# ---- block 1 ----
### src/rtl/mux_4_rr_arbiter.sv
// Round-robin arbiter for a shared 4-to-1 data mux feeding one valid/ready
// channel. A requester holds the grant for up to MAX_BURST accepted beats or
// until it drops its request. Priority then rotates to the next index, and
// the next owner is chosen on the same edge so that no idle cycle is inserted.
//
// state   | meaning
// S_IDLE  | no owner, o_Grant=0000, waiting for any request
// S_GRANT | requester o_Sel owns the channel, o_Grant=one-hot(o_Sel)
module mux_4_rr_arbiter #(
    parameter int DATA_WIDTH = 8,
    parameter int MAX_BURST  = 4
) (
    input  logic                  i_Clk,
    input  logic                  i_Rst_L,
    input  logic [3:0]            i_Req,
    input  logic [DATA_WIDTH-1:0] i_Data0,
    input  logic [DATA_WIDTH-1:0] i_Data1,
    input  logic [DATA_WIDTH-1:0] i_Data2,
    input  logic [DATA_WIDTH-1:0] i_Data3,
    output logic [3:0]            o_Grant,
    output logic [1:0]            o_Sel,
    output logic                  o_Valid,
    output logic [DATA_WIDTH-1:0] o_Data,
    input  logic                  i_Ready
);

    localparam int CW = $clog2(MAX_BURST + 1);
    localparam logic [CW-1:0] LAST_BEAT = CW'(MAX_BURST - 1);

    typedef enum logic {S_IDLE, S_GRANT} state_t;

    state_t          r_state, w_state_nxt;
    logic [1:0]      r_sel, w_sel_nxt;
    logic [1:0]      r_ptr, w_ptr_nxt;
    logic [3:0]      r_grant, w_grant_nxt;
    logic [CW-1:0]   r_cnt, w_cnt_nxt;

    logic [1:0]      w_arb_ptr;
    logic [1:0]      w_scan_idx;
    logic [1:0]      w_win_idx;
    logic            w_win_vld;
    logic            w_valid;
    logic            w_beat;
    logic            w_release;

    // On release the pointer moves past the current owner before re-arbitrating,
    // so the scan in GRANT starts at r_sel+1 rather than the stored pointer.
    assign w_arb_ptr = (r_state == S_GRANT) ? (r_sel + 2'd1) : r_ptr;
    assign w_valid   = (r_state == S_GRANT) & i_Req[r_sel];
    assign w_beat    = w_valid & i_Ready;
    assign w_release = (r_state == S_GRANT) &
                       ((w_beat & (r_cnt == LAST_BEAT)) | ~i_Req[r_sel]);

    // Priority scan: walk from the farthest offset down so the closest request wins.
    always_comb begin
        w_win_vld  = 1'b0;
        w_win_idx  = w_arb_ptr;
        w_scan_idx = w_arb_ptr;
        for (int k = 3; k >= 0; k--) begin
            w_scan_idx = w_arb_ptr + 2'(k);
            if (i_Req[w_scan_idx]) begin
                w_win_vld = 1'b1;
                w_win_idx = w_scan_idx;
            end
        end
    end

    // State and grant registers, cleared asynchronously.
    always_ff @(posedge i_Clk or negedge i_Rst_L) begin
        if (!i_Rst_L) begin
            r_state <= S_IDLE;
            r_sel   <= 2'd0;
            r_ptr   <= 2'd0;
            r_grant <= 4'b0000;
            r_cnt   <= '0;
        end else begin
            r_state <= w_state_nxt;
            r_sel   <= w_sel_nxt;
            r_ptr   <= w_ptr_nxt;
            r_grant <= w_grant_nxt;
            r_cnt   <= w_cnt_nxt;
        end
    end

    // Next-state logic: grant on any request, count beats, release and re-arbitrate.
    always_comb begin
        w_state_nxt = r_state;
        w_sel_nxt   = r_sel;
        w_ptr_nxt   = r_ptr;
        w_grant_nxt = r_grant;
        w_cnt_nxt   = r_cnt;
        case (r_state)
            S_IDLE: begin
                if (w_win_vld) begin
                    w_state_nxt = S_GRANT;
                    w_sel_nxt   = w_win_idx;
                    w_grant_nxt = 4'b0001 << w_win_idx;
                    w_cnt_nxt   = '0;
                end
            end
            S_GRANT: begin
                if (w_release) begin
                    w_ptr_nxt = r_sel + 2'd1;
                    w_cnt_nxt = '0;
                    if (w_win_vld) begin
                        w_sel_nxt   = w_win_idx;
                        w_grant_nxt = 4'b0001 << w_win_idx;
                    end else begin
                        w_state_nxt = S_IDLE;
                        w_grant_nxt = 4'b0000;
                    end
                end else if (w_beat) begin
                    w_cnt_nxt = r_cnt + 1'b1;
                end
            end
            default: begin
                w_state_nxt = S_IDLE;
                w_grant_nxt = 4'b0000;
            end
        endcase
    end

    // Output logic: data is forced to zero whenever the channel is not valid.
    always_comb begin
        o_Valid = w_valid;
        o_Data  = '0;
        if (w_valid) begin
            case (r_sel)
                2'd0:    o_Data = i_Data0;
                2'd1:    o_Data = i_Data1;
                2'd2:    o_Data = i_Data2;
                default: o_Data = i_Data3;
            endcase
        end
    end

    assign o_Grant = r_grant;
    assign o_Sel   = r_sel;

endmodule

### config.mk
export PLATFORM = sky130hd
export DESIGN_NAME = mux_4_rr_arbiter
export DESIGN_NICKNAME = d
export VERILOG_FILES = /design/src/rtl/mux_4_rr_arbiter.sv
export SDC_FILE = /design/constraint.sdc
export NUM_CORES = 1
export LEC_CHECK = 0
export CAP_MARGIN = 25
export CORE_MARGIN = 5
export CORE_UTILIZATION = 30
export CTS_BUF_LIST = sky130_fd_sc_hd__clkbuf_8 sky130_fd_sc_hd__clkbuf_16
export CTS_CLUSTER_SIZE = 16
export DETAILED_ROUTE_END_ITERATION = 8
export PLACE_DENSITY_LB_ADDON = 0.2
export RECOVER_POWER = 50
export SKIP_CTS_REPAIR_TIMING = 1
export SYNTH_ARGS = -nofsm -noshare
export SYNTH_HDL_FRONTEND = slang
export SYNTH_SLANG_ARGS = --single-unit
### constraint.sdc
create_clock -name i_Clk -period 2.6 [get_ports i_Clk]
set_input_delay 0.39 -clock i_Clk [delete_from_list [all_inputs] [get_ports i_Clk]]
set_output_delay 0.39 -clock i_Clk [all_outputs]
set_load 0.03 [all_outputs]
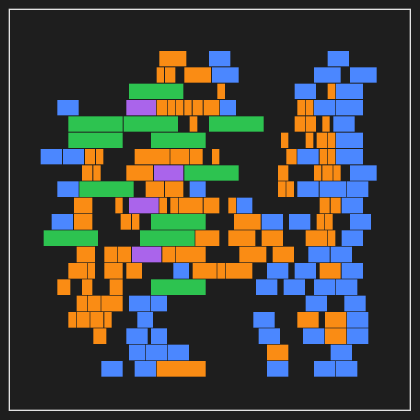
block_1/placement_by_type.png
(6 px per µm)
colour	class	cells
blue	remaining buffers and delay cells	61
green	sequential cells	12
purple	clock drivers and dummy loads	4
orange	combinational and other logic	93

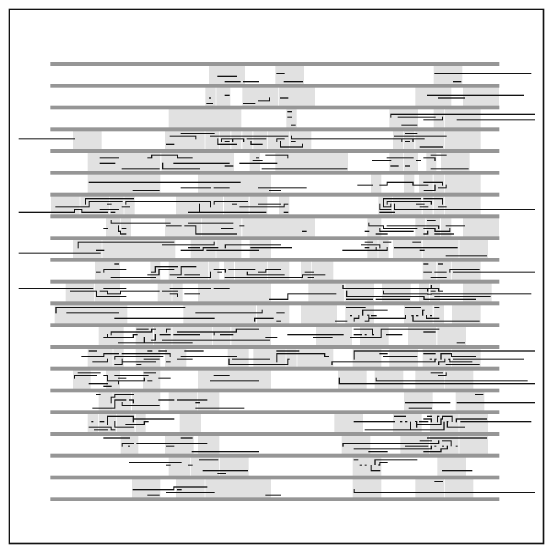
block_1/layer_met1.png
(8 px per µm) Supply wires on this layer in grey. Cells faint in the background.
main direction	horizontal
share of all routed wire	43%
longest straight run	24.4 µm
nets with wire on the layer	183

==> summary.txt <==
flow finished, numbers: outcome=completed, final total negative setup slack=0 ns, post-route clock skew=0.00248 ns, count of max-cap constraint violations=0, cell mode on critical path=nor2_1, most common logic cell in the routed design=clkdlybuf4s50_1, width of the die=66.6 µm, dominant kind of combinational cell=AND-OR/OR-AND gates, min-delay worst type=flip-flop to flip-flop, cells after synthesis=111, number of clock sinks seen by CTS=12, Int Pwr=957 µW, average instance area after synthesis=8.66 µm², TritonCTS clock tree=built, number of cells after detailed placement=210, crit path kind=flip-flop to primary output, power in combinational cells=1290 µW, setup slack at placement=0.0444 ns, number of buffers inserted during clock tree synthesis=3, distinct cell type count of the synthesized netlist=33, final wirelength=3080 µm, vias=1089, last element of the critical path=o_Data[0], flops out of synthesis=12, total core area=3050 µm², Pins Over Slew Limit=0, number of cell rows=20, Non-clk invs=6, storage element area=300 µm², DIE HEIGHT=66.6 µm, total die area=4430 µm², post-DR vias/cell=5.09, port buffer count=53, vias in the first global route=1105, Max stage delay cell, worst path=a222oi_1, R2R Setup Slk=0.62 ns, H-tree levels=1, clock edge transition at the registers on the reported setup and hold paths=0.05 ns, boundary pin count=54, signal arrival time at the worst endpoint=1.98 ns, yosys aoi share=29.6%, biggest cell category by area in the final layout=buffers, worst path setup slack after routing=0.226 ns, sequential share of power=16.9%, drt initial violations=103, power dissipated in sequential cells=303 µW, number of hold violations in the final report=0, Power Clock=199 µW, switching portion of total power=46.7%, R2R cell count=7, Crit path depth=7, multi-input combinational area share=36.6%, topmost layer with routed signal wires=met4, met3 wirelength from detailed routing=405 µm, CP Launch Point=o_Sel[0]$_DFFE_PN0P_, fraction of final layout cells with drive strength greater than 1=13.5%, tool warnings=29, transition time of the tightest slew-check pin=0.535 ns, global-route wire length before repair=4930 µm, Met1 Wirelength=1330 µm, Max power group=combinational logic, # Cells Yosys=111, Switching Power=837 µW, post-synthesis share of cell area spent on full adders, half adders and majority gates=7.81%, number of synthesized flops with an enable pin=0, Placed Instance Area=1580 µm²

# ---- block 2 ----
<file path="src/rtl/mac_pkg.sv">
// Shared defaults, requant FSM state encoding and output range limits
// for the mac_psum_requant datapath slice.
package mac_pkg;

  localparam int SUM_WIDTH_DEF = 68;
  localparam int OUT_W_DEF     = 8;
  localparam int OUT_MAX       = 2 ** (OUT_W_DEF - 1) - 1;
  localparam int OUT_MIN       = -(2 ** (OUT_W_DEF - 1));

  typedef enum logic [1:0] {
    ACC = 2'd0,
    RQ1 = 2'd1,
    RQ2 = 2'd2,
    OUT = 2'd3
  } state_t;

endpackage

</file>
<file path="src/rtl/requant_round_sat.sv">
// Combinational arithmetic right shift (rounding offset already added upstream),
// optional ReLU and signed saturation to OUT_W bits.
module requant_round_sat #(
  parameter int ACC_W = 73,
  parameter int OUT_W = 8
) (
  input  logic [ACC_W-1:0] value,
  input  logic [5:0]       shift,
  input  logic             relu,
  output logic [OUT_W-1:0] data,
  output logic             sat
);

  localparam logic signed [ACC_W-1:0] MAXV = {{(ACC_W-OUT_W+1){1'b0}}, {(OUT_W-1){1'b1}}};
  localparam logic signed [ACC_W-1:0] MINV = {{(ACC_W-OUT_W+1){1'b1}}, {(OUT_W-1){1'b0}}};

  logic signed [ACC_W-1:0] r;

  always_comb begin
    r    = $signed(value) >>> shift;
    data = r[OUT_W-1:0];
    sat  = 1'b0;
    if (relu && r[ACC_W-1]) begin
      data = '0;
    end else if (r > MAXV) begin
      data = MAXV[OUT_W-1:0];
      sat  = 1'b1;
    end else if (r < MINV) begin
      data = MINV[OUT_W-1:0];
      sat  = 1'b1;
    end
  end

endmodule

</file>
<file path="src/rtl/mac_psum_requant.sv">
// Accumulates cfg_taps partial sums, adds bias, rounds/shifts, ReLU + saturate,
// valid/ready output. Optional MAC_REQUANT_STATS_EN adds a saturation counter.
module mac_psum_requant
  import mac_pkg::*;
#(
  parameter int SUM_WIDTH = SUM_WIDTH_DEF,
  parameter int OUT_W     = OUT_W_DEF,
  parameter int BIAS_W    = 32,
  parameter int TAP_W     = 5
) (
  input  logic                 clk,
  input  logic                 rst,
  input  logic [TAP_W-1:0]     cfg_taps,
  input  logic [5:0]           cfg_shift,
  input  logic [BIAS_W-1:0]    cfg_bias,
  input  logic                 cfg_relu,
  input  logic                 in_valid,
  output logic                 in_ready,
  input  logic [SUM_WIDTH-1:0] in_psum,
  output logic                 out_valid,
  input  logic                 out_ready,
  output logic [OUT_W-1:0]     out_data,
  output logic                 out_sat,
  output logic                 busy
`ifdef MAC_REQUANT_STATS_EN
  ,
  output logic [15:0]          sat_count
`endif
);

  localparam int ACC_W = SUM_WIDTH + TAP_W;

  state_t             state;
  logic [ACC_W-1:0]   acc;
  logic [ACC_W-1:0]   tmp;
  logic [TAP_W-1:0]   tap_cnt;
  logic [TAP_W-1:0]   sh_taps;
  logic [5:0]         sh_shift;
  logic [BIAS_W-1:0]  sh_bias;
  logic               sh_relu;

  logic [TAP_W-1:0]   cfg_taps_eff;
  logic [TAP_W-1:0]   taps_cur;
  logic               last_tap;
  logic [ACC_W-1:0]   psum_ext;
  logic [ACC_W-1:0]   bias_ext;
  logic [ACC_W-1:0]   rnd;
  logic [OUT_W-1:0]   rq_data;
  logic               rq_sat;

  // First psum of a group must see live cfg, later ones the shadow copy.
  always_comb begin
    cfg_taps_eff = (cfg_taps == '0) ? TAP_W'(1) : cfg_taps;
    taps_cur     = (tap_cnt == '0) ? cfg_taps_eff : sh_taps;
    last_tap     = (tap_cnt == taps_cur - TAP_W'(1));
    psum_ext     = {{TAP_W{in_psum[SUM_WIDTH-1]}}, in_psum};
    bias_ext     = {{(ACC_W-BIAS_W){sh_bias[BIAS_W-1]}}, sh_bias};
    rnd          = '0;
    if (sh_shift != '0)
      rnd = {{(ACC_W-1){1'b0}}, 1'b1} << (sh_shift - 6'd1);
  end

  requant_round_sat #(
    .ACC_W (ACC_W),
    .OUT_W (OUT_W)
  ) u_rq (
    .value (tmp),
    .shift (sh_shift),
    .relu  (sh_relu),
    .data  (rq_data),
    .sat   (rq_sat)
  );

  assign busy = (state != ACC) || (tap_cnt != '0);

  always_ff @(posedge clk or posedge rst) begin
    if (rst) begin
      state     <= ACC;
      in_ready  <= 1'b1;
      out_valid <= 1'b0;
      out_data  <= '0;
      out_sat   <= 1'b0;
      acc       <= '0;
      tmp       <= '0;
      tap_cnt   <= '0;
      sh_taps   <= '0;
      sh_shift  <= '0;
      sh_bias   <= '0;
      sh_relu   <= 1'b0;
`ifdef MAC_REQUANT_STATS_EN
      sat_count <= '0;
`endif
    end else begin
      case (state)
        ACC: begin
          if (in_valid) begin
            if (tap_cnt == '0) begin
              sh_taps  <= cfg_taps_eff;
              sh_shift <= cfg_shift;
              sh_bias  <= cfg_bias;
              sh_relu  <= cfg_relu;
            end
            acc <= acc + psum_ext;
            if (last_tap) begin
              tap_cnt  <= '0;
              in_ready <= 1'b0;
              state    <= RQ1;
            end else begin
              tap_cnt <= tap_cnt + TAP_W'(1);
            end
          end
        end
        RQ1: begin
          tmp   <= acc + bias_ext + rnd;
          state <= RQ2;
        end
        RQ2: begin
          out_data  <= rq_data;
          out_sat   <= rq_sat;
          out_valid <= 1'b1;
          state     <= OUT;
        end
        OUT: begin
          if (out_ready) begin
            out_valid <= 1'b0;
            acc       <= '0;
            in_ready  <= 1'b1;
            state     <= ACC;
`ifdef MAC_REQUANT_STATS_EN
            if (out_sat && (sat_count != '1))
              sat_count <= sat_count + 16'd1;
`endif
          end
        end
        default: state <= ACC;
      endcase
    end
  end

endmodule
</file>
<file path="config.mk">
export PLATFORM = sky130hd
export DESIGN_NAME = mac_psum_requant
export DESIGN_NICKNAME = d
export VERILOG_FILES = /design/src/rtl/mac_pkg.sv /design/src/rtl/requant_round_sat.sv /design/src/rtl/mac_psum_requant.sv
export SDC_FILE = /design/constraint.sdc
export NUM_CORES = 1
export LEC_CHECK = 0
export CAP_MARGIN = 20
export CORE_ASPECT_RATIO = 1.25
export CORE_UTILIZATION = 57
export DETAILED_ROUTE_END_ITERATION = 8
export PLACE_DENSITY = 0.81
export SLEW_MARGIN = 20
export SYNTH_ARGS = -nofsm -noshare
export SYNTH_HDL_FRONTEND = slang
export SYNTH_SLANG_ARGS = --single-unit
</file>
<file path="constraint.sdc">
create_clock -name clk -period 7.5 [get_ports clk]
set_clock_uncertainty 0.1 [all_clocks]
set_input_delay 1.5 -clock clk [delete_from_list [all_inputs] [get_ports clk]]
set_output_delay 1.5 -clock clk [all_outputs]
set_load 0.01 [all_outputs]
</file>
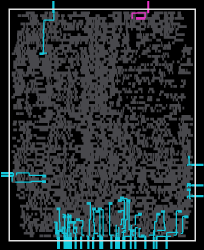
block_2/io_fan.png
(1 px per µm)
colour	port	direction	end cells	wire
cyan	cfg_bias	input	32	1050 µm
magenta	out_valid	output	1	26.5 µm

==> summary.txt <==
flow finished, numbers: setup repair after global routing missed its margin=no, flops out of synthesis=208, number of buffers inserted during clock tree synthesis=23, fill cell count=3542, Regs by FF count=acc: 73 flops, tmp: 73 flops, sh_bias: 32 flops, Crit path depth=16, tool warnings=33, worst endpoint required time=7.88 ns, crit path kind=flip-flop to flip-flop, number of cells upsized or downsized after cts=0, post-synthesis share of cell area spent on full adders, half adders and majority gates=14.0%, Final nets=3125, DIE HEIGHT=230 µm, fraction of final layout cells with drive strength greater than 1=11.5%, worst-case headroom to the max-slew limit=37.5%, top flip-flop cell by instance count after synthesis=dfrtp_1, R2R Path End=tmp[66]$_DFFE_PP0N_, number of cell rows=83, R2R Setup Slk=1.09 ns, width of the die=184 µm, hold_buf cts=0, Taps Inserted=552, port buffer count=127, list of cells traversed by the critical path=nand2_1, nor3_1, fa_1, ha_1, a21oi_1, nor2_1, o2111ai_1, a211oi_1, o21ai_0, a2111oi_0, nor3_1, o21ai_0, a311oi_1, nor4_1, or4_1, nand3_1, remaining routing DRC violations=0, Max FO, Critical Path=46, Post-CTS Setup Repair Bufs=0, number of synthesized flops with an enable pin=0, dominant kind of combinational cell=AND-OR/OR-AND gates, Worst setup SP type=flip-flop, CP Capture Type=flip-flop, TritonCTS clock tree=built, area share of the largest cell type after synthesis=21.8%, setup slack at placement=1.18 ns, Max stage delay cell, worst path=dfrtp_4, Clock Tree Root=clkbuf_16, mux share=16.8%, Pins Over Slew Limit=0, min-delay worst type=flip-flop to flip-flop, Finished Cell Area=26000 µm², distinct cell type count of the synthesized netlist=89, area of combinational cells with multiple inputs=17600 µm², initial core utilization=57.8%, storage element area=5220 µm², cell types occupying the most area after synthesis=dfrtp_1, ha_1, mux4_2, mux2_2, nand2_1, yosys aoi share=21.6%, outcome=completed, number of clock buffer instances in the layout=28, number of cells after detailed placement=3311, routability congestion estimate=0.996, CP Launch Point=sh_shift[1]$_DFFE_PP0P_

# ---- block 3 ----
block_3/io_fan.png
(3 px per µm)
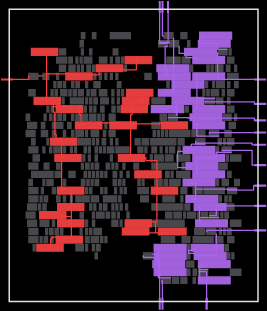
block_3/cell_density.png
(4 px per µm) 8 x 10 tiles, from dark blue (low) to red (high), 0 to 100% covered.
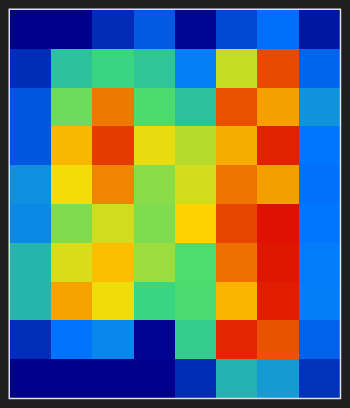
[src/rtl/nx_instr_fetch_if.sv]
// rtl/nx_instr_fetch_if.sv - store read port and core instruction stream bundle
interface nx_instr_fetch_if #(
  parameter int INSTR_WIDTH = 15,
  parameter int ADDR_W      = 9
);
  logic [ADDR_W-1:0]      store_addr_o;
  logic                   store_rd_o;
  logic                   store_stall_i;
  logic [INSTR_WIDTH-1:0] store_data_i;
  logic [INSTR_WIDTH-1:0] instr_data_o;
  logic                   instr_valid_o;
  logic                   instr_last_o;
  logic                   instr_ready_i;

  modport master (
    output store_addr_o, store_rd_o,
    input  store_stall_i, store_data_i,
    output instr_data_o, instr_valid_o, instr_last_o,
    input  instr_ready_i
  );

  modport slave (
    input  store_addr_o, store_rd_o,
    output store_stall_i, store_data_i,
    input  instr_data_o, instr_valid_o, instr_last_o,
    output instr_ready_i
  );
endinterface

[src/rtl/nx_instr_fetch.sv]
// rtl/nx_instr_fetch.sv - walks the instruction store 0..count-1 and streams words to decode
module nx_instr_fetch #(
  parameter int INSTR_WIDTH = 15,
  parameter int MAX_INSTRS  = 512,
  parameter int FIFO_DEPTH  = 2,
  localparam int ADDR_W     = $clog2(MAX_INSTRS)
) (
  input  logic                clk_i,
  input  logic                rst_i,
  input  logic                trigger_i,
  input  logic [ADDR_W-1:0]   populated_i,
  output logic                idle_o,
  nx_instr_fetch_if.master    bus
);
  localparam int PTR_W = (FIFO_DEPTH > 1) ? $clog2(FIFO_DEPTH) : 1;
  localparam int OCC_W = $clog2(FIFO_DEPTH + 1);

  typedef enum logic [1:0] {S_IDLE, S_FETCH, S_DRAIN} state_t;

  state_t                 state;
  logic [ADDR_W-1:0]      count;
  logic [ADDR_W-1:0]      addr;
  logic                   in_flight;
  logic                   in_flight_last;
  logic [INSTR_WIDTH-1:0] fifo_data [FIFO_DEPTH];
  logic                   fifo_last [FIFO_DEPTH];
  logic [PTR_W-1:0]       wr_ptr;
  logic [PTR_W-1:0]       rd_ptr;
  logic [OCC_W-1:0]       occ;

  logic fifo_valid;
  logic pop;
  logic push;
  logic credit_ok;
  logic rd_req;
  logic accept;
  logic is_last_addr;

  function automatic logic [PTR_W-1:0] next_ptr(input logic [PTR_W-1:0] p);
    return (p == PTR_W'(FIFO_DEPTH - 1)) ? '0 : p + PTR_W'(1);
  endfunction

  // A request may only go out if its response is guaranteed a FIFO slot,
  // counting the entry the core is draining this very cycle.
  always_comb begin
    fifo_valid   = (occ != '0);
    pop          = fifo_valid && bus.instr_ready_i;
    push         = in_flight;
    credit_ok    = ({1'b0, occ} + (OCC_W+1)'(in_flight))
                   < ((OCC_W+1)'(FIFO_DEPTH) + (OCC_W+1)'(pop));
    rd_req       = (state == S_FETCH) && credit_ok;
    accept       = rd_req && !bus.store_stall_i;
    is_last_addr = (addr == count - ADDR_W'(1));
  end

  assign idle_o            = (state == S_IDLE);
  assign bus.store_rd_o    = rd_req;
  assign bus.store_addr_o  = (state == S_FETCH) ? addr : '0;
  assign bus.instr_valid_o = fifo_valid;
  assign bus.instr_data_o  = fifo_valid ? fifo_data[rd_ptr] : '0;
  assign bus.instr_last_o  = fifo_valid && fifo_last[rd_ptr];

  always_ff @(posedge clk_i) begin
    if (push) begin
      fifo_data[wr_ptr] <= bus.store_data_i;
      fifo_last[wr_ptr] <= in_flight_last;
    end
  end

  always_ff @(posedge clk_i or negedge rst_i) begin
    if (!rst_i) begin
      state          <= S_IDLE;
      count          <= '0;
      addr           <= '0;
      in_flight      <= 1'b0;
      in_flight_last <= 1'b0;
      wr_ptr         <= '0;
      rd_ptr         <= '0;
      occ            <= '0;
    end else begin
      in_flight      <= accept;
      in_flight_last <= accept && is_last_addr;

      if (push) wr_ptr <= next_ptr(wr_ptr);
      if (pop)  rd_ptr <= next_ptr(rd_ptr);
      case ({push, pop})
        2'b10:   occ <= occ + OCC_W'(1);
        2'b01:   occ <= occ - OCC_W'(1);
        default: occ <= occ;
      endcase

      case (state)
        S_IDLE: begin
          if (trigger_i && (populated_i != '0)) begin
            count <= populated_i;
            addr  <= '0;
            state <= S_FETCH;
          end
        end
        S_FETCH: begin
          if (accept) begin
            addr <= addr + ADDR_W'(1);
            if (is_last_addr) state <= S_DRAIN;
          end
        end
        S_DRAIN: begin
          // Leaving on the last-tagged pop lets idle_o rise the very next cycle.
          if ((pop && fifo_last[rd_ptr]) || (!fifo_valid && !in_flight))
            state <= S_IDLE;
        end
        default: state <= S_IDLE;
      endcase
    end
  end
endmodule

[src/flat_wrapper.sv]
// flat-port wrapper written by rule: the top's interface ports become plain ports
module nx_instr_fetch_flat 
#(
  parameter int INSTR_WIDTH = 15,
  parameter int MAX_INSTRS  = 512,
  parameter int FIFO_DEPTH  = 2,
  localparam int ADDR_W     = $clog2(MAX_INSTRS)
)
  (clk_i, rst_i, trigger_i, populated_i, idle_o, bus_store_addr_o, bus_store_rd_o, bus_store_stall_i, bus_store_data_i, bus_instr_data_o, bus_instr_valid_o, bus_instr_last_o, bus_instr_ready_i);
  nx_instr_fetch_if #(.INSTR_WIDTH(INSTR_WIDTH), .ADDR_W(($clog2((512))))) bus_i ();
  input  logic clk_i;
  input  logic rst_i;
  input  logic trigger_i;
  input  logic [ADDR_W-1:0] populated_i;
  output logic idle_o;
  output wire logic [$bits(bus_i.store_addr_o)-1:0] bus_store_addr_o;
  output wire logic [$bits(bus_i.store_rd_o)-1:0] bus_store_rd_o;
  input wire logic [$bits(bus_i.store_stall_i)-1:0] bus_store_stall_i;
  input wire logic [$bits(bus_i.store_data_i)-1:0] bus_store_data_i;
  output wire logic [$bits(bus_i.instr_data_o)-1:0] bus_instr_data_o;
  output wire logic [$bits(bus_i.instr_valid_o)-1:0] bus_instr_valid_o;
  output wire logic [$bits(bus_i.instr_last_o)-1:0] bus_instr_last_o;
  input wire logic [$bits(bus_i.instr_ready_i)-1:0] bus_instr_ready_i;
  assign bus_store_addr_o = bus_i.store_addr_o;
  assign bus_store_rd_o = bus_i.store_rd_o;
  assign bus_i.store_stall_i = bus_store_stall_i;
  assign bus_i.store_data_i = bus_store_data_i;
  assign bus_instr_data_o = bus_i.instr_data_o;
  assign bus_instr_valid_o = bus_i.instr_valid_o;
  assign bus_instr_last_o = bus_i.instr_last_o;
  assign bus_i.instr_ready_i = bus_instr_ready_i;
  nx_instr_fetch #(.INSTR_WIDTH(INSTR_WIDTH), .MAX_INSTRS(MAX_INSTRS), .FIFO_DEPTH(FIFO_DEPTH)) u_core (.clk_i(clk_i), .rst_i(rst_i), .trigger_i(trigger_i), .populated_i(populated_i), .idle_o(idle_o), .bus(bus_i));
endmodule
[config.mk]
export PLATFORM = sky130hd
export DESIGN_NAME = nx_instr_fetch_flat
export DESIGN_NICKNAME = d
export VERILOG_FILES = /design/src/rtl/nx_instr_fetch_if.sv /design/src/rtl/nx_instr_fetch.sv /design/src/flat_wrapper.sv
export SDC_FILE = /design/constraint.sdc
export NUM_CORES = 1
export LEC_CHECK = 0
export ABC_AREA = 1
export CAP_MARGIN = 20
export CORE_ASPECT_RATIO = 1.2
export CORE_MARGIN = 5
export CORE_UTILIZATION = 47
export CTS_CLUSTER_SIZE = 24
export DETAILED_ROUTE_END_ITERATION = 8
export PLACE_DENSITY = 0.79
export SETUP_SLACK_MARGIN = 0.2
export SYNTH_ARGS = -nofsm -noshare
export SYNTH_HDL_FRONTEND = slang
export SYNTH_SLANG_ARGS = --single-unit
[constraint.sdc]
create_clock -name clk_i -period 2.37 [get_ports clk_i]
set_clock_uncertainty 0.15 [all_clocks]
set_input_delay 0.5925 -clock clk_i [delete_from_list [all_inputs] [get_ports clk_i]]
set_output_delay 0.5925 -clock clk_i [all_outputs]
set_load 0.03 [all_outputs]
==> summary.txt <==
flow finished, numbers: number of cell rows=31, number of buffers inserted during clock tree synthesis=9, synthesized net count=373, Clock Tree Root=clkbuf_8, worst path setup slack after routing=0.0995 ns, CP Launch Point=u_core.occ[0]$_DFFE_PN0P_, max reg flops=30, ratio of final minimum period to clock period=95.8%, worst endpoint required time=1.63 ns, dominant kind of combinational cell=simple AND/OR/NAND/NOR gates, Pins Over Slew Limit=0, minimum hold slack=0.297 ns, Clk Latency, worst-skew pair=0.33 ns, clock edge transition at the registers on the reported setup and hold paths=0.07 ns, Util after Layout=64.8%, overall overflow remaining after global route=0, #MultiIn Comb=227, outcome=completed, cell with the most instances after synthesis=nand2_1
About block_3/io_fan.png:
colour	port	direction	end cells	wire
purple	bus_store_data_i	input	30	482 µm
red	rst_i	input	26	222 µm

About block_3/cell_density.png:
tiles over 75% full	28%
mean over tiles	48%
fullest tile	98%
nearly empty tiles	10%


# ---- block 4 ----
--- config.mk ---
export PLATFORM = sky130hd
export DESIGN_NAME = adc_chan_avg
export DESIGN_NICKNAME = d
export VERILOG_FILES = /design/src/rtl/adc_chan_avg.sv
export SDC_FILE = /design/constraint.sdc
export NUM_CORES = 1
export LEC_CHECK = 0
export ABC_CLOCK_PERIOD_IN_PS = 3400
export CORE_MARGIN = 2
export CORE_UTILIZATION = 40
export DETAILED_ROUTE_END_ITERATION = 6
export PLACE_DENSITY = 0.71
export SLEW_MARGIN = 20
export SYNTH_ARGS = -nofsm -noshare
export SYNTH_HDL_FRONTEND = slang
export SYNTH_SLANG_ARGS = --single-unit
--- constraint.sdc ---
create_clock -name clk -period 3.4 [get_ports clk]
set_input_delay 0.68 -clock clk [delete_from_list [all_inputs] [get_ports clk]]
set_output_delay 0.68 -clock clk [all_outputs]
set_load 0.05 [all_outputs]
--- src/rtl/adc_chan_avg.sv ---
`timescale 1ns / 1ps
// -----------------------------------------------------------------------------
// adc_chan_avg
//
// Block-averaging stage behind the 8-channel SPI ADC converter. It counts the
// converter's per-conversion finish strobes. At the end of every complete scan
// sweep it snapshots all eight channel values. Each channel is summed over
// 2^AVG_LOG2 accepted sweeps. The block then publishes the truncated
// per-channel averages, a one-cycle valid strobe and per-channel
// high-threshold alarms.
//
// A short state machine serialises the accumulation: IDLE waits for a sweep
// completion, ACC adds one channel per cycle (8 cycles), and DUMP publishes
// the block result. A sweep that completes while ACC or DUMP is still busy
// is discarded and flagged on the sticky overrun output.
//
// Parameters
//   AVG_LOG2   log2 of sweeps per average, 0..6
//   SWEEP_LEN  finish_in pulses per scan sweep, 1..8
//   HI_THR     alarm threshold; alarm when average > HI_THR
//
// Ports
//   clk                      system clock
//   rst_n                    asynchronous active-low reset
//   value_in0..value_in7     converter channel results, unsigned 12 bit
//   finish_in                one-cycle strobe per conversion
//   avg_out0..avg_out7       last published averages (registered)
//   avg_valid                one-cycle pulse when avg_out*/alarm_hi update
//   alarm_hi                 bit i set when avg_out i > HI_THR
//   overrun                  sticky: a sweep completed while the block was busy
// -----------------------------------------------------------------------------
module adc_chan_avg #(
  parameter int unsigned AVG_LOG2  = 2,
  parameter int unsigned SWEEP_LEN = 8,
  parameter logic [11:0] HI_THR    = 12'd3000
) (
  input  logic        clk,
  input  logic        rst_n,
  input  logic [11:0] value_in0,
  input  logic [11:0] value_in1,
  input  logic [11:0] value_in2,
  input  logic [11:0] value_in3,
  input  logic [11:0] value_in4,
  input  logic [11:0] value_in5,
  input  logic [11:0] value_in6,
  input  logic [11:0] value_in7,
  input  logic        finish_in,
  output logic [11:0] avg_out0,
  output logic [11:0] avg_out1,
  output logic [11:0] avg_out2,
  output logic [11:0] avg_out3,
  output logic [11:0] avg_out4,
  output logic [11:0] avg_out5,
  output logic [11:0] avg_out6,
  output logic [11:0] avg_out7,
  output logic        avg_valid,
  output logic [7:0]  alarm_hi,
  output logic        overrun
);

  // ---------------------------------------------------------------------------
  // Derived constants
  // ---------------------------------------------------------------------------
  // The accumulator holds 2^AVG_LOG2 full-scale samples without overflow.
  localparam int unsigned ACC_W = 12 + AVG_LOG2;
  // One extra bit keeps the block counter non-zero width when AVG_LOG2 = 0.
  localparam int unsigned BLK_W = AVG_LOG2 + 1;

  localparam logic [2:0]       SWEEP_LAST = 3'(SWEEP_LEN - 1);
  localparam logic [BLK_W-1:0] BLK_LAST   = BLK_W'((1 << AVG_LOG2) - 1);

  // Elaboration-time guard against illegal configurations.
  if (AVG_LOG2 > 6) begin : g_bad_avg_log2
    $error("adc_chan_avg: AVG_LOG2 must be in 0..6");
  end
  if (SWEEP_LEN < 1 || SWEEP_LEN > 8) begin : g_bad_sweep_len
    $error("adc_chan_avg: SWEEP_LEN must be in 1..8");
  end

  typedef enum logic [1:0] {
    IDLE = 2'd0,
    ACC  = 2'd1,
    DUMP = 2'd2
  } state_t;

  // ---------------------------------------------------------------------------
  // Storage
  // ---------------------------------------------------------------------------
  state_t           state;
  logic [2:0]       sweep_cnt;
  logic [2:0]       idx;
  logic [BLK_W-1:0] blk_cnt;
  logic [11:0]      snap    [8];
  logic [ACC_W-1:0] acc     [8];
  logic [11:0]      avg     [8];

  logic [11:0]      value_in [8];
  logic [11:0]      acc_avg  [8];
  logic             sweep_done;

  assign value_in[0] = value_in0;
  assign value_in[1] = value_in1;
  assign value_in[2] = value_in2;
  assign value_in[3] = value_in3;
  assign value_in[4] = value_in4;
  assign value_in[5] = value_in5;
  assign value_in[6] = value_in6;
  assign value_in[7] = value_in7;

  assign avg_out0 = avg[0];
  assign avg_out1 = avg[1];
  assign avg_out2 = avg[2];
  assign avg_out3 = avg[3];
  assign avg_out4 = avg[4];
  assign avg_out5 = avg[5];
  assign avg_out6 = avg[6];
  assign avg_out7 = avg[7];

  // The pulse that wraps the sweep counter marks the sweep completion.
  assign sweep_done = finish_in && (sweep_cnt == SWEEP_LAST);

  // Truncated average of each accumulator: drop the AVG_LOG2 fraction bits.
  // NOTE: every element is assigned on every pass, so no latch is inferred.
  always_comb begin
    for (int i = 0; i < 8; i++) begin
      acc_avg[i] = acc[i][AVG_LOG2 +: 12];
    end
  end

  // ---------------------------------------------------------------------------
  // Sweep counter: counts every finish strobe regardless of state, so sweep
  // boundaries stay aligned with the converter even while sweeps are dropped.
  // ---------------------------------------------------------------------------
  // NOTE: sequential state uses non-blocking assignments so every register
  // samples pre-edge values and simulation matches the synthesised flops.
  always_ff @(posedge clk or negedge rst_n) begin
    if (!rst_n) begin
      sweep_cnt <= '0;
    end else if (finish_in) begin
      sweep_cnt <= (sweep_cnt == SWEEP_LAST) ? 3'd0 : sweep_cnt + 3'd1;
    end
  end

  // ---------------------------------------------------------------------------
  // Control FSM with registered outputs.
  //   IDLE : wait for a sweep completion, capture the snapshot.
  //   ACC  : acc[idx] += snap[idx] for idx 0..7, one channel per cycle.
  //   DUMP : publish averages and alarms, clear the accumulators.
  // ---------------------------------------------------------------------------
  always_ff @(posedge clk or negedge rst_n) begin
    if (!rst_n) begin
      state     <= IDLE;
      idx       <= '0;
      blk_cnt   <= '0;
      avg_valid <= 1'b0;
      alarm_hi  <= '0;
      overrun   <= 1'b0;
      // NOTE: these arrays are small register banks, not RAM, and a reset
      // must abandon any partial average, so they are cleared here.
      for (int i = 0; i < 8; i++) begin
        snap[i] <= '0;
        acc[i]  <= '0;
        avg[i]  <= '0;
      end
    end else begin
      // Strobe is high only in the cycle after DUMP.
      avg_valid <= 1'b0;

      // A completion while busy is dropped; the flag stays set until reset.
      if (sweep_done && (state != IDLE)) begin
        overrun <= 1'b1;
      end

      unique case (state)
        IDLE: begin
          if (sweep_done) begin
            for (int i = 0; i < 8; i++) begin
              snap[i] <= value_in[i];
            end
            idx   <= 3'd0;
            state <= ACC;
          end
        end

        ACC: begin
          acc[idx] <= acc[idx] + ACC_W'(snap[idx]);
          idx      <= idx + 3'd1;
          if (idx == 3'd7) begin
            if (blk_cnt == BLK_LAST) begin
              state <= DUMP;
            end else begin
              blk_cnt <= blk_cnt + BLK_W'(1);
              state   <= IDLE;
            end
          end
        end

        DUMP: begin
          for (int i = 0; i < 8; i++) begin
            avg[i]      <= acc_avg[i];
            alarm_hi[i] <= (acc_avg[i] > HI_THR);
            acc[i]      <= '0;
          end
          avg_valid <= 1'b1;
          blk_cnt   <= '0;
          state     <= IDLE;
        end

        default: begin
          state <= IDLE;
        end
      endcase
    end
  end

endmodule

==> summary.txt <==
flow finished, numbers: post-DR vias/cell=5.76, power dissipated in sequential cells=5630 µW, cell family contributing the most delay on the critical path=AND-OR/OR-AND gates, sequential-to-total area share from yosys stat=56.4%, count of endpoints failing setup in the final report=0, R2R Setup Slk=0.007 ns, last element of the critical path=acc[54]$_DFFE_PN0P_, combinational share of power=50.8%, ranking of synthesized cells by instance count=dfrtp_1, mux2_2, nand2_1, a22o_1, o21ai_1, Non-clk invs=30, area share of the largest cell type after synthesis=56.4%, post-synthesis instance area=14400 µm², number of diodes=0, number of sequential cells in the layout=325, Post-DRT Antenna Nets=0, antenna violations before repair=1, number of synthesized flops with an enable pin=0, DR WL met2=21600 µm, transition time of the tightest slew-check pin=0.769 ns, largest net degree at the start of global routing=94, async set-reset flop share out of synthesis=100%, Post-CTS Setup Repair Bufs=1, worst endpoint required time=3.80 ns, cells after synthesis=1137, Synth area leader=dfrtp_1, synthesized net count=1258, number of cell rows=69, switching portion of total power=41.7%, final total negative setup slack=0 ns, number of clock buffer instances in the layout=44, R2R Path End=acc[54]$_DFFE_PN0P_, Power Clock=4170 µW, yosys aoi share=14.8%, boundary pin count=205, CP Launch Point=idx[0]$_DFFE_PN0P_, met3 wirelength from detailed routing=3210 µm, leading cell types in the layout, fill and taps excluded=dfrtp_1, clkdlybuf4s50_1, mux2_2, Taps Inserted=461, global routing usage on met1=34.3%, outcome=completed, max reg flops=112, post-synthesis share of cell area spent on full adders, half adders and majority gates=1.96%, global-route wire length before repair=71000 µm, count of warnings emitted by yosys=0, Final nets=1555, number of buffers inserted during clock tree synthesis=37, cell types occupying the most area after synthesis=dfrtp_1, mux2_2, a22o_1, a221oi_1, nand2_1, biggest cell category by area in the final layout=registers
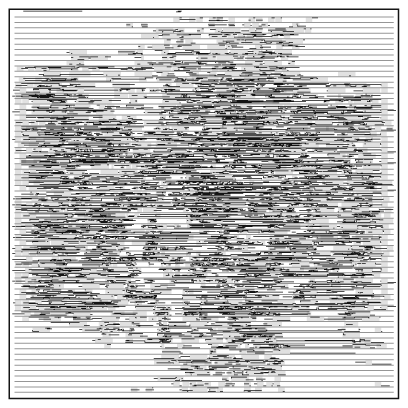
block_4/layer_met1.png
(2 px per µm) Supply wires on this layer in grey. Cells faint in the background.
share of all routed wire	42%
wire length on this layer	19800 µm
nets with wire on the layer	1401
main direction	horizontal
longest straight run	45.5 µm


# ---- block 5 ----
### src/rtl/bcd_display_mux_if.sv
// Load/value input and display drive bundle for the multiplexed BCD display.
interface bcd_display_mux_if #(
  parameter int NDIGITS = 5
);
  logic                   load;
  logic [4*NDIGITS-1:0]   bcd;
  logic [6:0]             seg;
  logic [NDIGITS-1:0]     an;
  logic                   dp;
  logic                   err;

  modport master (output load, bcd, input seg, an, dp, err);
  modport slave  (input load, bcd, output seg, an, dp, err);
endinterface

### src/rtl/bcd_display_mux.sv
// Time-multiplexed common-anode 7-segment driver for packed BCD digits,
// with leading-zero blanking and a flag for non-decimal nibbles.
module bcd_display_mux #(
  parameter int NDIGITS     = 5,
  parameter int CLK_DIV     = 50000,
  parameter int BLANK_ZEROS = 1
) (
  input  logic             clk,
  input  logic             rst,
  bcd_display_mux_if.slave disp
);
  localparam int IDX_W = (NDIGITS > 1) ? $clog2(NDIGITS) : 1;
  localparam int DIV_W = $clog2(CLK_DIV);
  localparam logic [IDX_W-1:0]   IDX_LAST  = IDX_W'(NDIGITS - 1);
  localparam logic [DIV_W-1:0]   DIV_LAST  = DIV_W'(CLK_DIV - 1);
  localparam logic [6:0]         SEG_BLANK = 7'h7F;
  localparam logic [NDIGITS-1:0] AN_OFF    = {NDIGITS{1'b1}};
  localparam logic [NDIGITS-1:0] AN_ONE    = NDIGITS'(1);

  function automatic logic [6:0] seg_decode(input logic [3:0] nib);
    logic [6:0] s;
    case (nib)
      4'd0:    s = 7'h40;
      4'd1:    s = 7'h79;
      4'd2:    s = 7'h24;
      4'd3:    s = 7'h30;
      4'd4:    s = 7'h19;
      4'd5:    s = 7'h12;
      4'd6:    s = 7'h02;
      4'd7:    s = 7'h78;
      4'd8:    s = 7'h00;
      4'd9:    s = 7'h10;
      default: s = 7'h3F;
    endcase
    return s;
  endfunction

  function automatic logic has_bad_nibble(input logic [4*NDIGITS-1:0] v);
    logic bad;
    bad = 1'b0;
    for (int i = 0; i < NDIGITS; i++) begin
      if (v[4*i +: 4] > 4'd9) begin
        bad = 1'b1;
      end else begin
        bad = bad;
      end
    end
    return bad;
  endfunction

  // True when digit idx and every more-significant digit are zero.
  function automatic logic upper_zero(input logic [4*NDIGITS-1:0] v,
                                      input logic [IDX_W-1:0] idx);
    logic nz;
    nz = 1'b0;
    for (int i = 0; i < NDIGITS; i++) begin
      if ((i >= int'(idx)) && (v[4*i +: 4] != 4'd0)) begin
        nz = 1'b1;
      end else begin
        nz = nz;
      end
    end
    return !nz;
  endfunction

  logic [4*NDIGITS-1:0] bcd_q,   bcd_d;
  logic                 valid_q, valid_d;
  logic                 err_q,   err_d;
  logic [DIV_W-1:0]     div_q,   div_d;
  logic [IDX_W-1:0]     idx_q,   idx_d;
  logic [6:0]           seg_q,   seg_d;
  logic [NDIGITS-1:0]   an_q,    an_d;
  logic                 dp_q,    dp_d;
  logic [3:0]           nib_s;
  logic                 blank_s;

  // Next-state: capture, prescaler/scan index, and the registered display drive.
  always_comb begin
    bcd_d   = bcd_q;
    valid_d = valid_q;
    err_d   = err_q;
    div_d   = div_q;
    idx_d   = idx_q;
    seg_d   = SEG_BLANK;
    an_d    = AN_OFF;
    dp_d    = 1'b1;

    if (disp.load) begin
      bcd_d   = disp.bcd;
      valid_d = 1'b1;
      err_d   = has_bad_nibble(disp.bcd);
    end else begin
      bcd_d   = bcd_q;
      valid_d = valid_q;
      err_d   = err_q;
    end

    if (div_q == DIV_LAST) begin
      div_d = '0;
      if (idx_q == IDX_LAST) begin
        idx_d = '0;
      end else begin
        idx_d = idx_q + IDX_W'(1);
      end
    end else begin
      div_d = div_q + DIV_W'(1);
      idx_d = idx_q;
    end

    nib_s   = bcd_q[4*int'(idx_q) +: 4];
    blank_s = !valid_q ||
              ((BLANK_ZEROS != 0) && (idx_q != '0) && upper_zero(bcd_q, idx_q));

    // The anode pattern is derived from one index register, so it is one-hot-low by construction.
    if (blank_s) begin
      seg_d = SEG_BLANK;
      an_d  = AN_OFF;
    end else begin
      seg_d = seg_decode(nib_s);
      an_d  = ~(AN_ONE << idx_q);
    end
  end

  // State and output registers; reset blanks the display immediately.
  always_ff @(posedge clk or negedge rst) begin
    if (!rst) begin
      bcd_q   <= '0;
      valid_q <= 1'b0;
      err_q   <= 1'b0;
      div_q   <= '0;
      idx_q   <= '0;
      seg_q   <= SEG_BLANK;
      an_q    <= AN_OFF;
      dp_q    <= 1'b1;
    end else begin
      bcd_q   <= bcd_d;
      valid_q <= valid_d;
      err_q   <= err_d;
      div_q   <= div_d;
      idx_q   <= idx_d;
      seg_q   <= seg_d;
      an_q    <= an_d;
      dp_q    <= dp_d;
    end
  end

  assign disp.seg = seg_q;
  assign disp.an  = an_q;
  assign disp.dp  = dp_q;
  assign disp.err = err_q;
endmodule
### src/flat_wrapper.sv
// flat-port wrapper written by rule: the top's interface ports become plain ports
module bcd_display_mux_flat 
#(
  parameter int NDIGITS     = 5,
  parameter int CLK_DIV     = 50000,
  parameter int BLANK_ZEROS = 1
)
  (clk, rst, disp_load, disp_bcd, disp_seg, disp_an, disp_dp, disp_err);
  bcd_display_mux_if #(.NDIGITS(NDIGITS)) disp_i ();
  input  logic clk;
  input  logic rst;
  input wire logic [$bits(disp_i.load)-1:0] disp_load;
  input wire logic [$bits(disp_i.bcd)-1:0] disp_bcd;
  output wire logic [$bits(disp_i.seg)-1:0] disp_seg;
  output wire logic [$bits(disp_i.an)-1:0] disp_an;
  output wire logic [$bits(disp_i.dp)-1:0] disp_dp;
  output wire logic [$bits(disp_i.err)-1:0] disp_err;
  assign disp_i.load = disp_load;
  assign disp_i.bcd = disp_bcd;
  assign disp_seg = disp_i.seg;
  assign disp_an = disp_i.an;
  assign disp_dp = disp_i.dp;
  assign disp_err = disp_i.err;
  bcd_display_mux #(.NDIGITS(NDIGITS), .CLK_DIV(CLK_DIV), .BLANK_ZEROS(BLANK_ZEROS)) u_core (.clk(clk), .rst(rst), .disp(disp_i));
endmodule
### config.mk
export PLATFORM = sky130hd
export DESIGN_NAME = bcd_display_mux_flat
export DESIGN_NICKNAME = d
export VERILOG_FILES = /design/src/rtl/bcd_display_mux_if.sv /design/src/rtl/bcd_display_mux.sv /design/src/flat_wrapper.sv
export SDC_FILE = /design/constraint.sdc
export NUM_CORES = 1
export LEC_CHECK = 0
export CORE_ASPECT_RATIO = 0.75
export CORE_UTILIZATION = 51
export CTS_BUF_LIST = sky130_fd_sc_hd__clkbuf_4
export CTS_CLUSTER_DIAMETER = 50
export DETAILED_ROUTE_END_ITERATION = 10
export PLACE_DENSITY_LB_ADDON = 0.25
export SYNTH_ARGS = -nofsm -noshare
export SYNTH_HDL_FRONTEND = slang
export SYNTH_SLANG_ARGS = --single-unit
### constraint.sdc
create_clock -name clk -period 1.9 [get_ports clk]
set_input_delay 0.38 -clock clk [delete_from_list [all_inputs] [get_ports clk]]
set_output_delay 0.38 -clock clk [all_outputs]
set_load 0.02 [all_outputs]
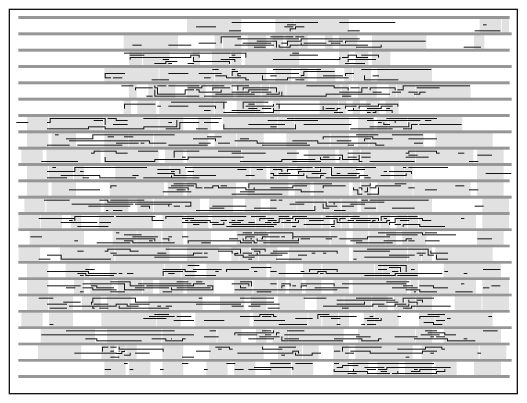
block_5/layer_met1.png
(6 px per µm) Supply wires on this layer in grey. Cells faint in the background.
wire length on this layer	2650 µm
share of all routed wire	49%
nets with wire on the layer	278
main direction	horizontal

==> summary.txt <==
flow finished, numbers: Leakage=0.00148 µW, topmost layer with routed signal wires=met4, Int Pwr=1580 µW, flops out of synthesis=53, #MultiIn Comb=158, non-clk buf share=17.9%, Switching Power=587 µW, number of hold violations in the final report=0, GRT Total Usage=22.0%, Util after Layout=71.3%, buffers outside the clock class=64, Worst IR Drop VDD=387 µV, setup repair after global routing missed its margin=yes, final total negative setup slack=-0.390 ns, min-delay worst type=input port to async pin, clock network power share=22.5%, CTS Buffer Depth=2, crit path kind=flip-flop to flip-flop, overall overflow remaining after global route=0, cell with the most instances after synthesis=dfrtp_1, R2R Setup Slk=-0.1 ns, Post-CTS Setup Repair Bufs=3, Placed Instance Area=3190 µm², boundary pin count=37, H-tree levels=2, Final nets=323, Taps Inserted=60, global routing usage on met1=32.6%, total core area=4900 µm², number of synthesized flops with an enable pin=0, final wirelength=5400 µm, synthesized net count=260, fill cell count=348, count of endpoints failing setup in the final report=6, Worst setup SP type=flip-flop, number of diodes=0, storage element area=1340 µm², average instance area after synthesis=11.5 µm², violations in the final reports=DRC, setup timing, number of sequential cells in the layout=53, number of cells after detailed placement=335, top flip-flop cell by instance count after synthesis=dfrtp_1, worst endpoint required time=2.19 ns, leading cell types in the layout, fill and taps excluded=dfrtp_1, buf_4, clkdlybuf4s50_1, count of max-cap constraint violations=0, number of non-filler instances in the completed layout=350, Met1 Wirelength=2650 µm, most common logic cell in the routed design=dfrtp_1, outcome=finished with violations, async set-reset flop share out of synthesis=100%, R2R cell count=8, vias=1942, cells after synthesis=226, switching portion of total power=27.1%, max reg flops=20, Max stage delay on crit path=0.44 ns, largest net degree at the start of global routing=34, cell types occupying the most area after synthesis=dfrtp_1, dfstp_2, mux2_2, ha_1, xnor2_1, R2R Path End=u_core.disp.seg[4]$_DFF_PN1_, width of the die=84.4 µm, sequential-to-total area share from yosys stat=51.6%, CP Launch Point=u_core.idx_q[0]$_DFFE_PN0N_, Max FO, Critical Path=7, setup slack at placement=-0.367 ns, last element of the critical path=u_core.disp.seg[4]$_DFF_PN1_, cell family contributing the most delay on the critical path=AND-OR/OR-AND gates, worst path setup slack after routing=-0.0979 ns, remaining routing DRC violations=3, post-route clock skew=0.00464 ns

# ---- block 6 ----
<file path="config.mk">
export PLATFORM = sky130hd
export DESIGN_NAME = bf16_fma_add_stage
export DESIGN_NICKNAME = d
export VERILOG_FILES = /design/src/rtl/bf16_pkg.sv /design/src/rtl/bf16_lzc.sv /design/src/rtl/bf16_fma_add_stage.sv
export SDC_FILE = /design/constraint.sdc
export NUM_CORES = 1
export LEC_CHECK = 0
export CORE_UTILIZATION = 64
export DETAILED_ROUTE_END_ITERATION = 8
export GPL_TIMING_DRIVEN = 0
export HOLD_SLACK_MARGIN = 0.05
export PLACE_DENSITY = 0.87
export SKIP_CTS_REPAIR_TIMING = 1
export SLEW_MARGIN = 20
export SYNTH_ARGS = -nofsm -noshare
export SYNTH_HDL_FRONTEND = slang
export SYNTH_HIERARCHICAL = 1
export SYNTH_SLANG_ARGS = --single-unit
</file>
<file path="constraint.sdc">
create_clock -name clk -period 14.05 [get_ports clk]
set_input_delay 3.5125 -clock clk [delete_from_list [all_inputs] [get_ports clk]]
set_output_delay 3.5125 -clock clk [all_outputs]
set_load 0.01 [all_outputs]
</file>
<file path="src/rtl/bf16_pkg.sv">
// Shared types and constants for the BF16 add stage of the FMA datapath.
package bf16_pkg;

    localparam int unsigned EXP_W = 8;
    localparam int unsigned MAN_W = 7;
    localparam int unsigned BIAS  = 127;
    // Aligned significand: hidden + mantissa + guard + round + sticky
    localparam int unsigned SIG_W = MAN_W + 4;

    localparam logic [15:0] QNAN = 16'h7FC0;
    localparam logic [15:0] PINF = 16'h7F80;

    // Operand class, and also the special-result code carried down the pipe
    typedef enum logic [1:0] {
        ClsNorm,
        ClsZero,
        ClsInf,
        ClsNan
    } spc_cls_e;

    // S1 -> S2: operands swapped so |X| >= |Y|, Y already aligned to X
    typedef struct packed {
        logic             sign_x;
        logic             sign_y;
        logic [EXP_W-1:0] exp_x;
        logic [SIG_W-1:0] sig_x;
        logic [SIG_W-1:0] sig_y;
        spc_cls_e         spc;
        logic             spc_sign;
        logic             p_ovf;
        logic             p_unf;
    } s1_t;

    // S2 -> S3: raw sum with carry-out bit on top
    typedef struct packed {
        logic             sign;
        logic [EXP_W-1:0] exp;
        logic [SIG_W:0]   sum;
        spc_cls_e         spc;
        logic             spc_sign;
        logic             p_ovf;
        logic             p_unf;
    } s2_t;

    // Flush-to-zero classification of a BF16 value
    function automatic spc_cls_e classify(input logic [15:0] v);
        if (v[14:7] == 8'hFF) begin
            return (v[6:0] != 7'h0) ? ClsNan : ClsInf;
        end else if (v[14:7] == 8'h00) begin
            return ClsZero;
        end
        return ClsNorm;
    endfunction

endpackage

</file>
<file path="src/rtl/bf16_lzc.sv">
// 11-bit combinational leading-zero counter used by the normalise stage.
module bf16_lzc (
    input  logic [10:0] din_i,
    output logic [3:0]  cnt_o
);

    // Ascending scan: the highest set bit is the last one to write the count
    always_comb begin
        cnt_o = 4'd11;
        for (int i = 0; i < 11; i++) begin
            if (din_i[i]) begin
                cnt_o = 4'(10 - i);
            end
        end
    end

endmodule

</file>
<file path="src/rtl/bf16_fma_add_stage.sv">
// Three-stage pipelined BF16 adder (R = P + C), accumulate half of the FMA.
// Stages: S1 unpack/classify/align, S2 add/subtract, S3 normalise/round/pack.
// Optional build macro: BF16_ADD_STICKY_FLAGS_EN adds the sticky_flags port.
module bf16_fma_add_stage
    import bf16_pkg::*;
#(
    parameter int unsigned RND_MODE = 0,
    parameter int unsigned FTZ      = 1
) (
    input  logic        clk,
    input  logic        rst_n,
    input  logic        in_valid,
    output logic        in_ready,
    input  logic [15:0] prod,
    input  logic        prod_ovf,
    input  logic        prod_unf,
    input  logic [15:0] addend,
    output logic        out_valid,
    input  logic        out_ready,
    output logic [15:0] result,
    output logic        res_zero,
    output logic        res_ovf,
    output logic        res_unf,
    output logic        res_inv,
    output logic        res_inex
`ifdef BF16_ADD_STICKY_FLAGS_EN
    ,
    output logic [4:0]  sticky_flags
`endif
);

    if (FTZ != 1) begin : gen_ftz_check
        $error("bf16_fma_add_stage: only FTZ = 1 is supported");
    end

    logic       advance;
    logic       v1_q, v2_q, out_valid_q;
    s1_t        s1_d, s1_q;
    s2_t        s2_d, s2_q;
    logic [15:0] res_d, res_q;
    logic [4:0] flg_d, flg_q;  // {inex, inv, unf, ovf, zero}

    // Whole pipe moves as one; only a full, blocked output stage stalls it
    assign advance  = !out_valid_q || out_ready;
    assign in_ready = advance;

    // ---------------- S1: classify, swap, align ----------------
    logic [14:0]     mag_p, mag_c, mag_x, mag_y;
    logic            swap;
    logic [7:0]      d;
    logic [3:0]      sh;
    logic [SIG_W-1:0] sig_y_raw;
    logic [2*SIG_W-1:0] ext;
    spc_cls_e        cls_p, cls_c;

    // Flushed magnitudes, swap, and right-shift of Y with sticky collection
    always_comb begin
        cls_p     = classify(prod);
        cls_c     = classify(addend);
        mag_p     = (prod[14:7] == 8'h0) ? 15'h0 : prod[14:0];
        mag_c     = (addend[14:7] == 8'h0) ? 15'h0 : addend[14:0];
        swap      = mag_c > mag_p;
        mag_x     = swap ? mag_c : mag_p;
        mag_y     = swap ? mag_p : mag_c;
        d         = mag_x[14:7] - mag_y[14:7];
        sh        = (d > 8'd11) ? 4'd11 : d[3:0];
        sig_y_raw = (mag_y[14:7] == 8'h0) ? '0 : {1'b1, mag_y[6:0], 3'b000};
        ext       = {sig_y_raw, {SIG_W{1'b0}}} >> sh;

        s1_d.sign_x = swap ? addend[15] : prod[15];
        s1_d.sign_y = swap ? prod[15] : addend[15];
        s1_d.exp_x  = mag_x[14:7];
        s1_d.sig_x  = (mag_x[14:7] == 8'h0) ? '0 : {1'b1, mag_x[6:0], 3'b000};
        s1_d.sig_y  = {ext[21:12], ext[11] | (|ext[10:0])};
        s1_d.p_ovf  = prod_ovf;
        s1_d.p_unf  = prod_unf;

        s1_d.spc      = ClsNorm;
        s1_d.spc_sign = 1'b0;
        if (cls_p == ClsNan || cls_c == ClsNan) begin
            s1_d.spc = ClsNan;
        end else if (cls_p == ClsInf && cls_c == ClsInf && (prod[15] != addend[15])) begin
            s1_d.spc = ClsNan;
        end else if (cls_p == ClsInf) begin
            s1_d.spc      = ClsInf;
            s1_d.spc_sign = prod[15];
        end else if (cls_c == ClsInf) begin
            s1_d.spc      = ClsInf;
            s1_d.spc_sign = addend[15];
        end else if (cls_p == ClsZero && cls_c == ClsZero) begin
            s1_d.spc      = ClsZero;
            s1_d.spc_sign = prod[15] & addend[15];
        end
    end

    // ---------------- S2: effective add/subtract ----------------
    // |X| >= |Y| so the difference never goes negative
    always_comb begin
        s2_d.sign     = s1_q.sign_x;
        s2_d.exp      = s1_q.exp_x;
        s2_d.spc      = s1_q.spc;
        s2_d.spc_sign = s1_q.spc_sign;
        s2_d.p_ovf    = s1_q.p_ovf;
        s2_d.p_unf    = s1_q.p_unf;
        if (s1_q.sign_x ^ s1_q.sign_y) begin
            s2_d.sum = {1'b0, s1_q.sig_x} - {1'b0, s1_q.sig_y};
        end else begin
            s2_d.sum = {1'b0, s1_q.sig_x} + {1'b0, s1_q.sig_y};
        end
    end

    // ---------------- S3: normalise, round, pack ----------------
    logic [3:0]       lzc;
    logic [SIG_W-1:0] norm_m;
    logic [9:0]       e_norm, e_fin;
    logic             g, r, s, round_up;
    logic [8:0]       man_r;
    logic             unused_hidden;

    bf16_lzc u_lzc (
        .din_i (s2_q.sum[SIG_W-1:0]),
        .cnt_o (lzc)
    );

    assign unused_hidden = man_r[7];

    // Normalise, round, then let specials and range checks override the pack
    always_comb begin
        if (s2_q.sum[SIG_W]) begin
            norm_m = {s2_q.sum[11:2], s2_q.sum[1] | s2_q.sum[0]};
            e_norm = {2'b0, s2_q.exp} + 10'd1;
        end else begin
            norm_m = s2_q.sum[SIG_W-1:0] << lzc;
            e_norm = {2'b0, s2_q.exp} - {6'b0, lzc};
        end
        g        = norm_m[2];
        r        = norm_m[1];
        s        = norm_m[0];
        round_up = (RND_MODE == 0) && g && (r || s || norm_m[3]);
        man_r    = {1'b0, norm_m[10:3]} + {8'b0, round_up};
        e_fin    = e_norm + {9'b0, man_r[8]};

        res_d = {s2_q.sign, e_fin[7:0], man_r[8] ? 7'h0 : man_r[6:0]};
        flg_d = {g | r | s, 4'b0000};

        unique case (s2_q.spc)
            ClsNan: begin
                res_d = QNAN;
                flg_d = 5'b01000;
            end
            ClsInf: begin
                res_d = PINF | {s2_q.spc_sign, 15'h0};
                flg_d = 5'b00000;
            end
            ClsZero: begin
                res_d = {s2_q.spc_sign, 15'h0};
                flg_d = 5'b00001;
            end
            ClsNorm: begin
                if (s2_q.sum == '0) begin
                    res_d = 16'h0000;
                    flg_d = 5'b00001;
                end else if (!e_fin[9] && e_fin >= 10'd255) begin
                    res_d = {s2_q.sign, 8'hFF, 7'h0};
                    flg_d = 5'b10010;
                end else if (e_fin[9] || e_fin == 10'd0) begin
                    res_d    = {s2_q.sign, 15'h0};
                    flg_d[2] = 1'b1;
                    flg_d[0] = 1'b1;
                end
            end
        endcase

        flg_d[1] = flg_d[1] | s2_q.p_ovf;
        flg_d[2] = flg_d[2] | s2_q.p_unf;
    end

    // Pipeline registers: all stages shift together on advance
    always_ff @(posedge clk or negedge rst_n) begin
        if (!rst_n) begin
            v1_q        <= 1'b0;
            v2_q        <= 1'b0;
            out_valid_q <= 1'b0;
            s1_q        <= '0;
            s2_q        <= '0;
            res_q       <= '0;
            flg_q       <= '0;
        end else if (advance) begin
            v1_q        <= in_valid;
            v2_q        <= v1_q;
            out_valid_q <= v2_q;
            s1_q        <= s1_d;
            s2_q        <= s2_d;
            res_q       <= res_d;
            flg_q       <= flg_d;
        end
    end

    assign out_valid = out_valid_q;
    assign result    = res_q;
    assign res_inex  = flg_q[4];
    assign res_inv   = flg_q[3];
    assign res_unf   = flg_q[2];
    assign res_ovf   = flg_q[1];
    assign res_zero  = flg_q[0];

`ifdef BF16_ADD_STICKY_FLAGS_EN
    logic [4:0] sticky_q;

    // Accumulate flags of every result actually handed downstream
    always_ff @(posedge clk or negedge rst_n) begin
        if (!rst_n) begin
            sticky_q <= '0;
        end else if (out_valid_q && out_ready) begin
            sticky_q <= sticky_q | flg_q;
        end
    end

    assign sticky_flags = sticky_q;
`endif

endmodule

</file>
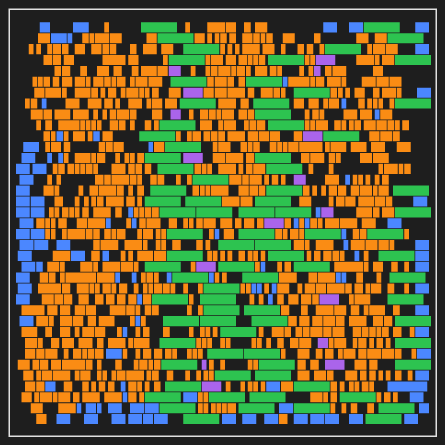
block_6/placement_by_type.png
(4 px per µm)
colour	class	cells
orange	combinational and other logic	764
purple	clock drivers and dummy loads	16
blue	remaining buffers and delay cells	108
green	sequential cells	84

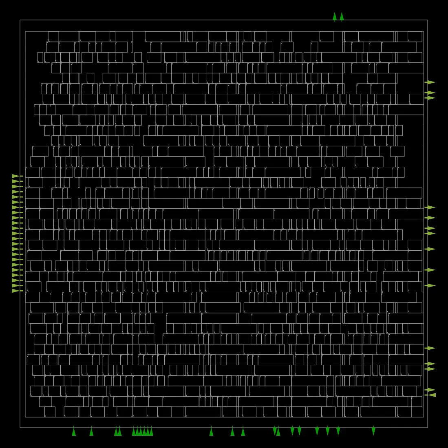
block_6/placement.png
number of sequential cells in the layout: 84
number of cell rows: 37
number of non-filler instances in the completed layout: 1108

==> summary.txt <==
flow finished, numbers: outcome=completed, met3 wirelength from detailed routing=967 µm, combinational share of power=60.9%, Max stage delay cell, worst path=clkdlybuf4s50_1, R2R cell count=21, power dissipated in sequential cells=412 µW, number of buffers inserted during clock tree synthesis=9, worst-case headroom to the max-slew limit=48.9%, vias=6844, Post-Synth Simple-Gate Area=24.8%, remaining routing DRC violations=0, HPWL after detailed placement=14400 µm, average instance area after synthesis=7.77 µm², Crit path depth=28, Max power group=combinational logic, count of warnings emitted by yosys=6, dominant kind of combinational cell=simple AND/OR/NAND/NOR gates, global-route wire length before repair=31200 µm, ratio of final minimum period to clock period=69.6%, Chip Area, Yosys=6970 µm², count of max-cap constraint violations=0, Clock Tree Root=clkbuf_8, Finished Cell Area=7920 µm², Placed Instance Area=7740 µm², area share of the largest cell type after synthesis=30.2%, H-tree levels=3, sequential-to-total area share from yosys stat=30.2%, multi-input combinational area share=56.8%, R2R Setup Slk=7.55 ns, detail-routed net length per standard cell=16.8 µm, DR WL met2=8970 µm, storage element area=2100 µm², most common logic cell in the routed design=nand2_1, biggest cell category by area in the final layout=logic gates, Worst setup SP type=input port, post-synthesis instance area=6970 µm², Switching Power=686 µW, cells after synthesis=897, setup slack at placement=4.00 ns, global-route met2 utilization=58.9%, cell types occupying the most area after synthesis=dfrtp_1, nand2_1, ha_1, a21oi_1, nor2_1, final total negative setup slack=0 ns, flops out of synthesis=84, vias in the first global route=6462, mux share=4.51%, xor/xnor share of the synthesized area=6.00%, Hold Path Depth=2, number of clock sinks seen by CTS=84, power density over cell area=185 nW/µm², Buf+Inv Stages, Crit Path=6
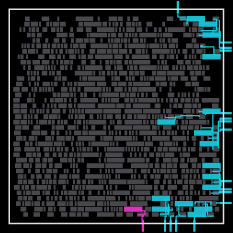
block_6/io_fan.png
(2 px per µm)
colour	port	direction	end cells	wire
magenta	out_valid	output	1	11.4 µm
cyan	result	output	16	322 µm


# ---- block 7 ----
==> config.mk <==
export PLATFORM = sky130hd
export DESIGN_NAME = pipe_stage_reg_flat
export DESIGN_NICKNAME = d
export VERILOG_FILES = /design/src/rtl/pipe_stage_reg_if.sv /design/src/rtl/pipe_stage_reg.sv /design/src/flat_wrapper.sv
export SDC_FILE = /design/constraint.sdc
export NUM_CORES = 1
export LEC_CHECK = 0
export CAP_MARGIN = 20
export CORE_MARGIN = 8
export CORE_UTILIZATION = 43
export DETAILED_ROUTE_END_ITERATION = 16
export PLACE_DENSITY_LB_ADDON = 0.2
export SLEW_MARGIN = 20
export SYNTH_ARGS = -nofsm -noshare
export SYNTH_HDL_FRONTEND = slang
export SYNTH_SLANG_ARGS = --single-unit
==> constraint.sdc <==
create_clock -name clk -period 5.45 [get_ports clk]
set_input_delay 1.09 -clock clk [delete_from_list [all_inputs] [get_ports clk]]
set_output_delay 1.09 -clock clk [all_outputs]
set_load 0.01 [all_outputs]
==> src/rtl/pipe_stage_reg_if.sv <==
// Inter-stage pipeline register bundle: upstream slot, pipeline controls and the registered slot.
// Master drives the upstream slot and controls; slave is the register stage itself.
interface pipe_stage_reg_if #(
    parameter int DATA_W = 32,
    parameter int CTRL_W = 16
);
    logic              in_valid;
    logic [CTRL_W-1:0] in_ctrl;
    logic [DATA_W-1:0] in_data;
    logic              hold;
    logic              flush;
    logic              stall;
    logic              out_valid;
    logic [CTRL_W-1:0] out_ctrl;
    logic [DATA_W-1:0] out_data;
    logic [3:0]        stall_cnt;
    logic [15:0]       bubble_count;

    modport master (
        output in_valid, in_ctrl, in_data, hold, flush, stall,
        input  out_valid, out_ctrl, out_data, stall_cnt, bubble_count
    );

    modport slave (
        input  in_valid, in_ctrl, in_data, hold, flush, stall,
        output out_valid, out_ctrl, out_data, stall_cnt, bubble_count
    );
endinterface

==> src/rtl/pipe_stage_reg.sv <==
// Parametrised inter-stage pipeline register with hold, flush and stall-run bubble injection.
// Optional bubble counter enabled by defining PIPE_BUBBLE_CNT_EN (otherwise bubble_count reads 0).
module pipe_stage_reg #(
    parameter int                DATA_W           = 32,
    parameter int                CTRL_W           = 16,
    parameter logic [CTRL_W-1:0] NOP_CTRL         = {CTRL_W{1'b0}},
    parameter int                CLR_STALL_CYCLES = 2
) (
    input logic            clk,
    input logic            rst,
    pipe_stage_reg_if.slave bus
);

    if ((CLR_STALL_CYCLES < 1) || (CLR_STALL_CYCLES > 15)) begin : g_bad_clr_stall
        $error("pipe_stage_reg: CLR_STALL_CYCLES must be within 1..15");
    end

    localparam logic [3:0] CLR_CNT = 4'(CLR_STALL_CYCLES);

    // Length of the current stall run after one more stalled edge, pinned at the threshold.
    function automatic logic [3:0] stall_run_next(input logic [3:0] cnt);
        logic [3:0] nxt;
        if (cnt >= CLR_CNT) begin
            nxt = CLR_CNT;
        end else begin
            nxt = cnt + 4'd1;
        end
        return nxt;
    endfunction

    logic              valid_r;
    logic [CTRL_W-1:0] ctrl_r;
    logic [DATA_W-1:0] data_r;
    logic [3:0]        stall_cnt_r;

    logic              valid_s;
    logic [CTRL_W-1:0] ctrl_s;
    logic [DATA_W-1:0] data_s;
    logic [3:0]        stall_cnt_s;
    logic [3:0]        stall_inc_s;

    // Next-slot selection in priority order flush > hold > stall > normal load.
    always_comb begin
        valid_s     = valid_r;
        ctrl_s      = ctrl_r;
        data_s      = data_r;
        stall_cnt_s = stall_cnt_r;
        stall_inc_s = stall_run_next(stall_cnt_r);
        if (bus.flush) begin
            valid_s     = 1'b0;
            ctrl_s      = NOP_CTRL;
            stall_cnt_s = 4'd0;
        end else if (bus.hold) begin
            valid_s     = valid_r;
            ctrl_s      = ctrl_r;
            data_s      = data_r;
            stall_cnt_s = stall_cnt_r;
        end else if (bus.stall) begin
            stall_cnt_s = stall_inc_s;
            if (stall_inc_s == CLR_CNT) begin
                // Payload is kept so a squashed slot still shows the last operands.
                valid_s = 1'b0;
                ctrl_s  = NOP_CTRL;
            end else begin
                valid_s = bus.in_valid;
                ctrl_s  = bus.in_ctrl;
                data_s  = bus.in_data;
            end
        end else begin
            valid_s     = bus.in_valid;
            ctrl_s      = bus.in_ctrl;
            data_s      = bus.in_data;
            stall_cnt_s = 4'd0;
        end
    end

    // Slot and stall-run state registers with synchronous reset.
    always_ff @(posedge clk) begin
        if (rst) begin
            valid_r     <= 1'b0;
            ctrl_r      <= NOP_CTRL;
            data_r      <= {DATA_W{1'b0}};
            stall_cnt_r <= 4'd0;
        end else begin
            valid_r     <= valid_s;
            ctrl_r      <= ctrl_s;
            data_r      <= data_s;
            stall_cnt_r <= stall_cnt_s;
        end
    end

    assign bus.out_valid = valid_r;
    assign bus.out_ctrl  = ctrl_r;
    assign bus.out_data  = data_r;
    assign bus.stall_cnt = stall_cnt_r;

`ifdef PIPE_BUBBLE_CNT_EN
    logic        bubble_s;
    logic [15:0] bubble_cnt_r;

    // An injected bubble is a flush, or an unheld stall that reaches the threshold.
    assign bubble_s = bus.flush |
                      (~bus.hold & bus.stall & (stall_run_next(stall_cnt_r) == CLR_CNT));

    // Saturating bubble counter; never wraps so long runs stay visibly pegged.
    always_ff @(posedge clk) begin
        if (rst) begin
            bubble_cnt_r <= 16'h0000;
        end else if (bubble_s && (bubble_cnt_r != 16'hFFFF)) begin
            bubble_cnt_r <= bubble_cnt_r + 16'h0001;
        end else begin
            bubble_cnt_r <= bubble_cnt_r;
        end
    end

    assign bus.bubble_count = bubble_cnt_r;
`else
    assign bus.bubble_count = 16'h0000;
`endif

endmodule

==> src/flat_wrapper.sv <==
// flat-port wrapper written by rule: the top's interface ports become plain ports
module pipe_stage_reg_flat 
#(
    parameter int                DATA_W           = 32,
    parameter int                CTRL_W           = 16,
    parameter logic [CTRL_W-1:0] NOP_CTRL         = {CTRL_W{1'b0}},
    parameter int                CLR_STALL_CYCLES = 2
)
  (clk, rst, bus_in_valid, bus_in_ctrl, bus_in_data, bus_hold, bus_flush, bus_stall, bus_out_valid, bus_out_ctrl, bus_out_data, bus_stall_cnt, bus_bubble_count);
  pipe_stage_reg_if #(.DATA_W(DATA_W), .CTRL_W(CTRL_W)) bus_i ();
  input logic clk;
  input logic rst;
  input wire logic [$bits(bus_i.in_valid)-1:0] bus_in_valid;
  input wire logic [$bits(bus_i.in_ctrl)-1:0] bus_in_ctrl;
  input wire logic [$bits(bus_i.in_data)-1:0] bus_in_data;
  input wire logic [$bits(bus_i.hold)-1:0] bus_hold;
  input wire logic [$bits(bus_i.flush)-1:0] bus_flush;
  input wire logic [$bits(bus_i.stall)-1:0] bus_stall;
  output wire logic [$bits(bus_i.out_valid)-1:0] bus_out_valid;
  output wire logic [$bits(bus_i.out_ctrl)-1:0] bus_out_ctrl;
  output wire logic [$bits(bus_i.out_data)-1:0] bus_out_data;
  output wire logic [$bits(bus_i.stall_cnt)-1:0] bus_stall_cnt;
  output wire logic [$bits(bus_i.bubble_count)-1:0] bus_bubble_count;
  assign bus_i.in_valid = bus_in_valid;
  assign bus_i.in_ctrl = bus_in_ctrl;
  assign bus_i.in_data = bus_in_data;
  assign bus_i.hold = bus_hold;
  assign bus_i.flush = bus_flush;
  assign bus_i.stall = bus_stall;
  assign bus_out_valid = bus_i.out_valid;
  assign bus_out_ctrl = bus_i.out_ctrl;
  assign bus_out_data = bus_i.out_data;
  assign bus_stall_cnt = bus_i.stall_cnt;
  assign bus_bubble_count = bus_i.bubble_count;
  pipe_stage_reg #(.DATA_W(DATA_W), .CTRL_W(CTRL_W), .NOP_CTRL(NOP_CTRL), .CLR_STALL_CYCLES(CLR_STALL_CYCLES)) u_core (.clk(clk), .rst(rst), .bus(bus_i));
endmodule
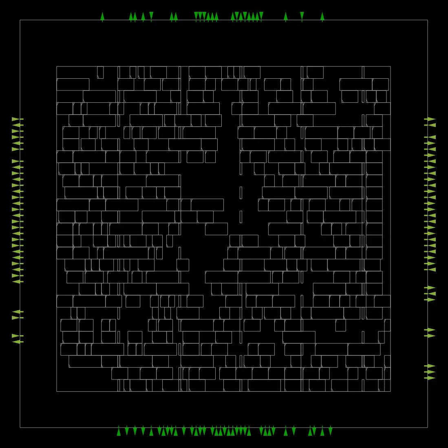
block_7/placement.png
total core area: 5540 µm²
number of non-filler instances in the completed layout: 425

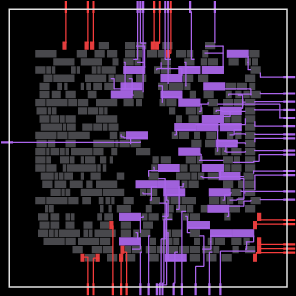
block_7/io_fan.png
(3 px per µm)
colour	port	direction	end cells	wire
purple	bus_out_data	output	32	976 µm
red	bus_bubble_count	output	16	177 µm

==> summary.txt <==
flow finished, numbers: final wirelength=6050 µm, most common logic cell in the routed design=clkdlybuf4s50_1, TritonCTS clock tree=built, Leakage=0.00130 µW, vias in the first global route=2021, setup slack at placement=1.88 ns, Chip Area, Yosys=2490 µm², biggest cell category by area in the final layout=logic gates, Non-clk invs=2, final total negative setup slack=0 ns, CP Launch Point=bus_stall, worst path setup slack after routing=2.21 ns, Post-Synth Simple-Gate Area=27.4%, total die area=8480 µm², outcome=completed, global-route met2 utilization=21.8%, Pins Over Slew Limit=0, number of clock buffer instances in the layout=6

# ---- block 8 ----
block_8/placement.png
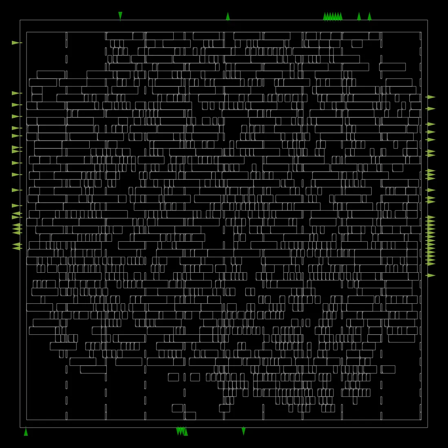
$ cat src/rtl/smg_decoder_module.sv
// -----------------------------------------------------------------------------
// smg_decoder_module
// Reads back a multiplexed six-digit seven-segment display bus. It recovers
// the BCD value of each digit and rebuilds the displayed binary number.
//
// Ports
//   clk_i     in   1  system clock
//   rst_i     in   1  asynchronous active-high reset
//   row_i     in   8  segment lines {dp,g,f,e,d,c,b,a}, active-low
//   column_i  in   6  digit selects, active-low, bit0 = least significant digit
//   num_o     out 20  binary value of the last complete frame
//   digits_o  out 24  BCD of the last frame, [3:0] = digit 0, 4'hF = undecodable
//   valid_o   out  1  one-cycle pulse when num_o/digits_o/err_o update
//   err_o     out  1  last frame had a bad segment pattern or a multi-hot select
//   stale_o   out  1  no capture for TIMEOUT_CYC cycles
// -----------------------------------------------------------------------------
module smg_decoder_module #(
  parameter int STABLE_CYC  = 16,
  parameter int TIMEOUT_CYC = 2000000
) (
  input  logic        clk_i,
  input  logic        rst_i,
  input  logic [7:0]  row_i,
  input  logic [5:0]  column_i,
  output logic [19:0] num_o,
  output logic [23:0] digits_o,
  output logic        valid_o,
  output logic        err_o,
  output logic        stale_o
);

  localparam int DW = $clog2(STABLE_CYC) + 1;
  localparam int TW = $clog2(TIMEOUT_CYC + 1);

  typedef enum logic [1:0] {S_COLLECT, S_CONVERT, S_PUBLISH} state_t;

  // Synchronizers reset to the idle (all lines inactive) level, so that
  // reset does not look like a multi-hot select.
  logic [7:0]  r_row_s1, r_row_s2;
  logic [5:0]  r_col_s1, r_col_s2;
  logic [5:0]  r_prev_s;
  logic [DW-1:0] r_dwell;
  logic [23:0] r_live;
  logic [5:0]  r_mask;
  logic        r_frame_err;
  logic [23:0] r_snap;
  logic        r_snap_err;
  logic [19:0] r_acc;
  logic [2:0]  r_step;
  logic [TW-1:0] r_tmo;
  logic [19:0] r_num;
  logic [23:0] r_digits;
  logic        r_valid;
  logic        r_err;
  state_t      r_state, w_state_next;

  logic [5:0]  w_s;
  logic [7:0]  w_g;
  logic        w_same, w_dwell_hit, w_onehot, w_cap, w_multi, w_snap_go;
  logic [3:0]  w_dec;
  logic        w_dec_bad;
  logic [23:0] w_sel;
  logic [3:0]  w_digit;
  logic [23:0] w_live_next;
  logic [5:0]  w_mask_next;

  assign w_s      = ~r_col_s2;
  assign w_g      = ~r_row_s2;
  assign w_same   = (w_s == r_prev_s);
  // The dwell counter moves from STABLE_CYC-2 to STABLE_CYC-1 exactly once
  // per dwell, which gives a single capture strobe per held select.
  assign w_dwell_hit = w_same && (r_dwell == DW'(STABLE_CYC - 2));
  assign w_onehot    = (w_s != 6'd0) && ((w_s & (w_s - 6'd1)) == 6'd0);
  assign w_cap       = w_dwell_hit && w_onehot;
  assign w_multi     = w_dwell_hit && !w_onehot && (w_s != 6'd0);
  assign w_snap_go   = (r_state == S_COLLECT) && (r_mask == 6'h3F);

  // Segment decode on active-high g, dp (bit 7) ignored.
  always_comb begin
    w_dec     = 4'hF;
    w_dec_bad = 1'b0;
    case (w_g[6:0])
      7'h3F: w_dec = 4'd0;
      7'h06: w_dec = 4'd1;
      7'h5B: w_dec = 4'd2;
      7'h4F: w_dec = 4'd3;
      7'h66: w_dec = 4'd4;
      7'h6D: w_dec = 4'd5;
      7'h7D: w_dec = 4'd6;
      7'h07: w_dec = 4'd7;
      7'h7F: w_dec = 4'd8;
      7'h6F: w_dec = 4'd9;
      default: begin
        w_dec     = 4'hF;
        w_dec_bad = 1'b1;
      end
    endcase
  end

  // Per-slot capture: a new capture wins over the snapshot clear, so the
  // first digit of the next frame is never lost.
  genvar gi;
  generate
    for (gi = 0; gi < 6; gi++) begin : g_slot
      assign w_live_next[gi*4 +: 4] = (w_cap && w_s[gi]) ? w_dec : r_live[gi*4 +: 4];
      assign w_mask_next[gi]        = (w_cap && w_s[gi]) ? 1'b1 :
                                      (w_snap_go ? 1'b0 : r_mask[gi]);
    end
  endgenerate

  // Digit for the current MAC step; an undecodable digit counts as zero.
  assign w_sel   = r_snap >> {r_step, 2'b00};
  assign w_digit = (w_sel[3:0] == 4'hF) ? 4'd0 : w_sel[3:0];

  always_comb begin
    w_state_next = r_state;
    case (r_state)
      S_COLLECT: if (w_snap_go) w_state_next = S_CONVERT;
      S_CONVERT: if (r_step == 3'd0) w_state_next = S_PUBLISH;
      S_PUBLISH: w_state_next = S_COLLECT;
      default:   w_state_next = S_COLLECT;
    endcase
  end

  always_ff @(posedge clk_i or posedge rst_i) begin
    if (rst_i) r_state <= S_COLLECT;
    else       r_state <= w_state_next;
  end

  // Input path, dwell, capture and timeout.
  always_ff @(posedge clk_i or posedge rst_i) begin
    if (rst_i) begin
      r_row_s1    <= 8'hFF;
      r_row_s2    <= 8'hFF;
      r_col_s1    <= 6'h3F;
      r_col_s2    <= 6'h3F;
      r_prev_s    <= 6'd0;
      r_dwell     <= '0;
      r_live      <= '0;
      r_mask      <= '0;
      r_frame_err <= 1'b0;
      r_tmo       <= '0;
    end else begin
      r_row_s1 <= row_i;
      r_row_s2 <= r_row_s1;
      r_col_s1 <= column_i;
      r_col_s2 <= r_col_s1;
      r_prev_s <= w_s;
      if (!w_same)              r_dwell <= '0;
      else if (r_dwell != '1)   r_dwell <= r_dwell + DW'(1);
      r_live <= w_live_next;
      r_mask <= w_mask_next;
      if ((w_cap && w_dec_bad) || w_multi) r_frame_err <= 1'b1;
      else if (w_snap_go)                  r_frame_err <= 1'b0;
      if (w_cap)                             r_tmo <= '0;
      else if (r_tmo < TW'(TIMEOUT_CYC))     r_tmo <= r_tmo + TW'(1);
    end
  end

  // Frame snapshot, BCD-to-binary MAC and publish.
  always_ff @(posedge clk_i or posedge rst_i) begin
    if (rst_i) begin
      r_snap     <= '0;
      r_snap_err <= 1'b0;
      r_acc      <= '0;
      r_step     <= '0;
      r_num      <= '0;
      r_digits   <= '0;
      r_err      <= 1'b0;
      r_valid    <= 1'b0;
    end else begin
      r_valid <= 1'b0;
      case (r_state)
        S_COLLECT: if (w_snap_go) begin
          r_snap     <= r_live;
          r_snap_err <= r_frame_err;
          r_acc      <= '0;
          r_step     <= 3'd5;
        end
        S_CONVERT: begin
          r_acc  <= r_acc * 20'd10 + {16'd0, w_digit};
          r_step <= r_step - 3'd1;
        end
        S_PUBLISH: begin
          r_num    <= r_acc;
          r_digits <= r_snap;
          r_err    <= r_snap_err;
          r_valid  <= 1'b1;
        end
        default: ;
      endcase
    end
  end

  assign num_o    = r_num;
  assign digits_o = r_digits;
  assign valid_o  = r_valid;
  assign err_o    = r_err;
  assign stale_o  = (r_tmo >= TW'(TIMEOUT_CYC));

endmodule

$ cat config.mk
export PLATFORM = sky130hd
export DESIGN_NAME = smg_decoder_module
export DESIGN_NICKNAME = d
export VERILOG_FILES = /design/src/rtl/smg_decoder_module.sv
export SDC_FILE = /design/constraint.sdc
export NUM_CORES = 1
export LEC_CHECK = 0
export ABC_AREA = 1
export CELL_PAD_IN_SITES_DETAIL_PLACEMENT = 0
export CELL_PAD_IN_SITES_GLOBAL_PLACEMENT = 1
export CORE_MARGIN = 2
export CORE_UTILIZATION = 48
export DETAILED_ROUTE_END_ITERATION = 7
export GPL_ROUTABILITY_DRIVEN = 0
export PLACE_DENSITY = 0.91
export SYNTH_ARGS = -nofsm -noshare
export SYNTH_HDL_FRONTEND = slang
export SYNTH_SLANG_ARGS = --single-unit
export TNS_END_PERCENT = 1
$ cat constraint.sdc
create_clock -name clk_i -period 11.5 [get_ports clk_i]
set_clock_uncertainty 0.05 [all_clocks]
set_input_delay 2.3 -clock clk_i [delete_from_list [all_inputs] [get_ports clk_i]]
set_output_delay 2.3 -clock clk_i [all_outputs]
set_load 0.01 [all_outputs]
==> summary.txt <==
flow finished, numbers: Clk Latency, worst-skew pair=0.43 ns, met3 Resource Use GR=3.55%, #MultiIn Comb=793, worst endpoint required time=9.15 ns, number of clock buffer instances in the layout=19, count of warnings emitted by yosys=0, Max stage delay cell, worst path=nand2_1, yosys aoi share=10.1%, vias=7532, Leakage=0.00531 µW, combinational share of power=2.1%, fraction of final layout cells with drive strength greater than 1=5.61%, setup slack at placement=6.94 ns, Non-clk invs=154, Power Clock=562 µW, CP Launch Point=r_tmo[7]$_DFFE_PP0P_, power in combinational cells=26.0 µW, min Tclk post-route=5.02 ns, Buf+Inv Stages, Crit Path=2, last element of the critical path=stale_o, list of cells traversed by the critical path=o311ai_0, nand3_1, nand2_1, inv_1, clkdlybuf4s50_1, multi-input combinational area share=36.7%, number of sequential cells in the layout=185, worst path setup slack after routing=6.48 ns, outcome=completed, post-synthesis instance area=9270 µm², TritonCTS clock tree=built, storage element area=4660 µm², final wirelength=20100 µm, number of synthesized flops with an enable pin=0, H-tree levels=4, Pre-Repair DR Iteration Count=6, tool warnings=33, R2R cell count=20, number of buffers inserted during clock tree synthesis=17, topmost layer with routed signal wires=met4, Post-DRT Antenna Nets=0, buffers outside the clock class=66, Most Used Layer, Global Route=met2, post-synthesis share of cell area spent on full adders, half adders and majority gates=5.97%, Max stage delay on crit path=0.57 ns
## Picture notes: block_8/placement.png
fill cell count: 1739
Util after Layout: 56.9%


# ---- block 9 ----
block_9/placement.png
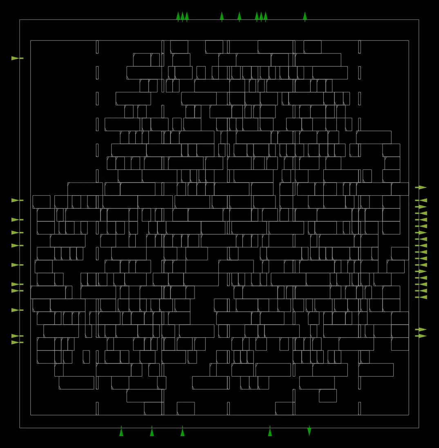
block_9/cell_density.png
(4 px per µm) 8 x 9 tiles, from dark blue (low) to red (high), 0 to 100% covered.
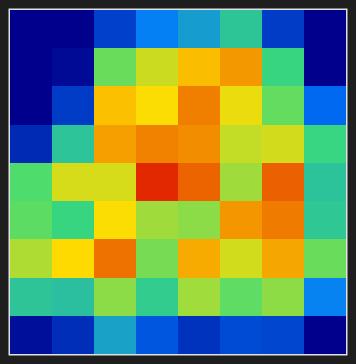
### config.mk
export PLATFORM = sky130hd
export DESIGN_NAME = fp_divider_seq_flat
export DESIGN_NICKNAME = d
export VERILOG_FILES = /design/src/rtl/fp_divider_seq_if.sv /design/src/rtl/fp_divider_seq.sv /design/src/flat_wrapper.sv
export SDC_FILE = /design/constraint.sdc
export NUM_CORES = 1
export LEC_CHECK = 0
export CAP_MARGIN = 20
export CORE_AREA = 2 2 82 84
export CTS_CLUSTER_DIAMETER = 60
export DETAILED_ROUTE_END_ITERATION = 6
export DIE_AREA = 0 0 84 86
export PLACE_DENSITY = 0.81
export SLEW_MARGIN = 20
export SYNTH_ARGS = -nofsm -noshare
export SYNTH_HDL_FRONTEND = slang
export SYNTH_SLANG_ARGS = --single-unit
### constraint.sdc
create_clock -name clk -period 6.5 [get_ports clk]
set_input_delay 1.625 -clock clk [delete_from_list [all_inputs] [get_ports clk]]
set_output_delay 1.625 -clock clk [all_outputs]
set_load 0.02 [all_outputs]
### src/rtl/fp_divider_seq_if.sv
// Handshake bundle for fp_divider_seq: operand channel (in_valid/in_ready)
// and result channel (out_valid/out_ready) with the W-bit data buses.
interface fp_divider_seq_if #(
  parameter int W = 12
) ();
  logic         in_valid;
  logic         in_ready;
  logic [W-1:0] data_input_1;
  logic [W-1:0] data_input_2;
  logic         out_valid;
  logic         out_ready;
  logic [W-1:0] data_output;
  logic         div_by_zero;
  logic         done;

  modport master (
    output in_valid, data_input_1, data_input_2, out_ready,
    input  in_ready, out_valid, data_output, div_by_zero, done
  );

  modport slave (
    input  in_valid, data_input_1, data_input_2, out_ready,
    output in_ready, out_valid, data_output, div_by_zero, done
  );
endinterface

### src/rtl/fp_divider_seq.sv
// fp_divider_seq: sequential floating-point divider, format {sign, exp, man}
// with hidden leading one. Radix-2 restoring, one quotient bit per cycle.
// Zero operands (exp == 0) flush; divide-by-zero, overflow and underflow
// are resolved to NaN / infinity / zero.
// Optional build macro FP_DIV_ROUND_NEAREST_EN: round to nearest, ties to
// even. Without it the mantissa is truncated. Latency is the same either way.
module fp_divider_seq #(
  parameter int EXP_W = 5,
  parameter int MAN_W = 6,
  parameter int BIAS  = 15
) (
  input  logic            clk,
  input  logic            rst,
  fp_divider_seq_if.slave bus
);
  localparam int W     = 1 + EXP_W + MAN_W;
  localparam int Q_W   = MAN_W + 3;
  localparam int CNT_W = $clog2(MAN_W + 4);
  localparam logic [CNT_W-1:0]          CNT_START = CNT_W'(MAN_W + 3);
  localparam logic signed [EXP_W+1:0]   BIAS_E    = (EXP_W + 2)'(BIAS);
  localparam logic signed [EXP_W+1:0]   EXP_MAX_E = (EXP_W + 2)'((1 << EXP_W) - 1);
  localparam logic signed [EXP_W+1:0]   ONE_E     = (EXP_W + 2)'(1);
  localparam logic signed [EXP_W+1:0]   ZERO_E    = (EXP_W + 2)'(0);

  typedef enum logic [1:0] {IDLE, DIV, NORM, DONE} state_t;

  state_t               state_r, state_s;
  logic                 sign_r;
  logic [EXP_W-1:0]     exp1_r, exp2_r;
  logic [MAN_W:0]       div_r;
  logic [MAN_W+1:0]     rem_r;
  logic [Q_W-1:0]       quo_r;
  logic [CNT_W-1:0]     cnt_r;
  logic [W-1:0]         data_output_r;
  logic                 dbz_r, out_valid_r, in_ready_r;

  logic                 sign_in_s, zero1_s, zero2_s, special_s;
  logic [W-1:0]         special_res_s, norm_res_s;
  logic [MAN_W+2:0]     trial_s;
  logic                 q_bit_s;
  logic [MAN_W+1:0]     rem_step_s;
  logic signed [EXP_W+1:0] e_s;
  logic [MAN_W-1:0]     mant_s;
  logic [MAN_W:0]       mant_sum_s;
  logic                 guard_s, sticky_s, round_up_s;

  assign bus.in_ready    = in_ready_r;
  assign bus.out_valid   = out_valid_r;
  assign bus.done        = out_valid_r;
  assign bus.data_output = data_output_r;
  assign bus.div_by_zero = dbz_r;

  // Classify incoming operands and form the direct special-case result.
  always_comb begin
    sign_in_s = bus.data_input_1[W-1] ^ bus.data_input_2[W-1];
    zero1_s   = (bus.data_input_1[W-2:MAN_W] == {EXP_W{1'b0}});
    zero2_s   = (bus.data_input_2[W-2:MAN_W] == {EXP_W{1'b0}});
    special_s = zero1_s | zero2_s;
    if (zero2_s && zero1_s) begin
      special_res_s = {sign_in_s, {EXP_W{1'b1}}, 1'b1, {(MAN_W-1){1'b0}}};
    end else if (zero2_s) begin
      special_res_s = {sign_in_s, {EXP_W{1'b1}}, {MAN_W{1'b0}}};
    end else begin
      special_res_s = {sign_in_s, {EXP_W{1'b0}}, {MAN_W{1'b0}}};
    end
  end

  // One restoring-division step: subtract divisor, keep or restore, shift.
  always_comb begin
    trial_s = {1'b0, rem_r} - {2'b00, div_r};
    q_bit_s = ~trial_s[MAN_W+2];
    if (q_bit_s) begin
      rem_step_s = trial_s[MAN_W+1:0] << 1;
    end else begin
      rem_step_s = rem_r << 1;
    end
  end

  // Normalise the quotient, round, and clamp the exponent range.
  always_comb begin
    e_s = $signed({2'b00, exp1_r}) - $signed({2'b00, exp2_r}) + BIAS_E;
    if (quo_r[Q_W-1]) begin
      mant_s   = quo_r[MAN_W+1:2];
      guard_s  = quo_r[1];
      sticky_s = quo_r[0] | (rem_r != {(MAN_W+2){1'b0}});
    end else begin
      mant_s   = quo_r[MAN_W:1];
      guard_s  = quo_r[0];
      sticky_s = (rem_r != {(MAN_W+2){1'b0}});
      e_s      = e_s - ONE_E;
    end
`ifdef FP_DIV_ROUND_NEAREST_EN
    round_up_s = guard_s & (sticky_s | mant_s[0]);
`else
    // Truncation: guard and sticky do not influence the result.
    round_up_s = (guard_s | sticky_s) & 1'b0;
`endif
    mant_sum_s = {1'b0, mant_s} + {{MAN_W{1'b0}}, round_up_s};
    if (mant_sum_s[MAN_W]) begin
      e_s = e_s + ONE_E;
    end else begin
      e_s = e_s;
    end
    if (e_s >= EXP_MAX_E) begin
      norm_res_s = {sign_r, {EXP_W{1'b1}}, {MAN_W{1'b0}}};
    end else if (e_s <= ZERO_E) begin
      norm_res_s = {sign_r, {EXP_W{1'b0}}, {MAN_W{1'b0}}};
    end else begin
      norm_res_s = {sign_r, e_s[EXP_W-1:0], mant_sum_s[MAN_W-1:0]};
    end
  end

  // Next-state logic for the IDLE/DIV/NORM/DONE sequencer.
  always_comb begin
    state_s = state_r;
    case (state_r)
      IDLE: begin
        if (bus.in_valid) begin
          state_s = special_s ? DONE : DIV;
        end else begin
          state_s = IDLE;
        end
      end
      DIV: begin
        if (cnt_r == CNT_W'(1)) begin
          state_s = NORM;
        end else begin
          state_s = DIV;
        end
      end
      NORM: state_s = DONE;
      DONE: begin
        if (bus.out_ready) begin
          state_s = IDLE;
        end else begin
          state_s = DONE;
        end
      end
      default: state_s = IDLE;
    endcase
  end

  // State register, handshake flags and datapath registers.
  always_ff @(posedge clk) begin
    if (rst) begin
      state_r       <= IDLE;
      in_ready_r    <= 1'b1;
      out_valid_r   <= 1'b0;
      dbz_r         <= 1'b0;
      data_output_r <= {W{1'b0}};
      sign_r        <= 1'b0;
      exp1_r        <= {EXP_W{1'b0}};
      exp2_r        <= {EXP_W{1'b0}};
      div_r         <= {(MAN_W+1){1'b0}};
      rem_r         <= {(MAN_W+2){1'b0}};
      quo_r         <= {Q_W{1'b0}};
      cnt_r         <= {CNT_W{1'b0}};
    end else begin
      state_r     <= state_s;
      in_ready_r  <= (state_s == IDLE);
      out_valid_r <= (state_s == DONE);
      case (state_r)
        IDLE: begin
          if (bus.in_valid) begin
            sign_r <= sign_in_s;
            exp1_r <= bus.data_input_1[W-2:MAN_W];
            exp2_r <= bus.data_input_2[W-2:MAN_W];
            div_r  <= {1'b1, bus.data_input_2[MAN_W-1:0]};
            rem_r  <= {1'b0, 1'b1, bus.data_input_1[MAN_W-1:0]};
            quo_r  <= {Q_W{1'b0}};
            cnt_r  <= CNT_START;
            if (special_s) begin
              data_output_r <= special_res_s;
              dbz_r         <= zero2_s;
            end
          end
        end
        DIV: begin
          rem_r <= rem_step_s;
          quo_r <= {quo_r[Q_W-2:0], q_bit_s};
          cnt_r <= cnt_r - CNT_W'(1);
        end
        NORM: begin
          data_output_r <= norm_res_s;
          dbz_r         <= 1'b0;
        end
        DONE: begin
          data_output_r <= data_output_r;
        end
        default: begin
          data_output_r <= data_output_r;
        end
      endcase
    end
  end
endmodule
### src/flat_wrapper.sv
// flat-port wrapper written by rule: the top's interface ports become plain ports
module fp_divider_seq_flat 
#(
  parameter int EXP_W = 5,
  parameter int MAN_W = 6,
  parameter int BIAS  = 15
)
  (clk, rst, bus_in_valid, bus_data_input_1, bus_data_input_2, bus_out_ready, bus_in_ready, bus_out_valid, bus_data_output, bus_div_by_zero, bus_done);
  fp_divider_seq_if bus_i ();
  input  logic clk;
  input  logic rst;
  input wire logic [$bits(bus_i.in_valid)-1:0] bus_in_valid;
  input wire logic [$bits(bus_i.data_input_1)-1:0] bus_data_input_1;
  input wire logic [$bits(bus_i.data_input_2)-1:0] bus_data_input_2;
  input wire logic [$bits(bus_i.out_ready)-1:0] bus_out_ready;
  output wire logic [$bits(bus_i.in_ready)-1:0] bus_in_ready;
  output wire logic [$bits(bus_i.out_valid)-1:0] bus_out_valid;
  output wire logic [$bits(bus_i.data_output)-1:0] bus_data_output;
  output wire logic [$bits(bus_i.div_by_zero)-1:0] bus_div_by_zero;
  output wire logic [$bits(bus_i.done)-1:0] bus_done;
  assign bus_i.in_valid = bus_in_valid;
  assign bus_i.data_input_1 = bus_data_input_1;
  assign bus_i.data_input_2 = bus_data_input_2;
  assign bus_i.out_ready = bus_out_ready;
  assign bus_in_ready = bus_i.in_ready;
  assign bus_out_valid = bus_i.out_valid;
  assign bus_data_output = bus_i.data_output;
  assign bus_div_by_zero = bus_i.div_by_zero;
  assign bus_done = bus_i.done;
  fp_divider_seq #(.EXP_W(EXP_W), .MAN_W(MAN_W), .BIAS(BIAS)) u_core (.clk(clk), .rst(rst), .bus(bus_i));
endmodule
==> summary.txt <==
flow finished, numbers: Clk Latency, worst-skew pair=0.32 ns, number of diodes=0, worst path setup slack after routing=3.05 ns, Synth area leader=dfxtp_1, Finished Cell Area=3620 µm², routability congestion estimate=0.875, remaining routing DRC violations=0, area share of the largest cell type after synthesis=36.5%, Int Pwr=599 µW, ranking of synthesized cells by instance count=nand2_1, dfxtp_1, a21oi_1, nor2_1, outcome=completed, Worst IR Drop VDD=123 µV, clock network power share=21.0%, Placed Instance Area=3530 µm², post-synthesis share of cell area spent on full adders, half adders and majority gates=7.83%, CP Launch Point=bus_in_valid, Power Clock=199 µW, non-clk buf share=12.4%, worst-case headroom to the max-slew limit=38.3%, boundary pin count=44, number of cells after detailed placement=490, width of the die=84 µm, worst-case hold path end point=u_core.bus.data_output[4]$_SDFFE_PP0P_
About block_9/placement.png:
Taps Inserted: 77
sequential share of cell area: 30.9%
total core area: 6280 µm²

About block_9/cell_density.png:
mean over tiles	49%
densest ninth of the die	middle
tiles over 75% full	22%


# ---- block 10 ----
File: src/rtl/debounce_sync_if.sv
// debounce_sync_if: raw button input, enable and conditioned level/pulse outputs of debounce_sync
interface debounce_sync_if;
   logic btn_in;
   logic enable;
   logic level_out;
   logic rise_pulse;
   logic fall_pulse;
   logic busy;
   modport master(output btn_in, enable, input level_out, rise_pulse, fall_pulse, busy);
   modport slave(input btn_in, enable, output level_out, rise_pulse, fall_pulse, busy);
endinterface

File: src/rtl/debounce_sync.sv
// debounce_sync: synchronizes a bouncy async input, commits a level after N identical samples, emits edge pulses
module debounce_sync #(
   parameter int   SYNC_STAGES     = 2,
   parameter int   DEBOUNCE_CYCLES = 50000,
   parameter int   CNT_WIDTH       = 16,
   parameter logic RESET_LEVEL     = 1'b0
) (
   input logic           clk,
   input logic           reset,
   debounce_sync_if.slave bus
);
   if (SYNC_STAGES < 2 || SYNC_STAGES > 4 || DEBOUNCE_CYCLES < 2 ||
       longint'(DEBOUNCE_CYCLES) > (longint'(1) << CNT_WIDTH) - 1) begin : g_bad_params
      $error("debounce_sync: illegal SYNC_STAGES/DEBOUNCE_CYCLES/CNT_WIDTH combination");
   end
   typedef enum logic {S_IDLE, S_WAIT} state_t;
   localparam logic [CNT_WIDTH-1:0] LAST = CNT_WIDTH'(DEBOUNCE_CYCLES - 1);
   logic [SYNC_STAGES-1:0] sync_q, sync_d;
   logic [CNT_WIDTH-1:0]   cnt_q, cnt_d;
   state_t                 state_q, state_d;
   logic                   level_q, level_d, rise_q, rise_d, fall_q, fall_d, s;
   assign s = sync_q[SYNC_STAGES-1];
   always_comb begin
      sync_d  = {sync_q[SYNC_STAGES-2:0], bus.btn_in};
      state_d = state_q;
      cnt_d   = '0;
      level_d = level_q;
      rise_d  = 1'b0;
      fall_d  = 1'b0;
      if (state_q == S_IDLE) begin
         if (bus.enable && s != level_q) begin
            state_d = S_WAIT;
            cnt_d   = CNT_WIDTH'(1);
         end
      end else if (!bus.enable || s == level_q) begin
         state_d = S_IDLE;
      end else if (cnt_q == LAST) begin
         state_d = S_IDLE;
         level_d = s;
         rise_d  = s;
         fall_d  = !s;
      end else begin
         cnt_d = cnt_q + CNT_WIDTH'(1);
      end
   end
   always_ff @(posedge clk) begin
      if (reset) begin
         sync_q  <= {SYNC_STAGES{RESET_LEVEL}};
         state_q <= S_IDLE;
         cnt_q   <= '0;
         level_q <= RESET_LEVEL;
         rise_q  <= 1'b0;
         fall_q  <= 1'b0;
      end else begin
         sync_q  <= sync_d;
         state_q <= state_d;
         cnt_q   <= cnt_d;
         level_q <= level_d;
         rise_q  <= rise_d;
         fall_q  <= fall_d;
      end
   end
   assign bus.level_out  = level_q;
   assign bus.rise_pulse = rise_q;
   assign bus.fall_pulse = fall_q;
   assign bus.busy       = state_q == S_WAIT;
endmodule

File: src/flat_wrapper.sv
// flat-port wrapper written by rule: the top's interface ports become plain ports
module debounce_sync_flat 
#(
   parameter int   SYNC_STAGES     = 2,
   parameter int   DEBOUNCE_CYCLES = 50000,
   parameter int   CNT_WIDTH       = 16,
   parameter logic RESET_LEVEL     = 1'b0
)
  (clk, reset, bus_btn_in, bus_enable, bus_level_out, bus_rise_pulse, bus_fall_pulse, bus_busy);
  debounce_sync_if bus_i ();
  input logic clk;
  input logic reset;
  input wire logic [$bits(bus_i.btn_in)-1:0] bus_btn_in;
  input wire logic [$bits(bus_i.enable)-1:0] bus_enable;
  output wire logic [$bits(bus_i.level_out)-1:0] bus_level_out;
  output wire logic [$bits(bus_i.rise_pulse)-1:0] bus_rise_pulse;
  output wire logic [$bits(bus_i.fall_pulse)-1:0] bus_fall_pulse;
  output wire logic [$bits(bus_i.busy)-1:0] bus_busy;
  assign bus_i.btn_in = bus_btn_in;
  assign bus_i.enable = bus_enable;
  assign bus_level_out = bus_i.level_out;
  assign bus_rise_pulse = bus_i.rise_pulse;
  assign bus_fall_pulse = bus_i.fall_pulse;
  assign bus_busy = bus_i.busy;
  debounce_sync #(.SYNC_STAGES(SYNC_STAGES), .DEBOUNCE_CYCLES(DEBOUNCE_CYCLES), .CNT_WIDTH(CNT_WIDTH), .RESET_LEVEL(RESET_LEVEL)) u_core (.clk(clk), .reset(reset), .bus(bus_i));
endmodule
File: config.mk
export PLATFORM = sky130hd
export DESIGN_NAME = debounce_sync_flat
export DESIGN_NICKNAME = d
export VERILOG_FILES = /design/src/rtl/debounce_sync_if.sv /design/src/rtl/debounce_sync.sv /design/src/flat_wrapper.sv
export SDC_FILE = /design/constraint.sdc
export NUM_CORES = 1
export LEC_CHECK = 0
export CAP_MARGIN = 10
export CORE_MARGIN = 2
export CORE_UTILIZATION = 45
export DETAILED_ROUTE_END_ITERATION = 8
export PLACE_DENSITY_LB_ADDON = 0.2
export SYNTH_ARGS = -nofsm -noshare
export SYNTH_HDL_FRONTEND = slang
export SYNTH_SLANG_ARGS = --single-unit
File: constraint.sdc
create_clock -name clk -period 3.35 [get_ports clk]
set_clock_uncertainty 0.15 [all_clocks]
set_input_delay 1.005 -clock clk [delete_from_list [all_inputs] [get_ports clk]]
set_output_delay 1.005 -clock clk [all_outputs]
set_load 0.1 [all_outputs]
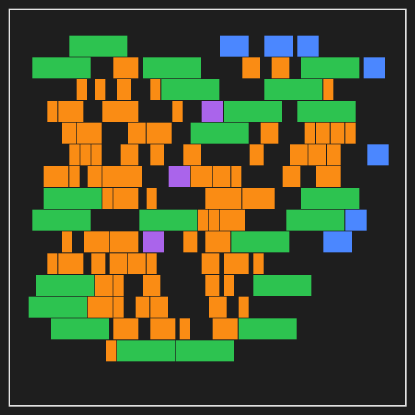
block_10/placement_by_type.png
(8 px per µm)
colour	class	cells
green	sequential cells	22
blue	remaining buffers and delay cells	7
purple	clock drivers	3
orange	combinational and other logic	78

==> summary.txt <==
flow finished, numbers: outcome=completed, Post-DRT Antenna Nets=0, Met1 Wirelength=817 µm, area added between synthesis and finish=11.3%, last element of the critical path=u_core.cnt_q[13]$_SDFF_PP0_, #MultiIn Comb=73, topmost layer with routed signal wires=met3, number of cell rows=16, clock network power share=28.9%, power density over cell area=371 nW/µm², post-DR vias/cell=5.10, R2R Setup Slk=1.34 ns, antenna violations before repair=0, min Tclk post-route=2.48 ns, Hold Path Depth=1, detail-routed net length per standard cell=11.2 µm, power in combinational cells=8.28 µW, width of the die=49.4 µm, count of max-cap constraint violations=0, remaining routing DRC violations=0, number of diodes=0, flops out of synthesis=22, number of non-filler instances in the completed layout=137, number of sequential cells in the layout=22, sequential-to-total area share from yosys stat=47.5%, synthesized net count=106, Util after Layout=52.6%, Synth area leader=dfxtp_1, power dissipated in sequential cells=264 µW, storage element area=440 µm², CP Launch Point=bus_enable, number of buffers inserted during clock tree synthesis=3, xor/xnor share of the synthesized area=14.2%, minimum hold slack=0.301 ns, area share of the largest cell type after synthesis=47.5%, yosys aoi share=1.62%
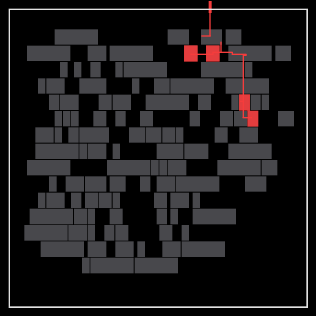
block_10/io_fan.png
(6 px per µm)
colour	port	direction	end cells	wire
red	reset	input	4	29.9 µm


# ---- block 11 ----
==> src/rtl/clk_div_n.sv <==
// clk_div_n: run-time programmable divide-by-N clock divider (N >= 2).
// Produces a 50% duty clk_o for even and odd N, a period-start strobe
// in the source domain, and applies divisor changes and stop requests
// only at output-period boundaries so clk_o never glitches.
module clk_div_n #(
    parameter int WIDTH       = 8,
    parameter int DEFAULT_DIV = 3
) (
    input  logic             clk,
    input  logic             rst,
    input  logic             en,
    input  logic [WIDTH-1:0] div,
    input  logic             div_load,
    output logic             clk_o,
    output logic             tick,
    output logic             running,
    output logic             div_err,
    output logic [WIDTH-1:0] cur_div
);

    localparam logic [WIDTH-1:0] DEF_DIV = WIDTH'(DEFAULT_DIV);
    localparam logic [WIDTH-1:0] ONE_W   = WIDTH'(1);
    localparam logic [WIDTH-1:0] MIN_DIV = WIDTH'(2);
    localparam logic [WIDTH:0]   ONE_H   = (WIDTH + 1)'(1);

    typedef enum logic {
        S_IDLE = 1'b0,
        S_RUN  = 1'b1
    } state_t;

    state_t           state;
    logic [WIDTH-1:0] cnt;
    logic [WIDTH-1:0] n_act;
    logic [WIDTH-1:0] n_pend;
    logic             h_p;
    logic             h_n;
    logic [WIDTH:0]   half;
    logic             wrap;

    // Half period H = ceil(n/2), one bit wider so N = 2^WIDTH-1 cannot overflow.
    function automatic logic [WIDTH:0] half_len(input logic [WIDTH-1:0] n);
        half_len = ({1'b0, n} + ONE_H) >> 1;
    endfunction

    assign half = half_len(n_act);
    assign wrap = (cnt == (n_act - ONE_W));

    // Period sequencer: start on en, count positions, swap divisor and honour stop at the wrap.
    always_ff @(posedge clk or posedge rst) begin
        if (rst) begin
            state <= S_IDLE;
            cnt   <= '0;
            n_act <= DEF_DIV;
            h_p   <= 1'b0;
            tick  <= 1'b0;
        end else if (state == S_IDLE) begin
            cnt  <= '0;
            h_p  <= 1'b0;
            tick <= 1'b0;
            if (en) begin
                state <= S_RUN;
                n_act <= n_pend;
            end
        end else begin
            h_p  <= ({1'b0, cnt} < half);
            tick <= (cnt == '0);
            if (wrap) begin
                cnt   <= '0;
                n_act <= n_pend;
                if (!en) begin
                    state <= S_IDLE;
                    h_p   <= 1'b0;
                end
            end else begin
                cnt <= cnt + ONE_W;
            end
        end
    end

    // Divisor load port: accept N >= 2 into the pending slot, flag anything smaller.
    always_ff @(posedge clk or posedge rst) begin
        if (rst) begin
            n_pend  <= DEF_DIV;
            div_err <= 1'b0;
        end else begin
            div_err <= div_load && (div < MIN_DIV);
            if (div_load && (div >= MIN_DIV)) begin
                n_pend <= div;
            end
        end
    end

    // Half-cycle delayed copy of the phase flop; trims the odd-N high phase by half a cycle.
    always_ff @(negedge clk or posedge rst) begin
        if (rst) begin
            h_n <= 1'b0;
        end else begin
            h_n <= h_p;
        end
    end

    // n_act only changes while h_p is low, so the parity select cannot glitch clk_o.
    assign clk_o   = n_act[0] ? (h_p & h_n) : h_p;
    assign running = (state == S_RUN);
    assign cur_div = n_act;

endmodule

==> config.mk <==
export PLATFORM = sky130hd
export DESIGN_NAME = clk_div_n
export DESIGN_NICKNAME = d
export VERILOG_FILES = /design/src/rtl/clk_div_n.sv
export SDC_FILE = /design/constraint.sdc
export NUM_CORES = 1
export LEC_CHECK = 0
export CORE_MARGIN = 2
export CORE_UTILIZATION = 45
export DETAILED_ROUTE_END_ITERATION = 7
export GPL_TIMING_DRIVEN = 0
export PLACE_DENSITY = 0.69
export SKIP_LAST_GASP = 1
export SYNTH_ARGS = -nofsm -noshare
export SYNTH_HDL_FRONTEND = slang
export SYNTH_SLANG_ARGS = --single-unit
==> constraint.sdc <==
create_clock -name clk -period 5.9 [get_ports clk]
set_clock_uncertainty 0.15 [all_clocks]
set_input_delay 1.475 -clock clk [delete_from_list [all_inputs] [get_ports clk]]
set_output_delay 1.475 -clock clk [all_outputs]
set_load 0.1 [all_outputs]
==> summary.txt <==
flow finished, numbers: most common logic cell in the routed design=nand2_1, biggest cell category by area in the final layout=logic gates, number of cells after detailed placement=271, vias=1493, minimum hold slack=0.325 ns, Max power group=the clock network, area share of the largest cell type after synthesis=30.6%, DR WL met2=1900 µm, boundary pin count=24, transition time of the tightest slew-check pin=1.08 ns, Met1 Wirelength=2030 µm, leading cell types in the layout, fill and taps excluded=nand2_1, dfrtp_1, clkdlybuf4s50_1, mux share=5.68%, total die area=4900 µm², count of max-cap constraint violations=0, combinational share of power=4.0%, Worst setup SP type=flip-flop, Util after Layout=55.7%, Synth area leader=dfrtp_1, sequential share of power=44.2%, Post-CTS Setup Repair Bufs=0, crit path kind=flip-flop to primary output, Non-clk invs=6, area of combinational cells with multiple inputs=1130 µm², outcome=completed, Int Pwr=382 µW, Max stage delay cell, worst path=buf_2, antenna violations before repair=0, Crit path depth=2, routability congestion estimate=0.874
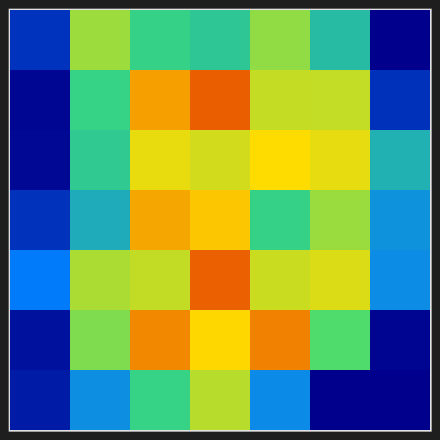
block_11/cell_density.png
(6 px per µm) 7 x 7 tiles, from dark blue (low) to red (high), 0 to 100% covered.
tiles over 75% full	16%
emptiest ninth of the die	bottom right
fullest tile	89%
mean over tiles	47%

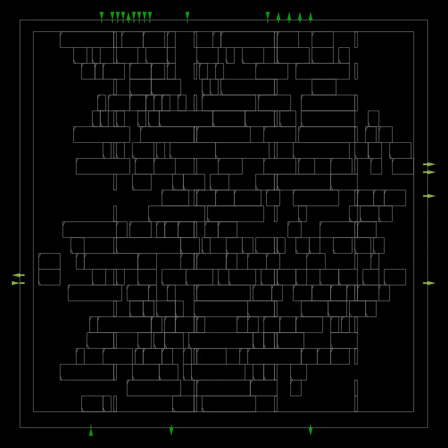
block_11/placement.png
sequential share of cell area: 30.8%
total core area: 4260 µm²
number of non-filler instances in the completed layout: 279


# ---- block 12 ----
block_12/placement.png
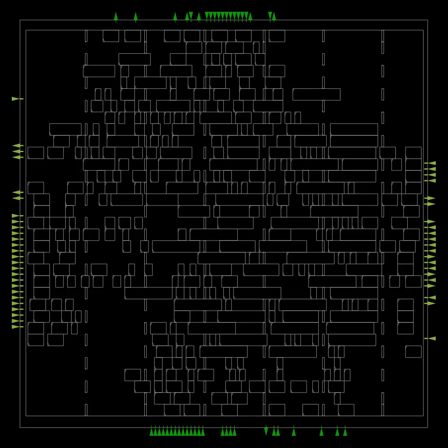
block_12/placement_by_type.png
(4 px per µm)
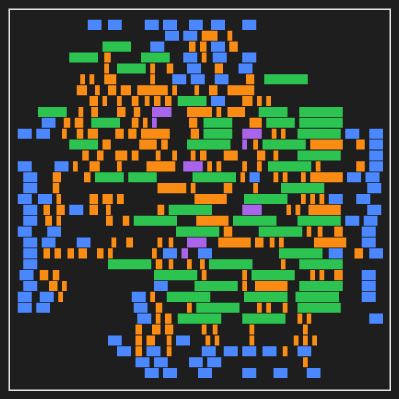
block_12/io_fan.png
(3 px per µm)
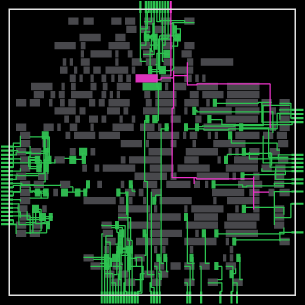
$ cat src/rtl/ln_out_serializer.sv
// LayerNorm output serializer: captures a D-element normalized vector, requantizes each
// element (round-half-up shift, then clamp) and streams it out one element per handshake.
module ln_out_serializer #(
  parameter int D     = 4,
  parameter int OUT_W = 17,
  parameter int DW    = 8,
  parameter int SHIFT = 0
) (
  input  logic                    clk,
  input  logic                    rst,
  input  logic                    in_valid,
  input  logic signed [OUT_W-1:0] in_y [0:D-1],
  output logic                    in_ready,
  output logic                    out_valid,
  output logic signed [DW-1:0]    out_data,
  output logic                    out_last,
  input  logic                    out_ready,
  output logic                    overflow,
  output logic [7:0]              sat_count
);

  localparam int IW = (D > 1) ? $clog2(D) : 1;
  localparam logic [IW-1:0] LAST_IDX = IW'(D - 1);
  localparam logic signed [OUT_W:0] RND  = (OUT_W + 1)'((1 << SHIFT) >> 1);
  localparam logic signed [OUT_W:0] QMAX = (OUT_W + 1)'((1 << (DW - 1)) - 1);
  localparam logic signed [OUT_W:0] QMIN = (OUT_W + 1)'(-(1 << (DW - 1)));

  typedef enum logic {S_IDLE, S_SEND} state_t;

  state_t                r_state;
  state_t                w_state_nxt;
  logic [IW-1:0]         r_idx;
  logic signed [DW-1:0]  r_buf [0:D-1];
  logic                  r_overflow;
  logic [7:0]            r_sat_count;

  logic [DW:0]           w_qs [0:D-1];
  logic [8:0]            w_nsat;
  logic [9:0]            w_sat_sum;
  logic                  w_at_last;
  logic                  w_capture;
  logic                  w_drop;
  logic                  w_accept;

  // One extra bit of headroom so the rounding add can never wrap.
  function automatic logic signed [OUT_W:0] round_shift(input logic signed [OUT_W-1:0] y);
    logic signed [OUT_W:0] v;
    v = {y[OUT_W-1], y};
    return (v + RND) >>> SHIFT;
  endfunction

  // Returns {clamped, value}.
  function automatic logic [DW:0] saturate(input logic signed [OUT_W:0] r);
    if (r > QMAX)
      return {1'b1, QMAX[DW-1:0]};
    else if (r < QMIN)
      return {1'b1, QMIN[DW-1:0]};
    else
      return {1'b0, r[DW-1:0]};
  endfunction

  always_comb begin
    w_nsat = '0;
    for (int i = 0; i < D; i++) begin
      w_qs[i] = saturate(round_shift(in_y[i]));
      w_nsat  = w_nsat + 9'(w_qs[i][DW]);
    end
    w_sat_sum = 10'(r_sat_count) + 10'(w_nsat);
  end

  assign w_at_last = (r_idx == LAST_IDX);
  assign w_capture = in_valid && in_ready;
  assign w_drop    = in_valid && !in_ready;
  assign w_accept  = out_valid && out_ready;

  always_ff @(posedge clk) begin
    if (rst)
      r_state <= S_IDLE;
    else
      r_state <= w_state_nxt;
  end

  // A capture on the final accept keeps us in SEND, so back-to-back vectors have no bubble.
  always_comb begin
    w_state_nxt = r_state;
    case (r_state)
      S_IDLE: if (w_capture) w_state_nxt = S_SEND;
      S_SEND: if (w_accept && w_at_last && !w_capture) w_state_nxt = S_IDLE;
      default: w_state_nxt = S_IDLE;
    endcase
  end

  always_comb begin
    in_ready  = 1'b1;
    out_valid = 1'b0;
    out_last  = 1'b0;
    out_data  = '0;
    if (r_state == S_SEND) begin
      in_ready  = w_at_last && out_ready;
      out_valid = 1'b1;
      out_last  = w_at_last;
      out_data  = r_buf[r_idx];
    end
  end

  // Capture stage: quantized vector lands in the buffer one cycle after in_valid.
  always_ff @(posedge clk) begin
    if (rst) begin
      r_idx       <= '0;
      r_overflow  <= 1'b0;
      r_sat_count <= '0;
      for (int i = 0; i < D; i++) r_buf[i] <= '0;
    end else begin
      if (w_capture) begin
        r_idx       <= '0;
        r_sat_count <= (w_sat_sum > 10'd255) ? 8'hFF : w_sat_sum[7:0];
        for (int i = 0; i < D; i++) r_buf[i] <= w_qs[i][DW-1:0];
      end else if (w_accept && !w_at_last) begin
        r_idx <= r_idx + IW'(1);
      end
      if (w_drop) r_overflow <= 1'b1;
    end
  end

  assign overflow  = r_overflow;
  assign sat_count = r_sat_count;

endmodule

$ cat config.mk
export PLATFORM = sky130hd
export DESIGN_NAME = ln_out_serializer
export DESIGN_NICKNAME = d
export VERILOG_FILES = /design/src/rtl/ln_out_serializer.sv
export SDC_FILE = /design/constraint.sdc
export NUM_CORES = 1
export LEC_CHECK = 0
export ABC_CLOCK_PERIOD_IN_PS = 7000
export CELL_PAD_IN_SITES_DETAIL_PLACEMENT = 1
export CELL_PAD_IN_SITES_GLOBAL_PLACEMENT = 2
export CORE_UTILIZATION = 28
export CTS_CLUSTER_DIAMETER = 40
export DETAILED_ROUTE_END_ITERATION = 12
export PLACE_DENSITY = 0.92
export SLEW_MARGIN = 20
export SYNTH_ARGS = -nofsm -noshare
export SYNTH_HDL_FRONTEND = slang
export SYNTH_SLANG_ARGS = --single-unit
$ cat constraint.sdc
create_clock -name clk -period 7 [get_ports clk]
set_input_delay 1.4 -clock clk [delete_from_list [all_inputs] [get_ports clk]]
set_output_delay 1.4 -clock clk [all_outputs]
set_load 0.02 [all_outputs]
==> summary.txt <==
flow finished, numbers: outcome=completed, max reg flops=32, Taps Inserted=105, Max power group=sequential cells, synthesized net count=314, area added between synthesis and finish=45.3%, last element of the critical path=sat_count[2]$_SDFFE_PP0P_, topmost layer with routed signal wires=met4, flops out of synthesis=46, R2R Setup Slk=4.33 ns, number of synthesized flops with an enable pin=32, post-synthesis share of cell area spent on full adders, half adders and majority gates=3.53%, H-tree levels=2, Leakage=0.00125 µW, vias=2133, Final nets=407, power in combinational cells=115 µW, number of diodes=0, Finished Cell Area=3510 µm², clock network power share=26.2%, Post-CTS Setup Repair Bufs=0, sequential share of power=54.2%, initial core utilization=29.1%, total die area=9000 µm², CP Launch Point=in_y[14], number of cells after detailed placement=428, Non-clk invs=11, final wirelength=6800 µm, fill cell count=922, number of sequential cells in the layout=46, tool warnings=26, distinct cell type count of the synthesized netlist=37, number of clock buffer instances in the layout=6, setup slack at placement=1.99 ns, buffers outside the clock class=92, largest register by flop count=r_buf, Switching Power=146 µW, total power=587 µW, cells after synthesis=237, number of cells upsized or downsized after cts=0, HPWL after detailed placement=5540 µm, Chip Area, Yosys=2410 µm², DIE HEIGHT=94.8 µm, final total negative setup slack=0 ns, async set-reset flop share out of synthesis=0%, Worst setup SP type=input port, overall overflow remaining after global route=0, Met1 Wirelength=2880 µm, #MultiIn Comb=174, met3 Resource Use GR=3.22%, transition time of the tightest slew-check pin=0.852 ns, vias in the first global route=2270, biggest cell category by area in the final layout=registers, Max stage delay on crit path=0.62 ns
About block_12/placement.png:
Util after Layout: 42.3%
number of non-filler instances in the completed layout: 436

About block_12/placement_by_type.png:
colour	class	cells
blue	remaining buffers and delay cells	92
purple	clock drivers and dummy loads	8
orange	combinational and other logic	185
green	sequential cells	46

About block_12/io_fan.png:
colour	port	direction	end cells	wire
green	in_y	input	67	1750 µm
magenta	out_valid	output	1	164 µm



==> screenshots <==
Placement view.
picture 1
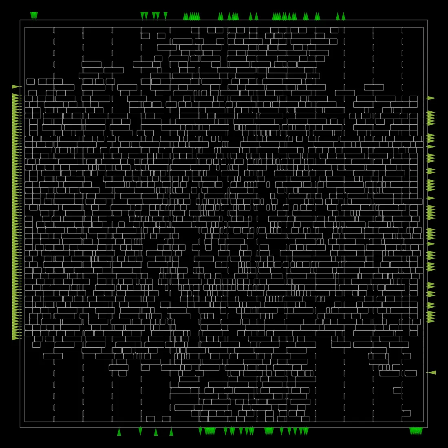
picture 2
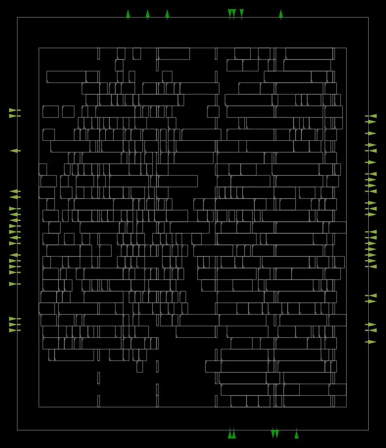
picture 3
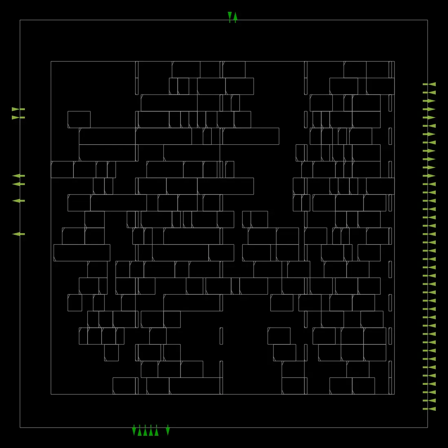
picture 4
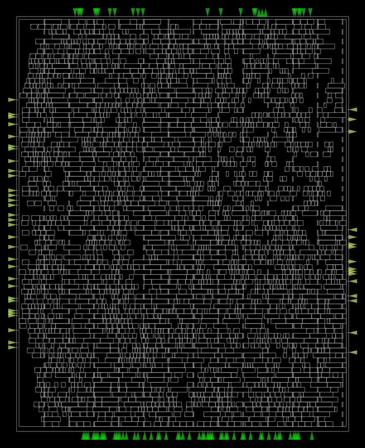
picture 5
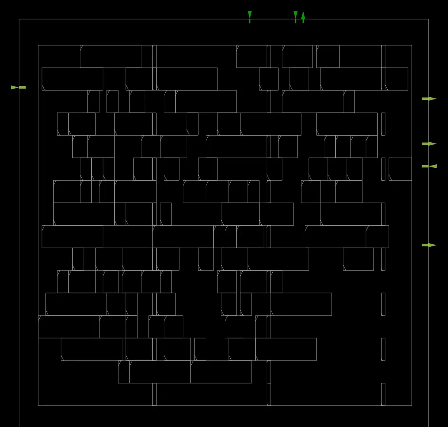
picture 6
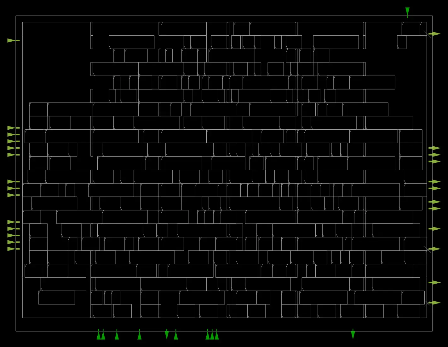
block 2: picture 4
block 10: picture 5
block 5: picture 6
block 3: picture 2
block 4: picture 1
block 1: picture 3


==> layout pictures side by side <==
I/O nets highlighted.
(a)
(1.5 px per µm)
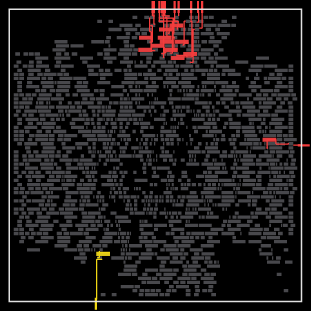
(b)
(2 px per µm)
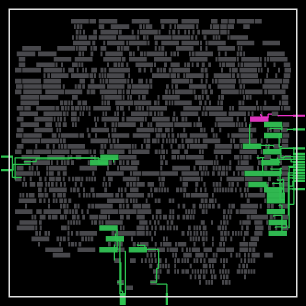
(c)
(3 px per µm)
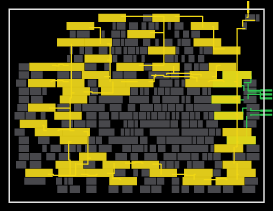
(d)
(4 px per µm)
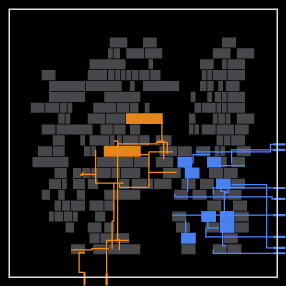
(e)
(3 px per µm)
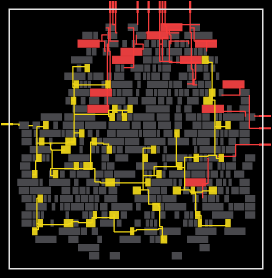
(f)
(4 px per µm)
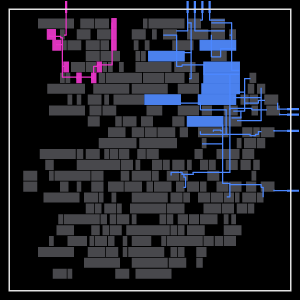
(a) comes from block 4.
(b) comes from block 8.
(c) comes from block 5.
(d) comes from block 1.
(f) comes from block 11.
(e) comes from block 9.

Key to (b):
colour	port	direction	end cells	wire
magenta	err_o	output	1	17.6 µm
green	num_o	output	20	576 µm

Power figures rest on the tool's default switching activity, not on a simulated workload.
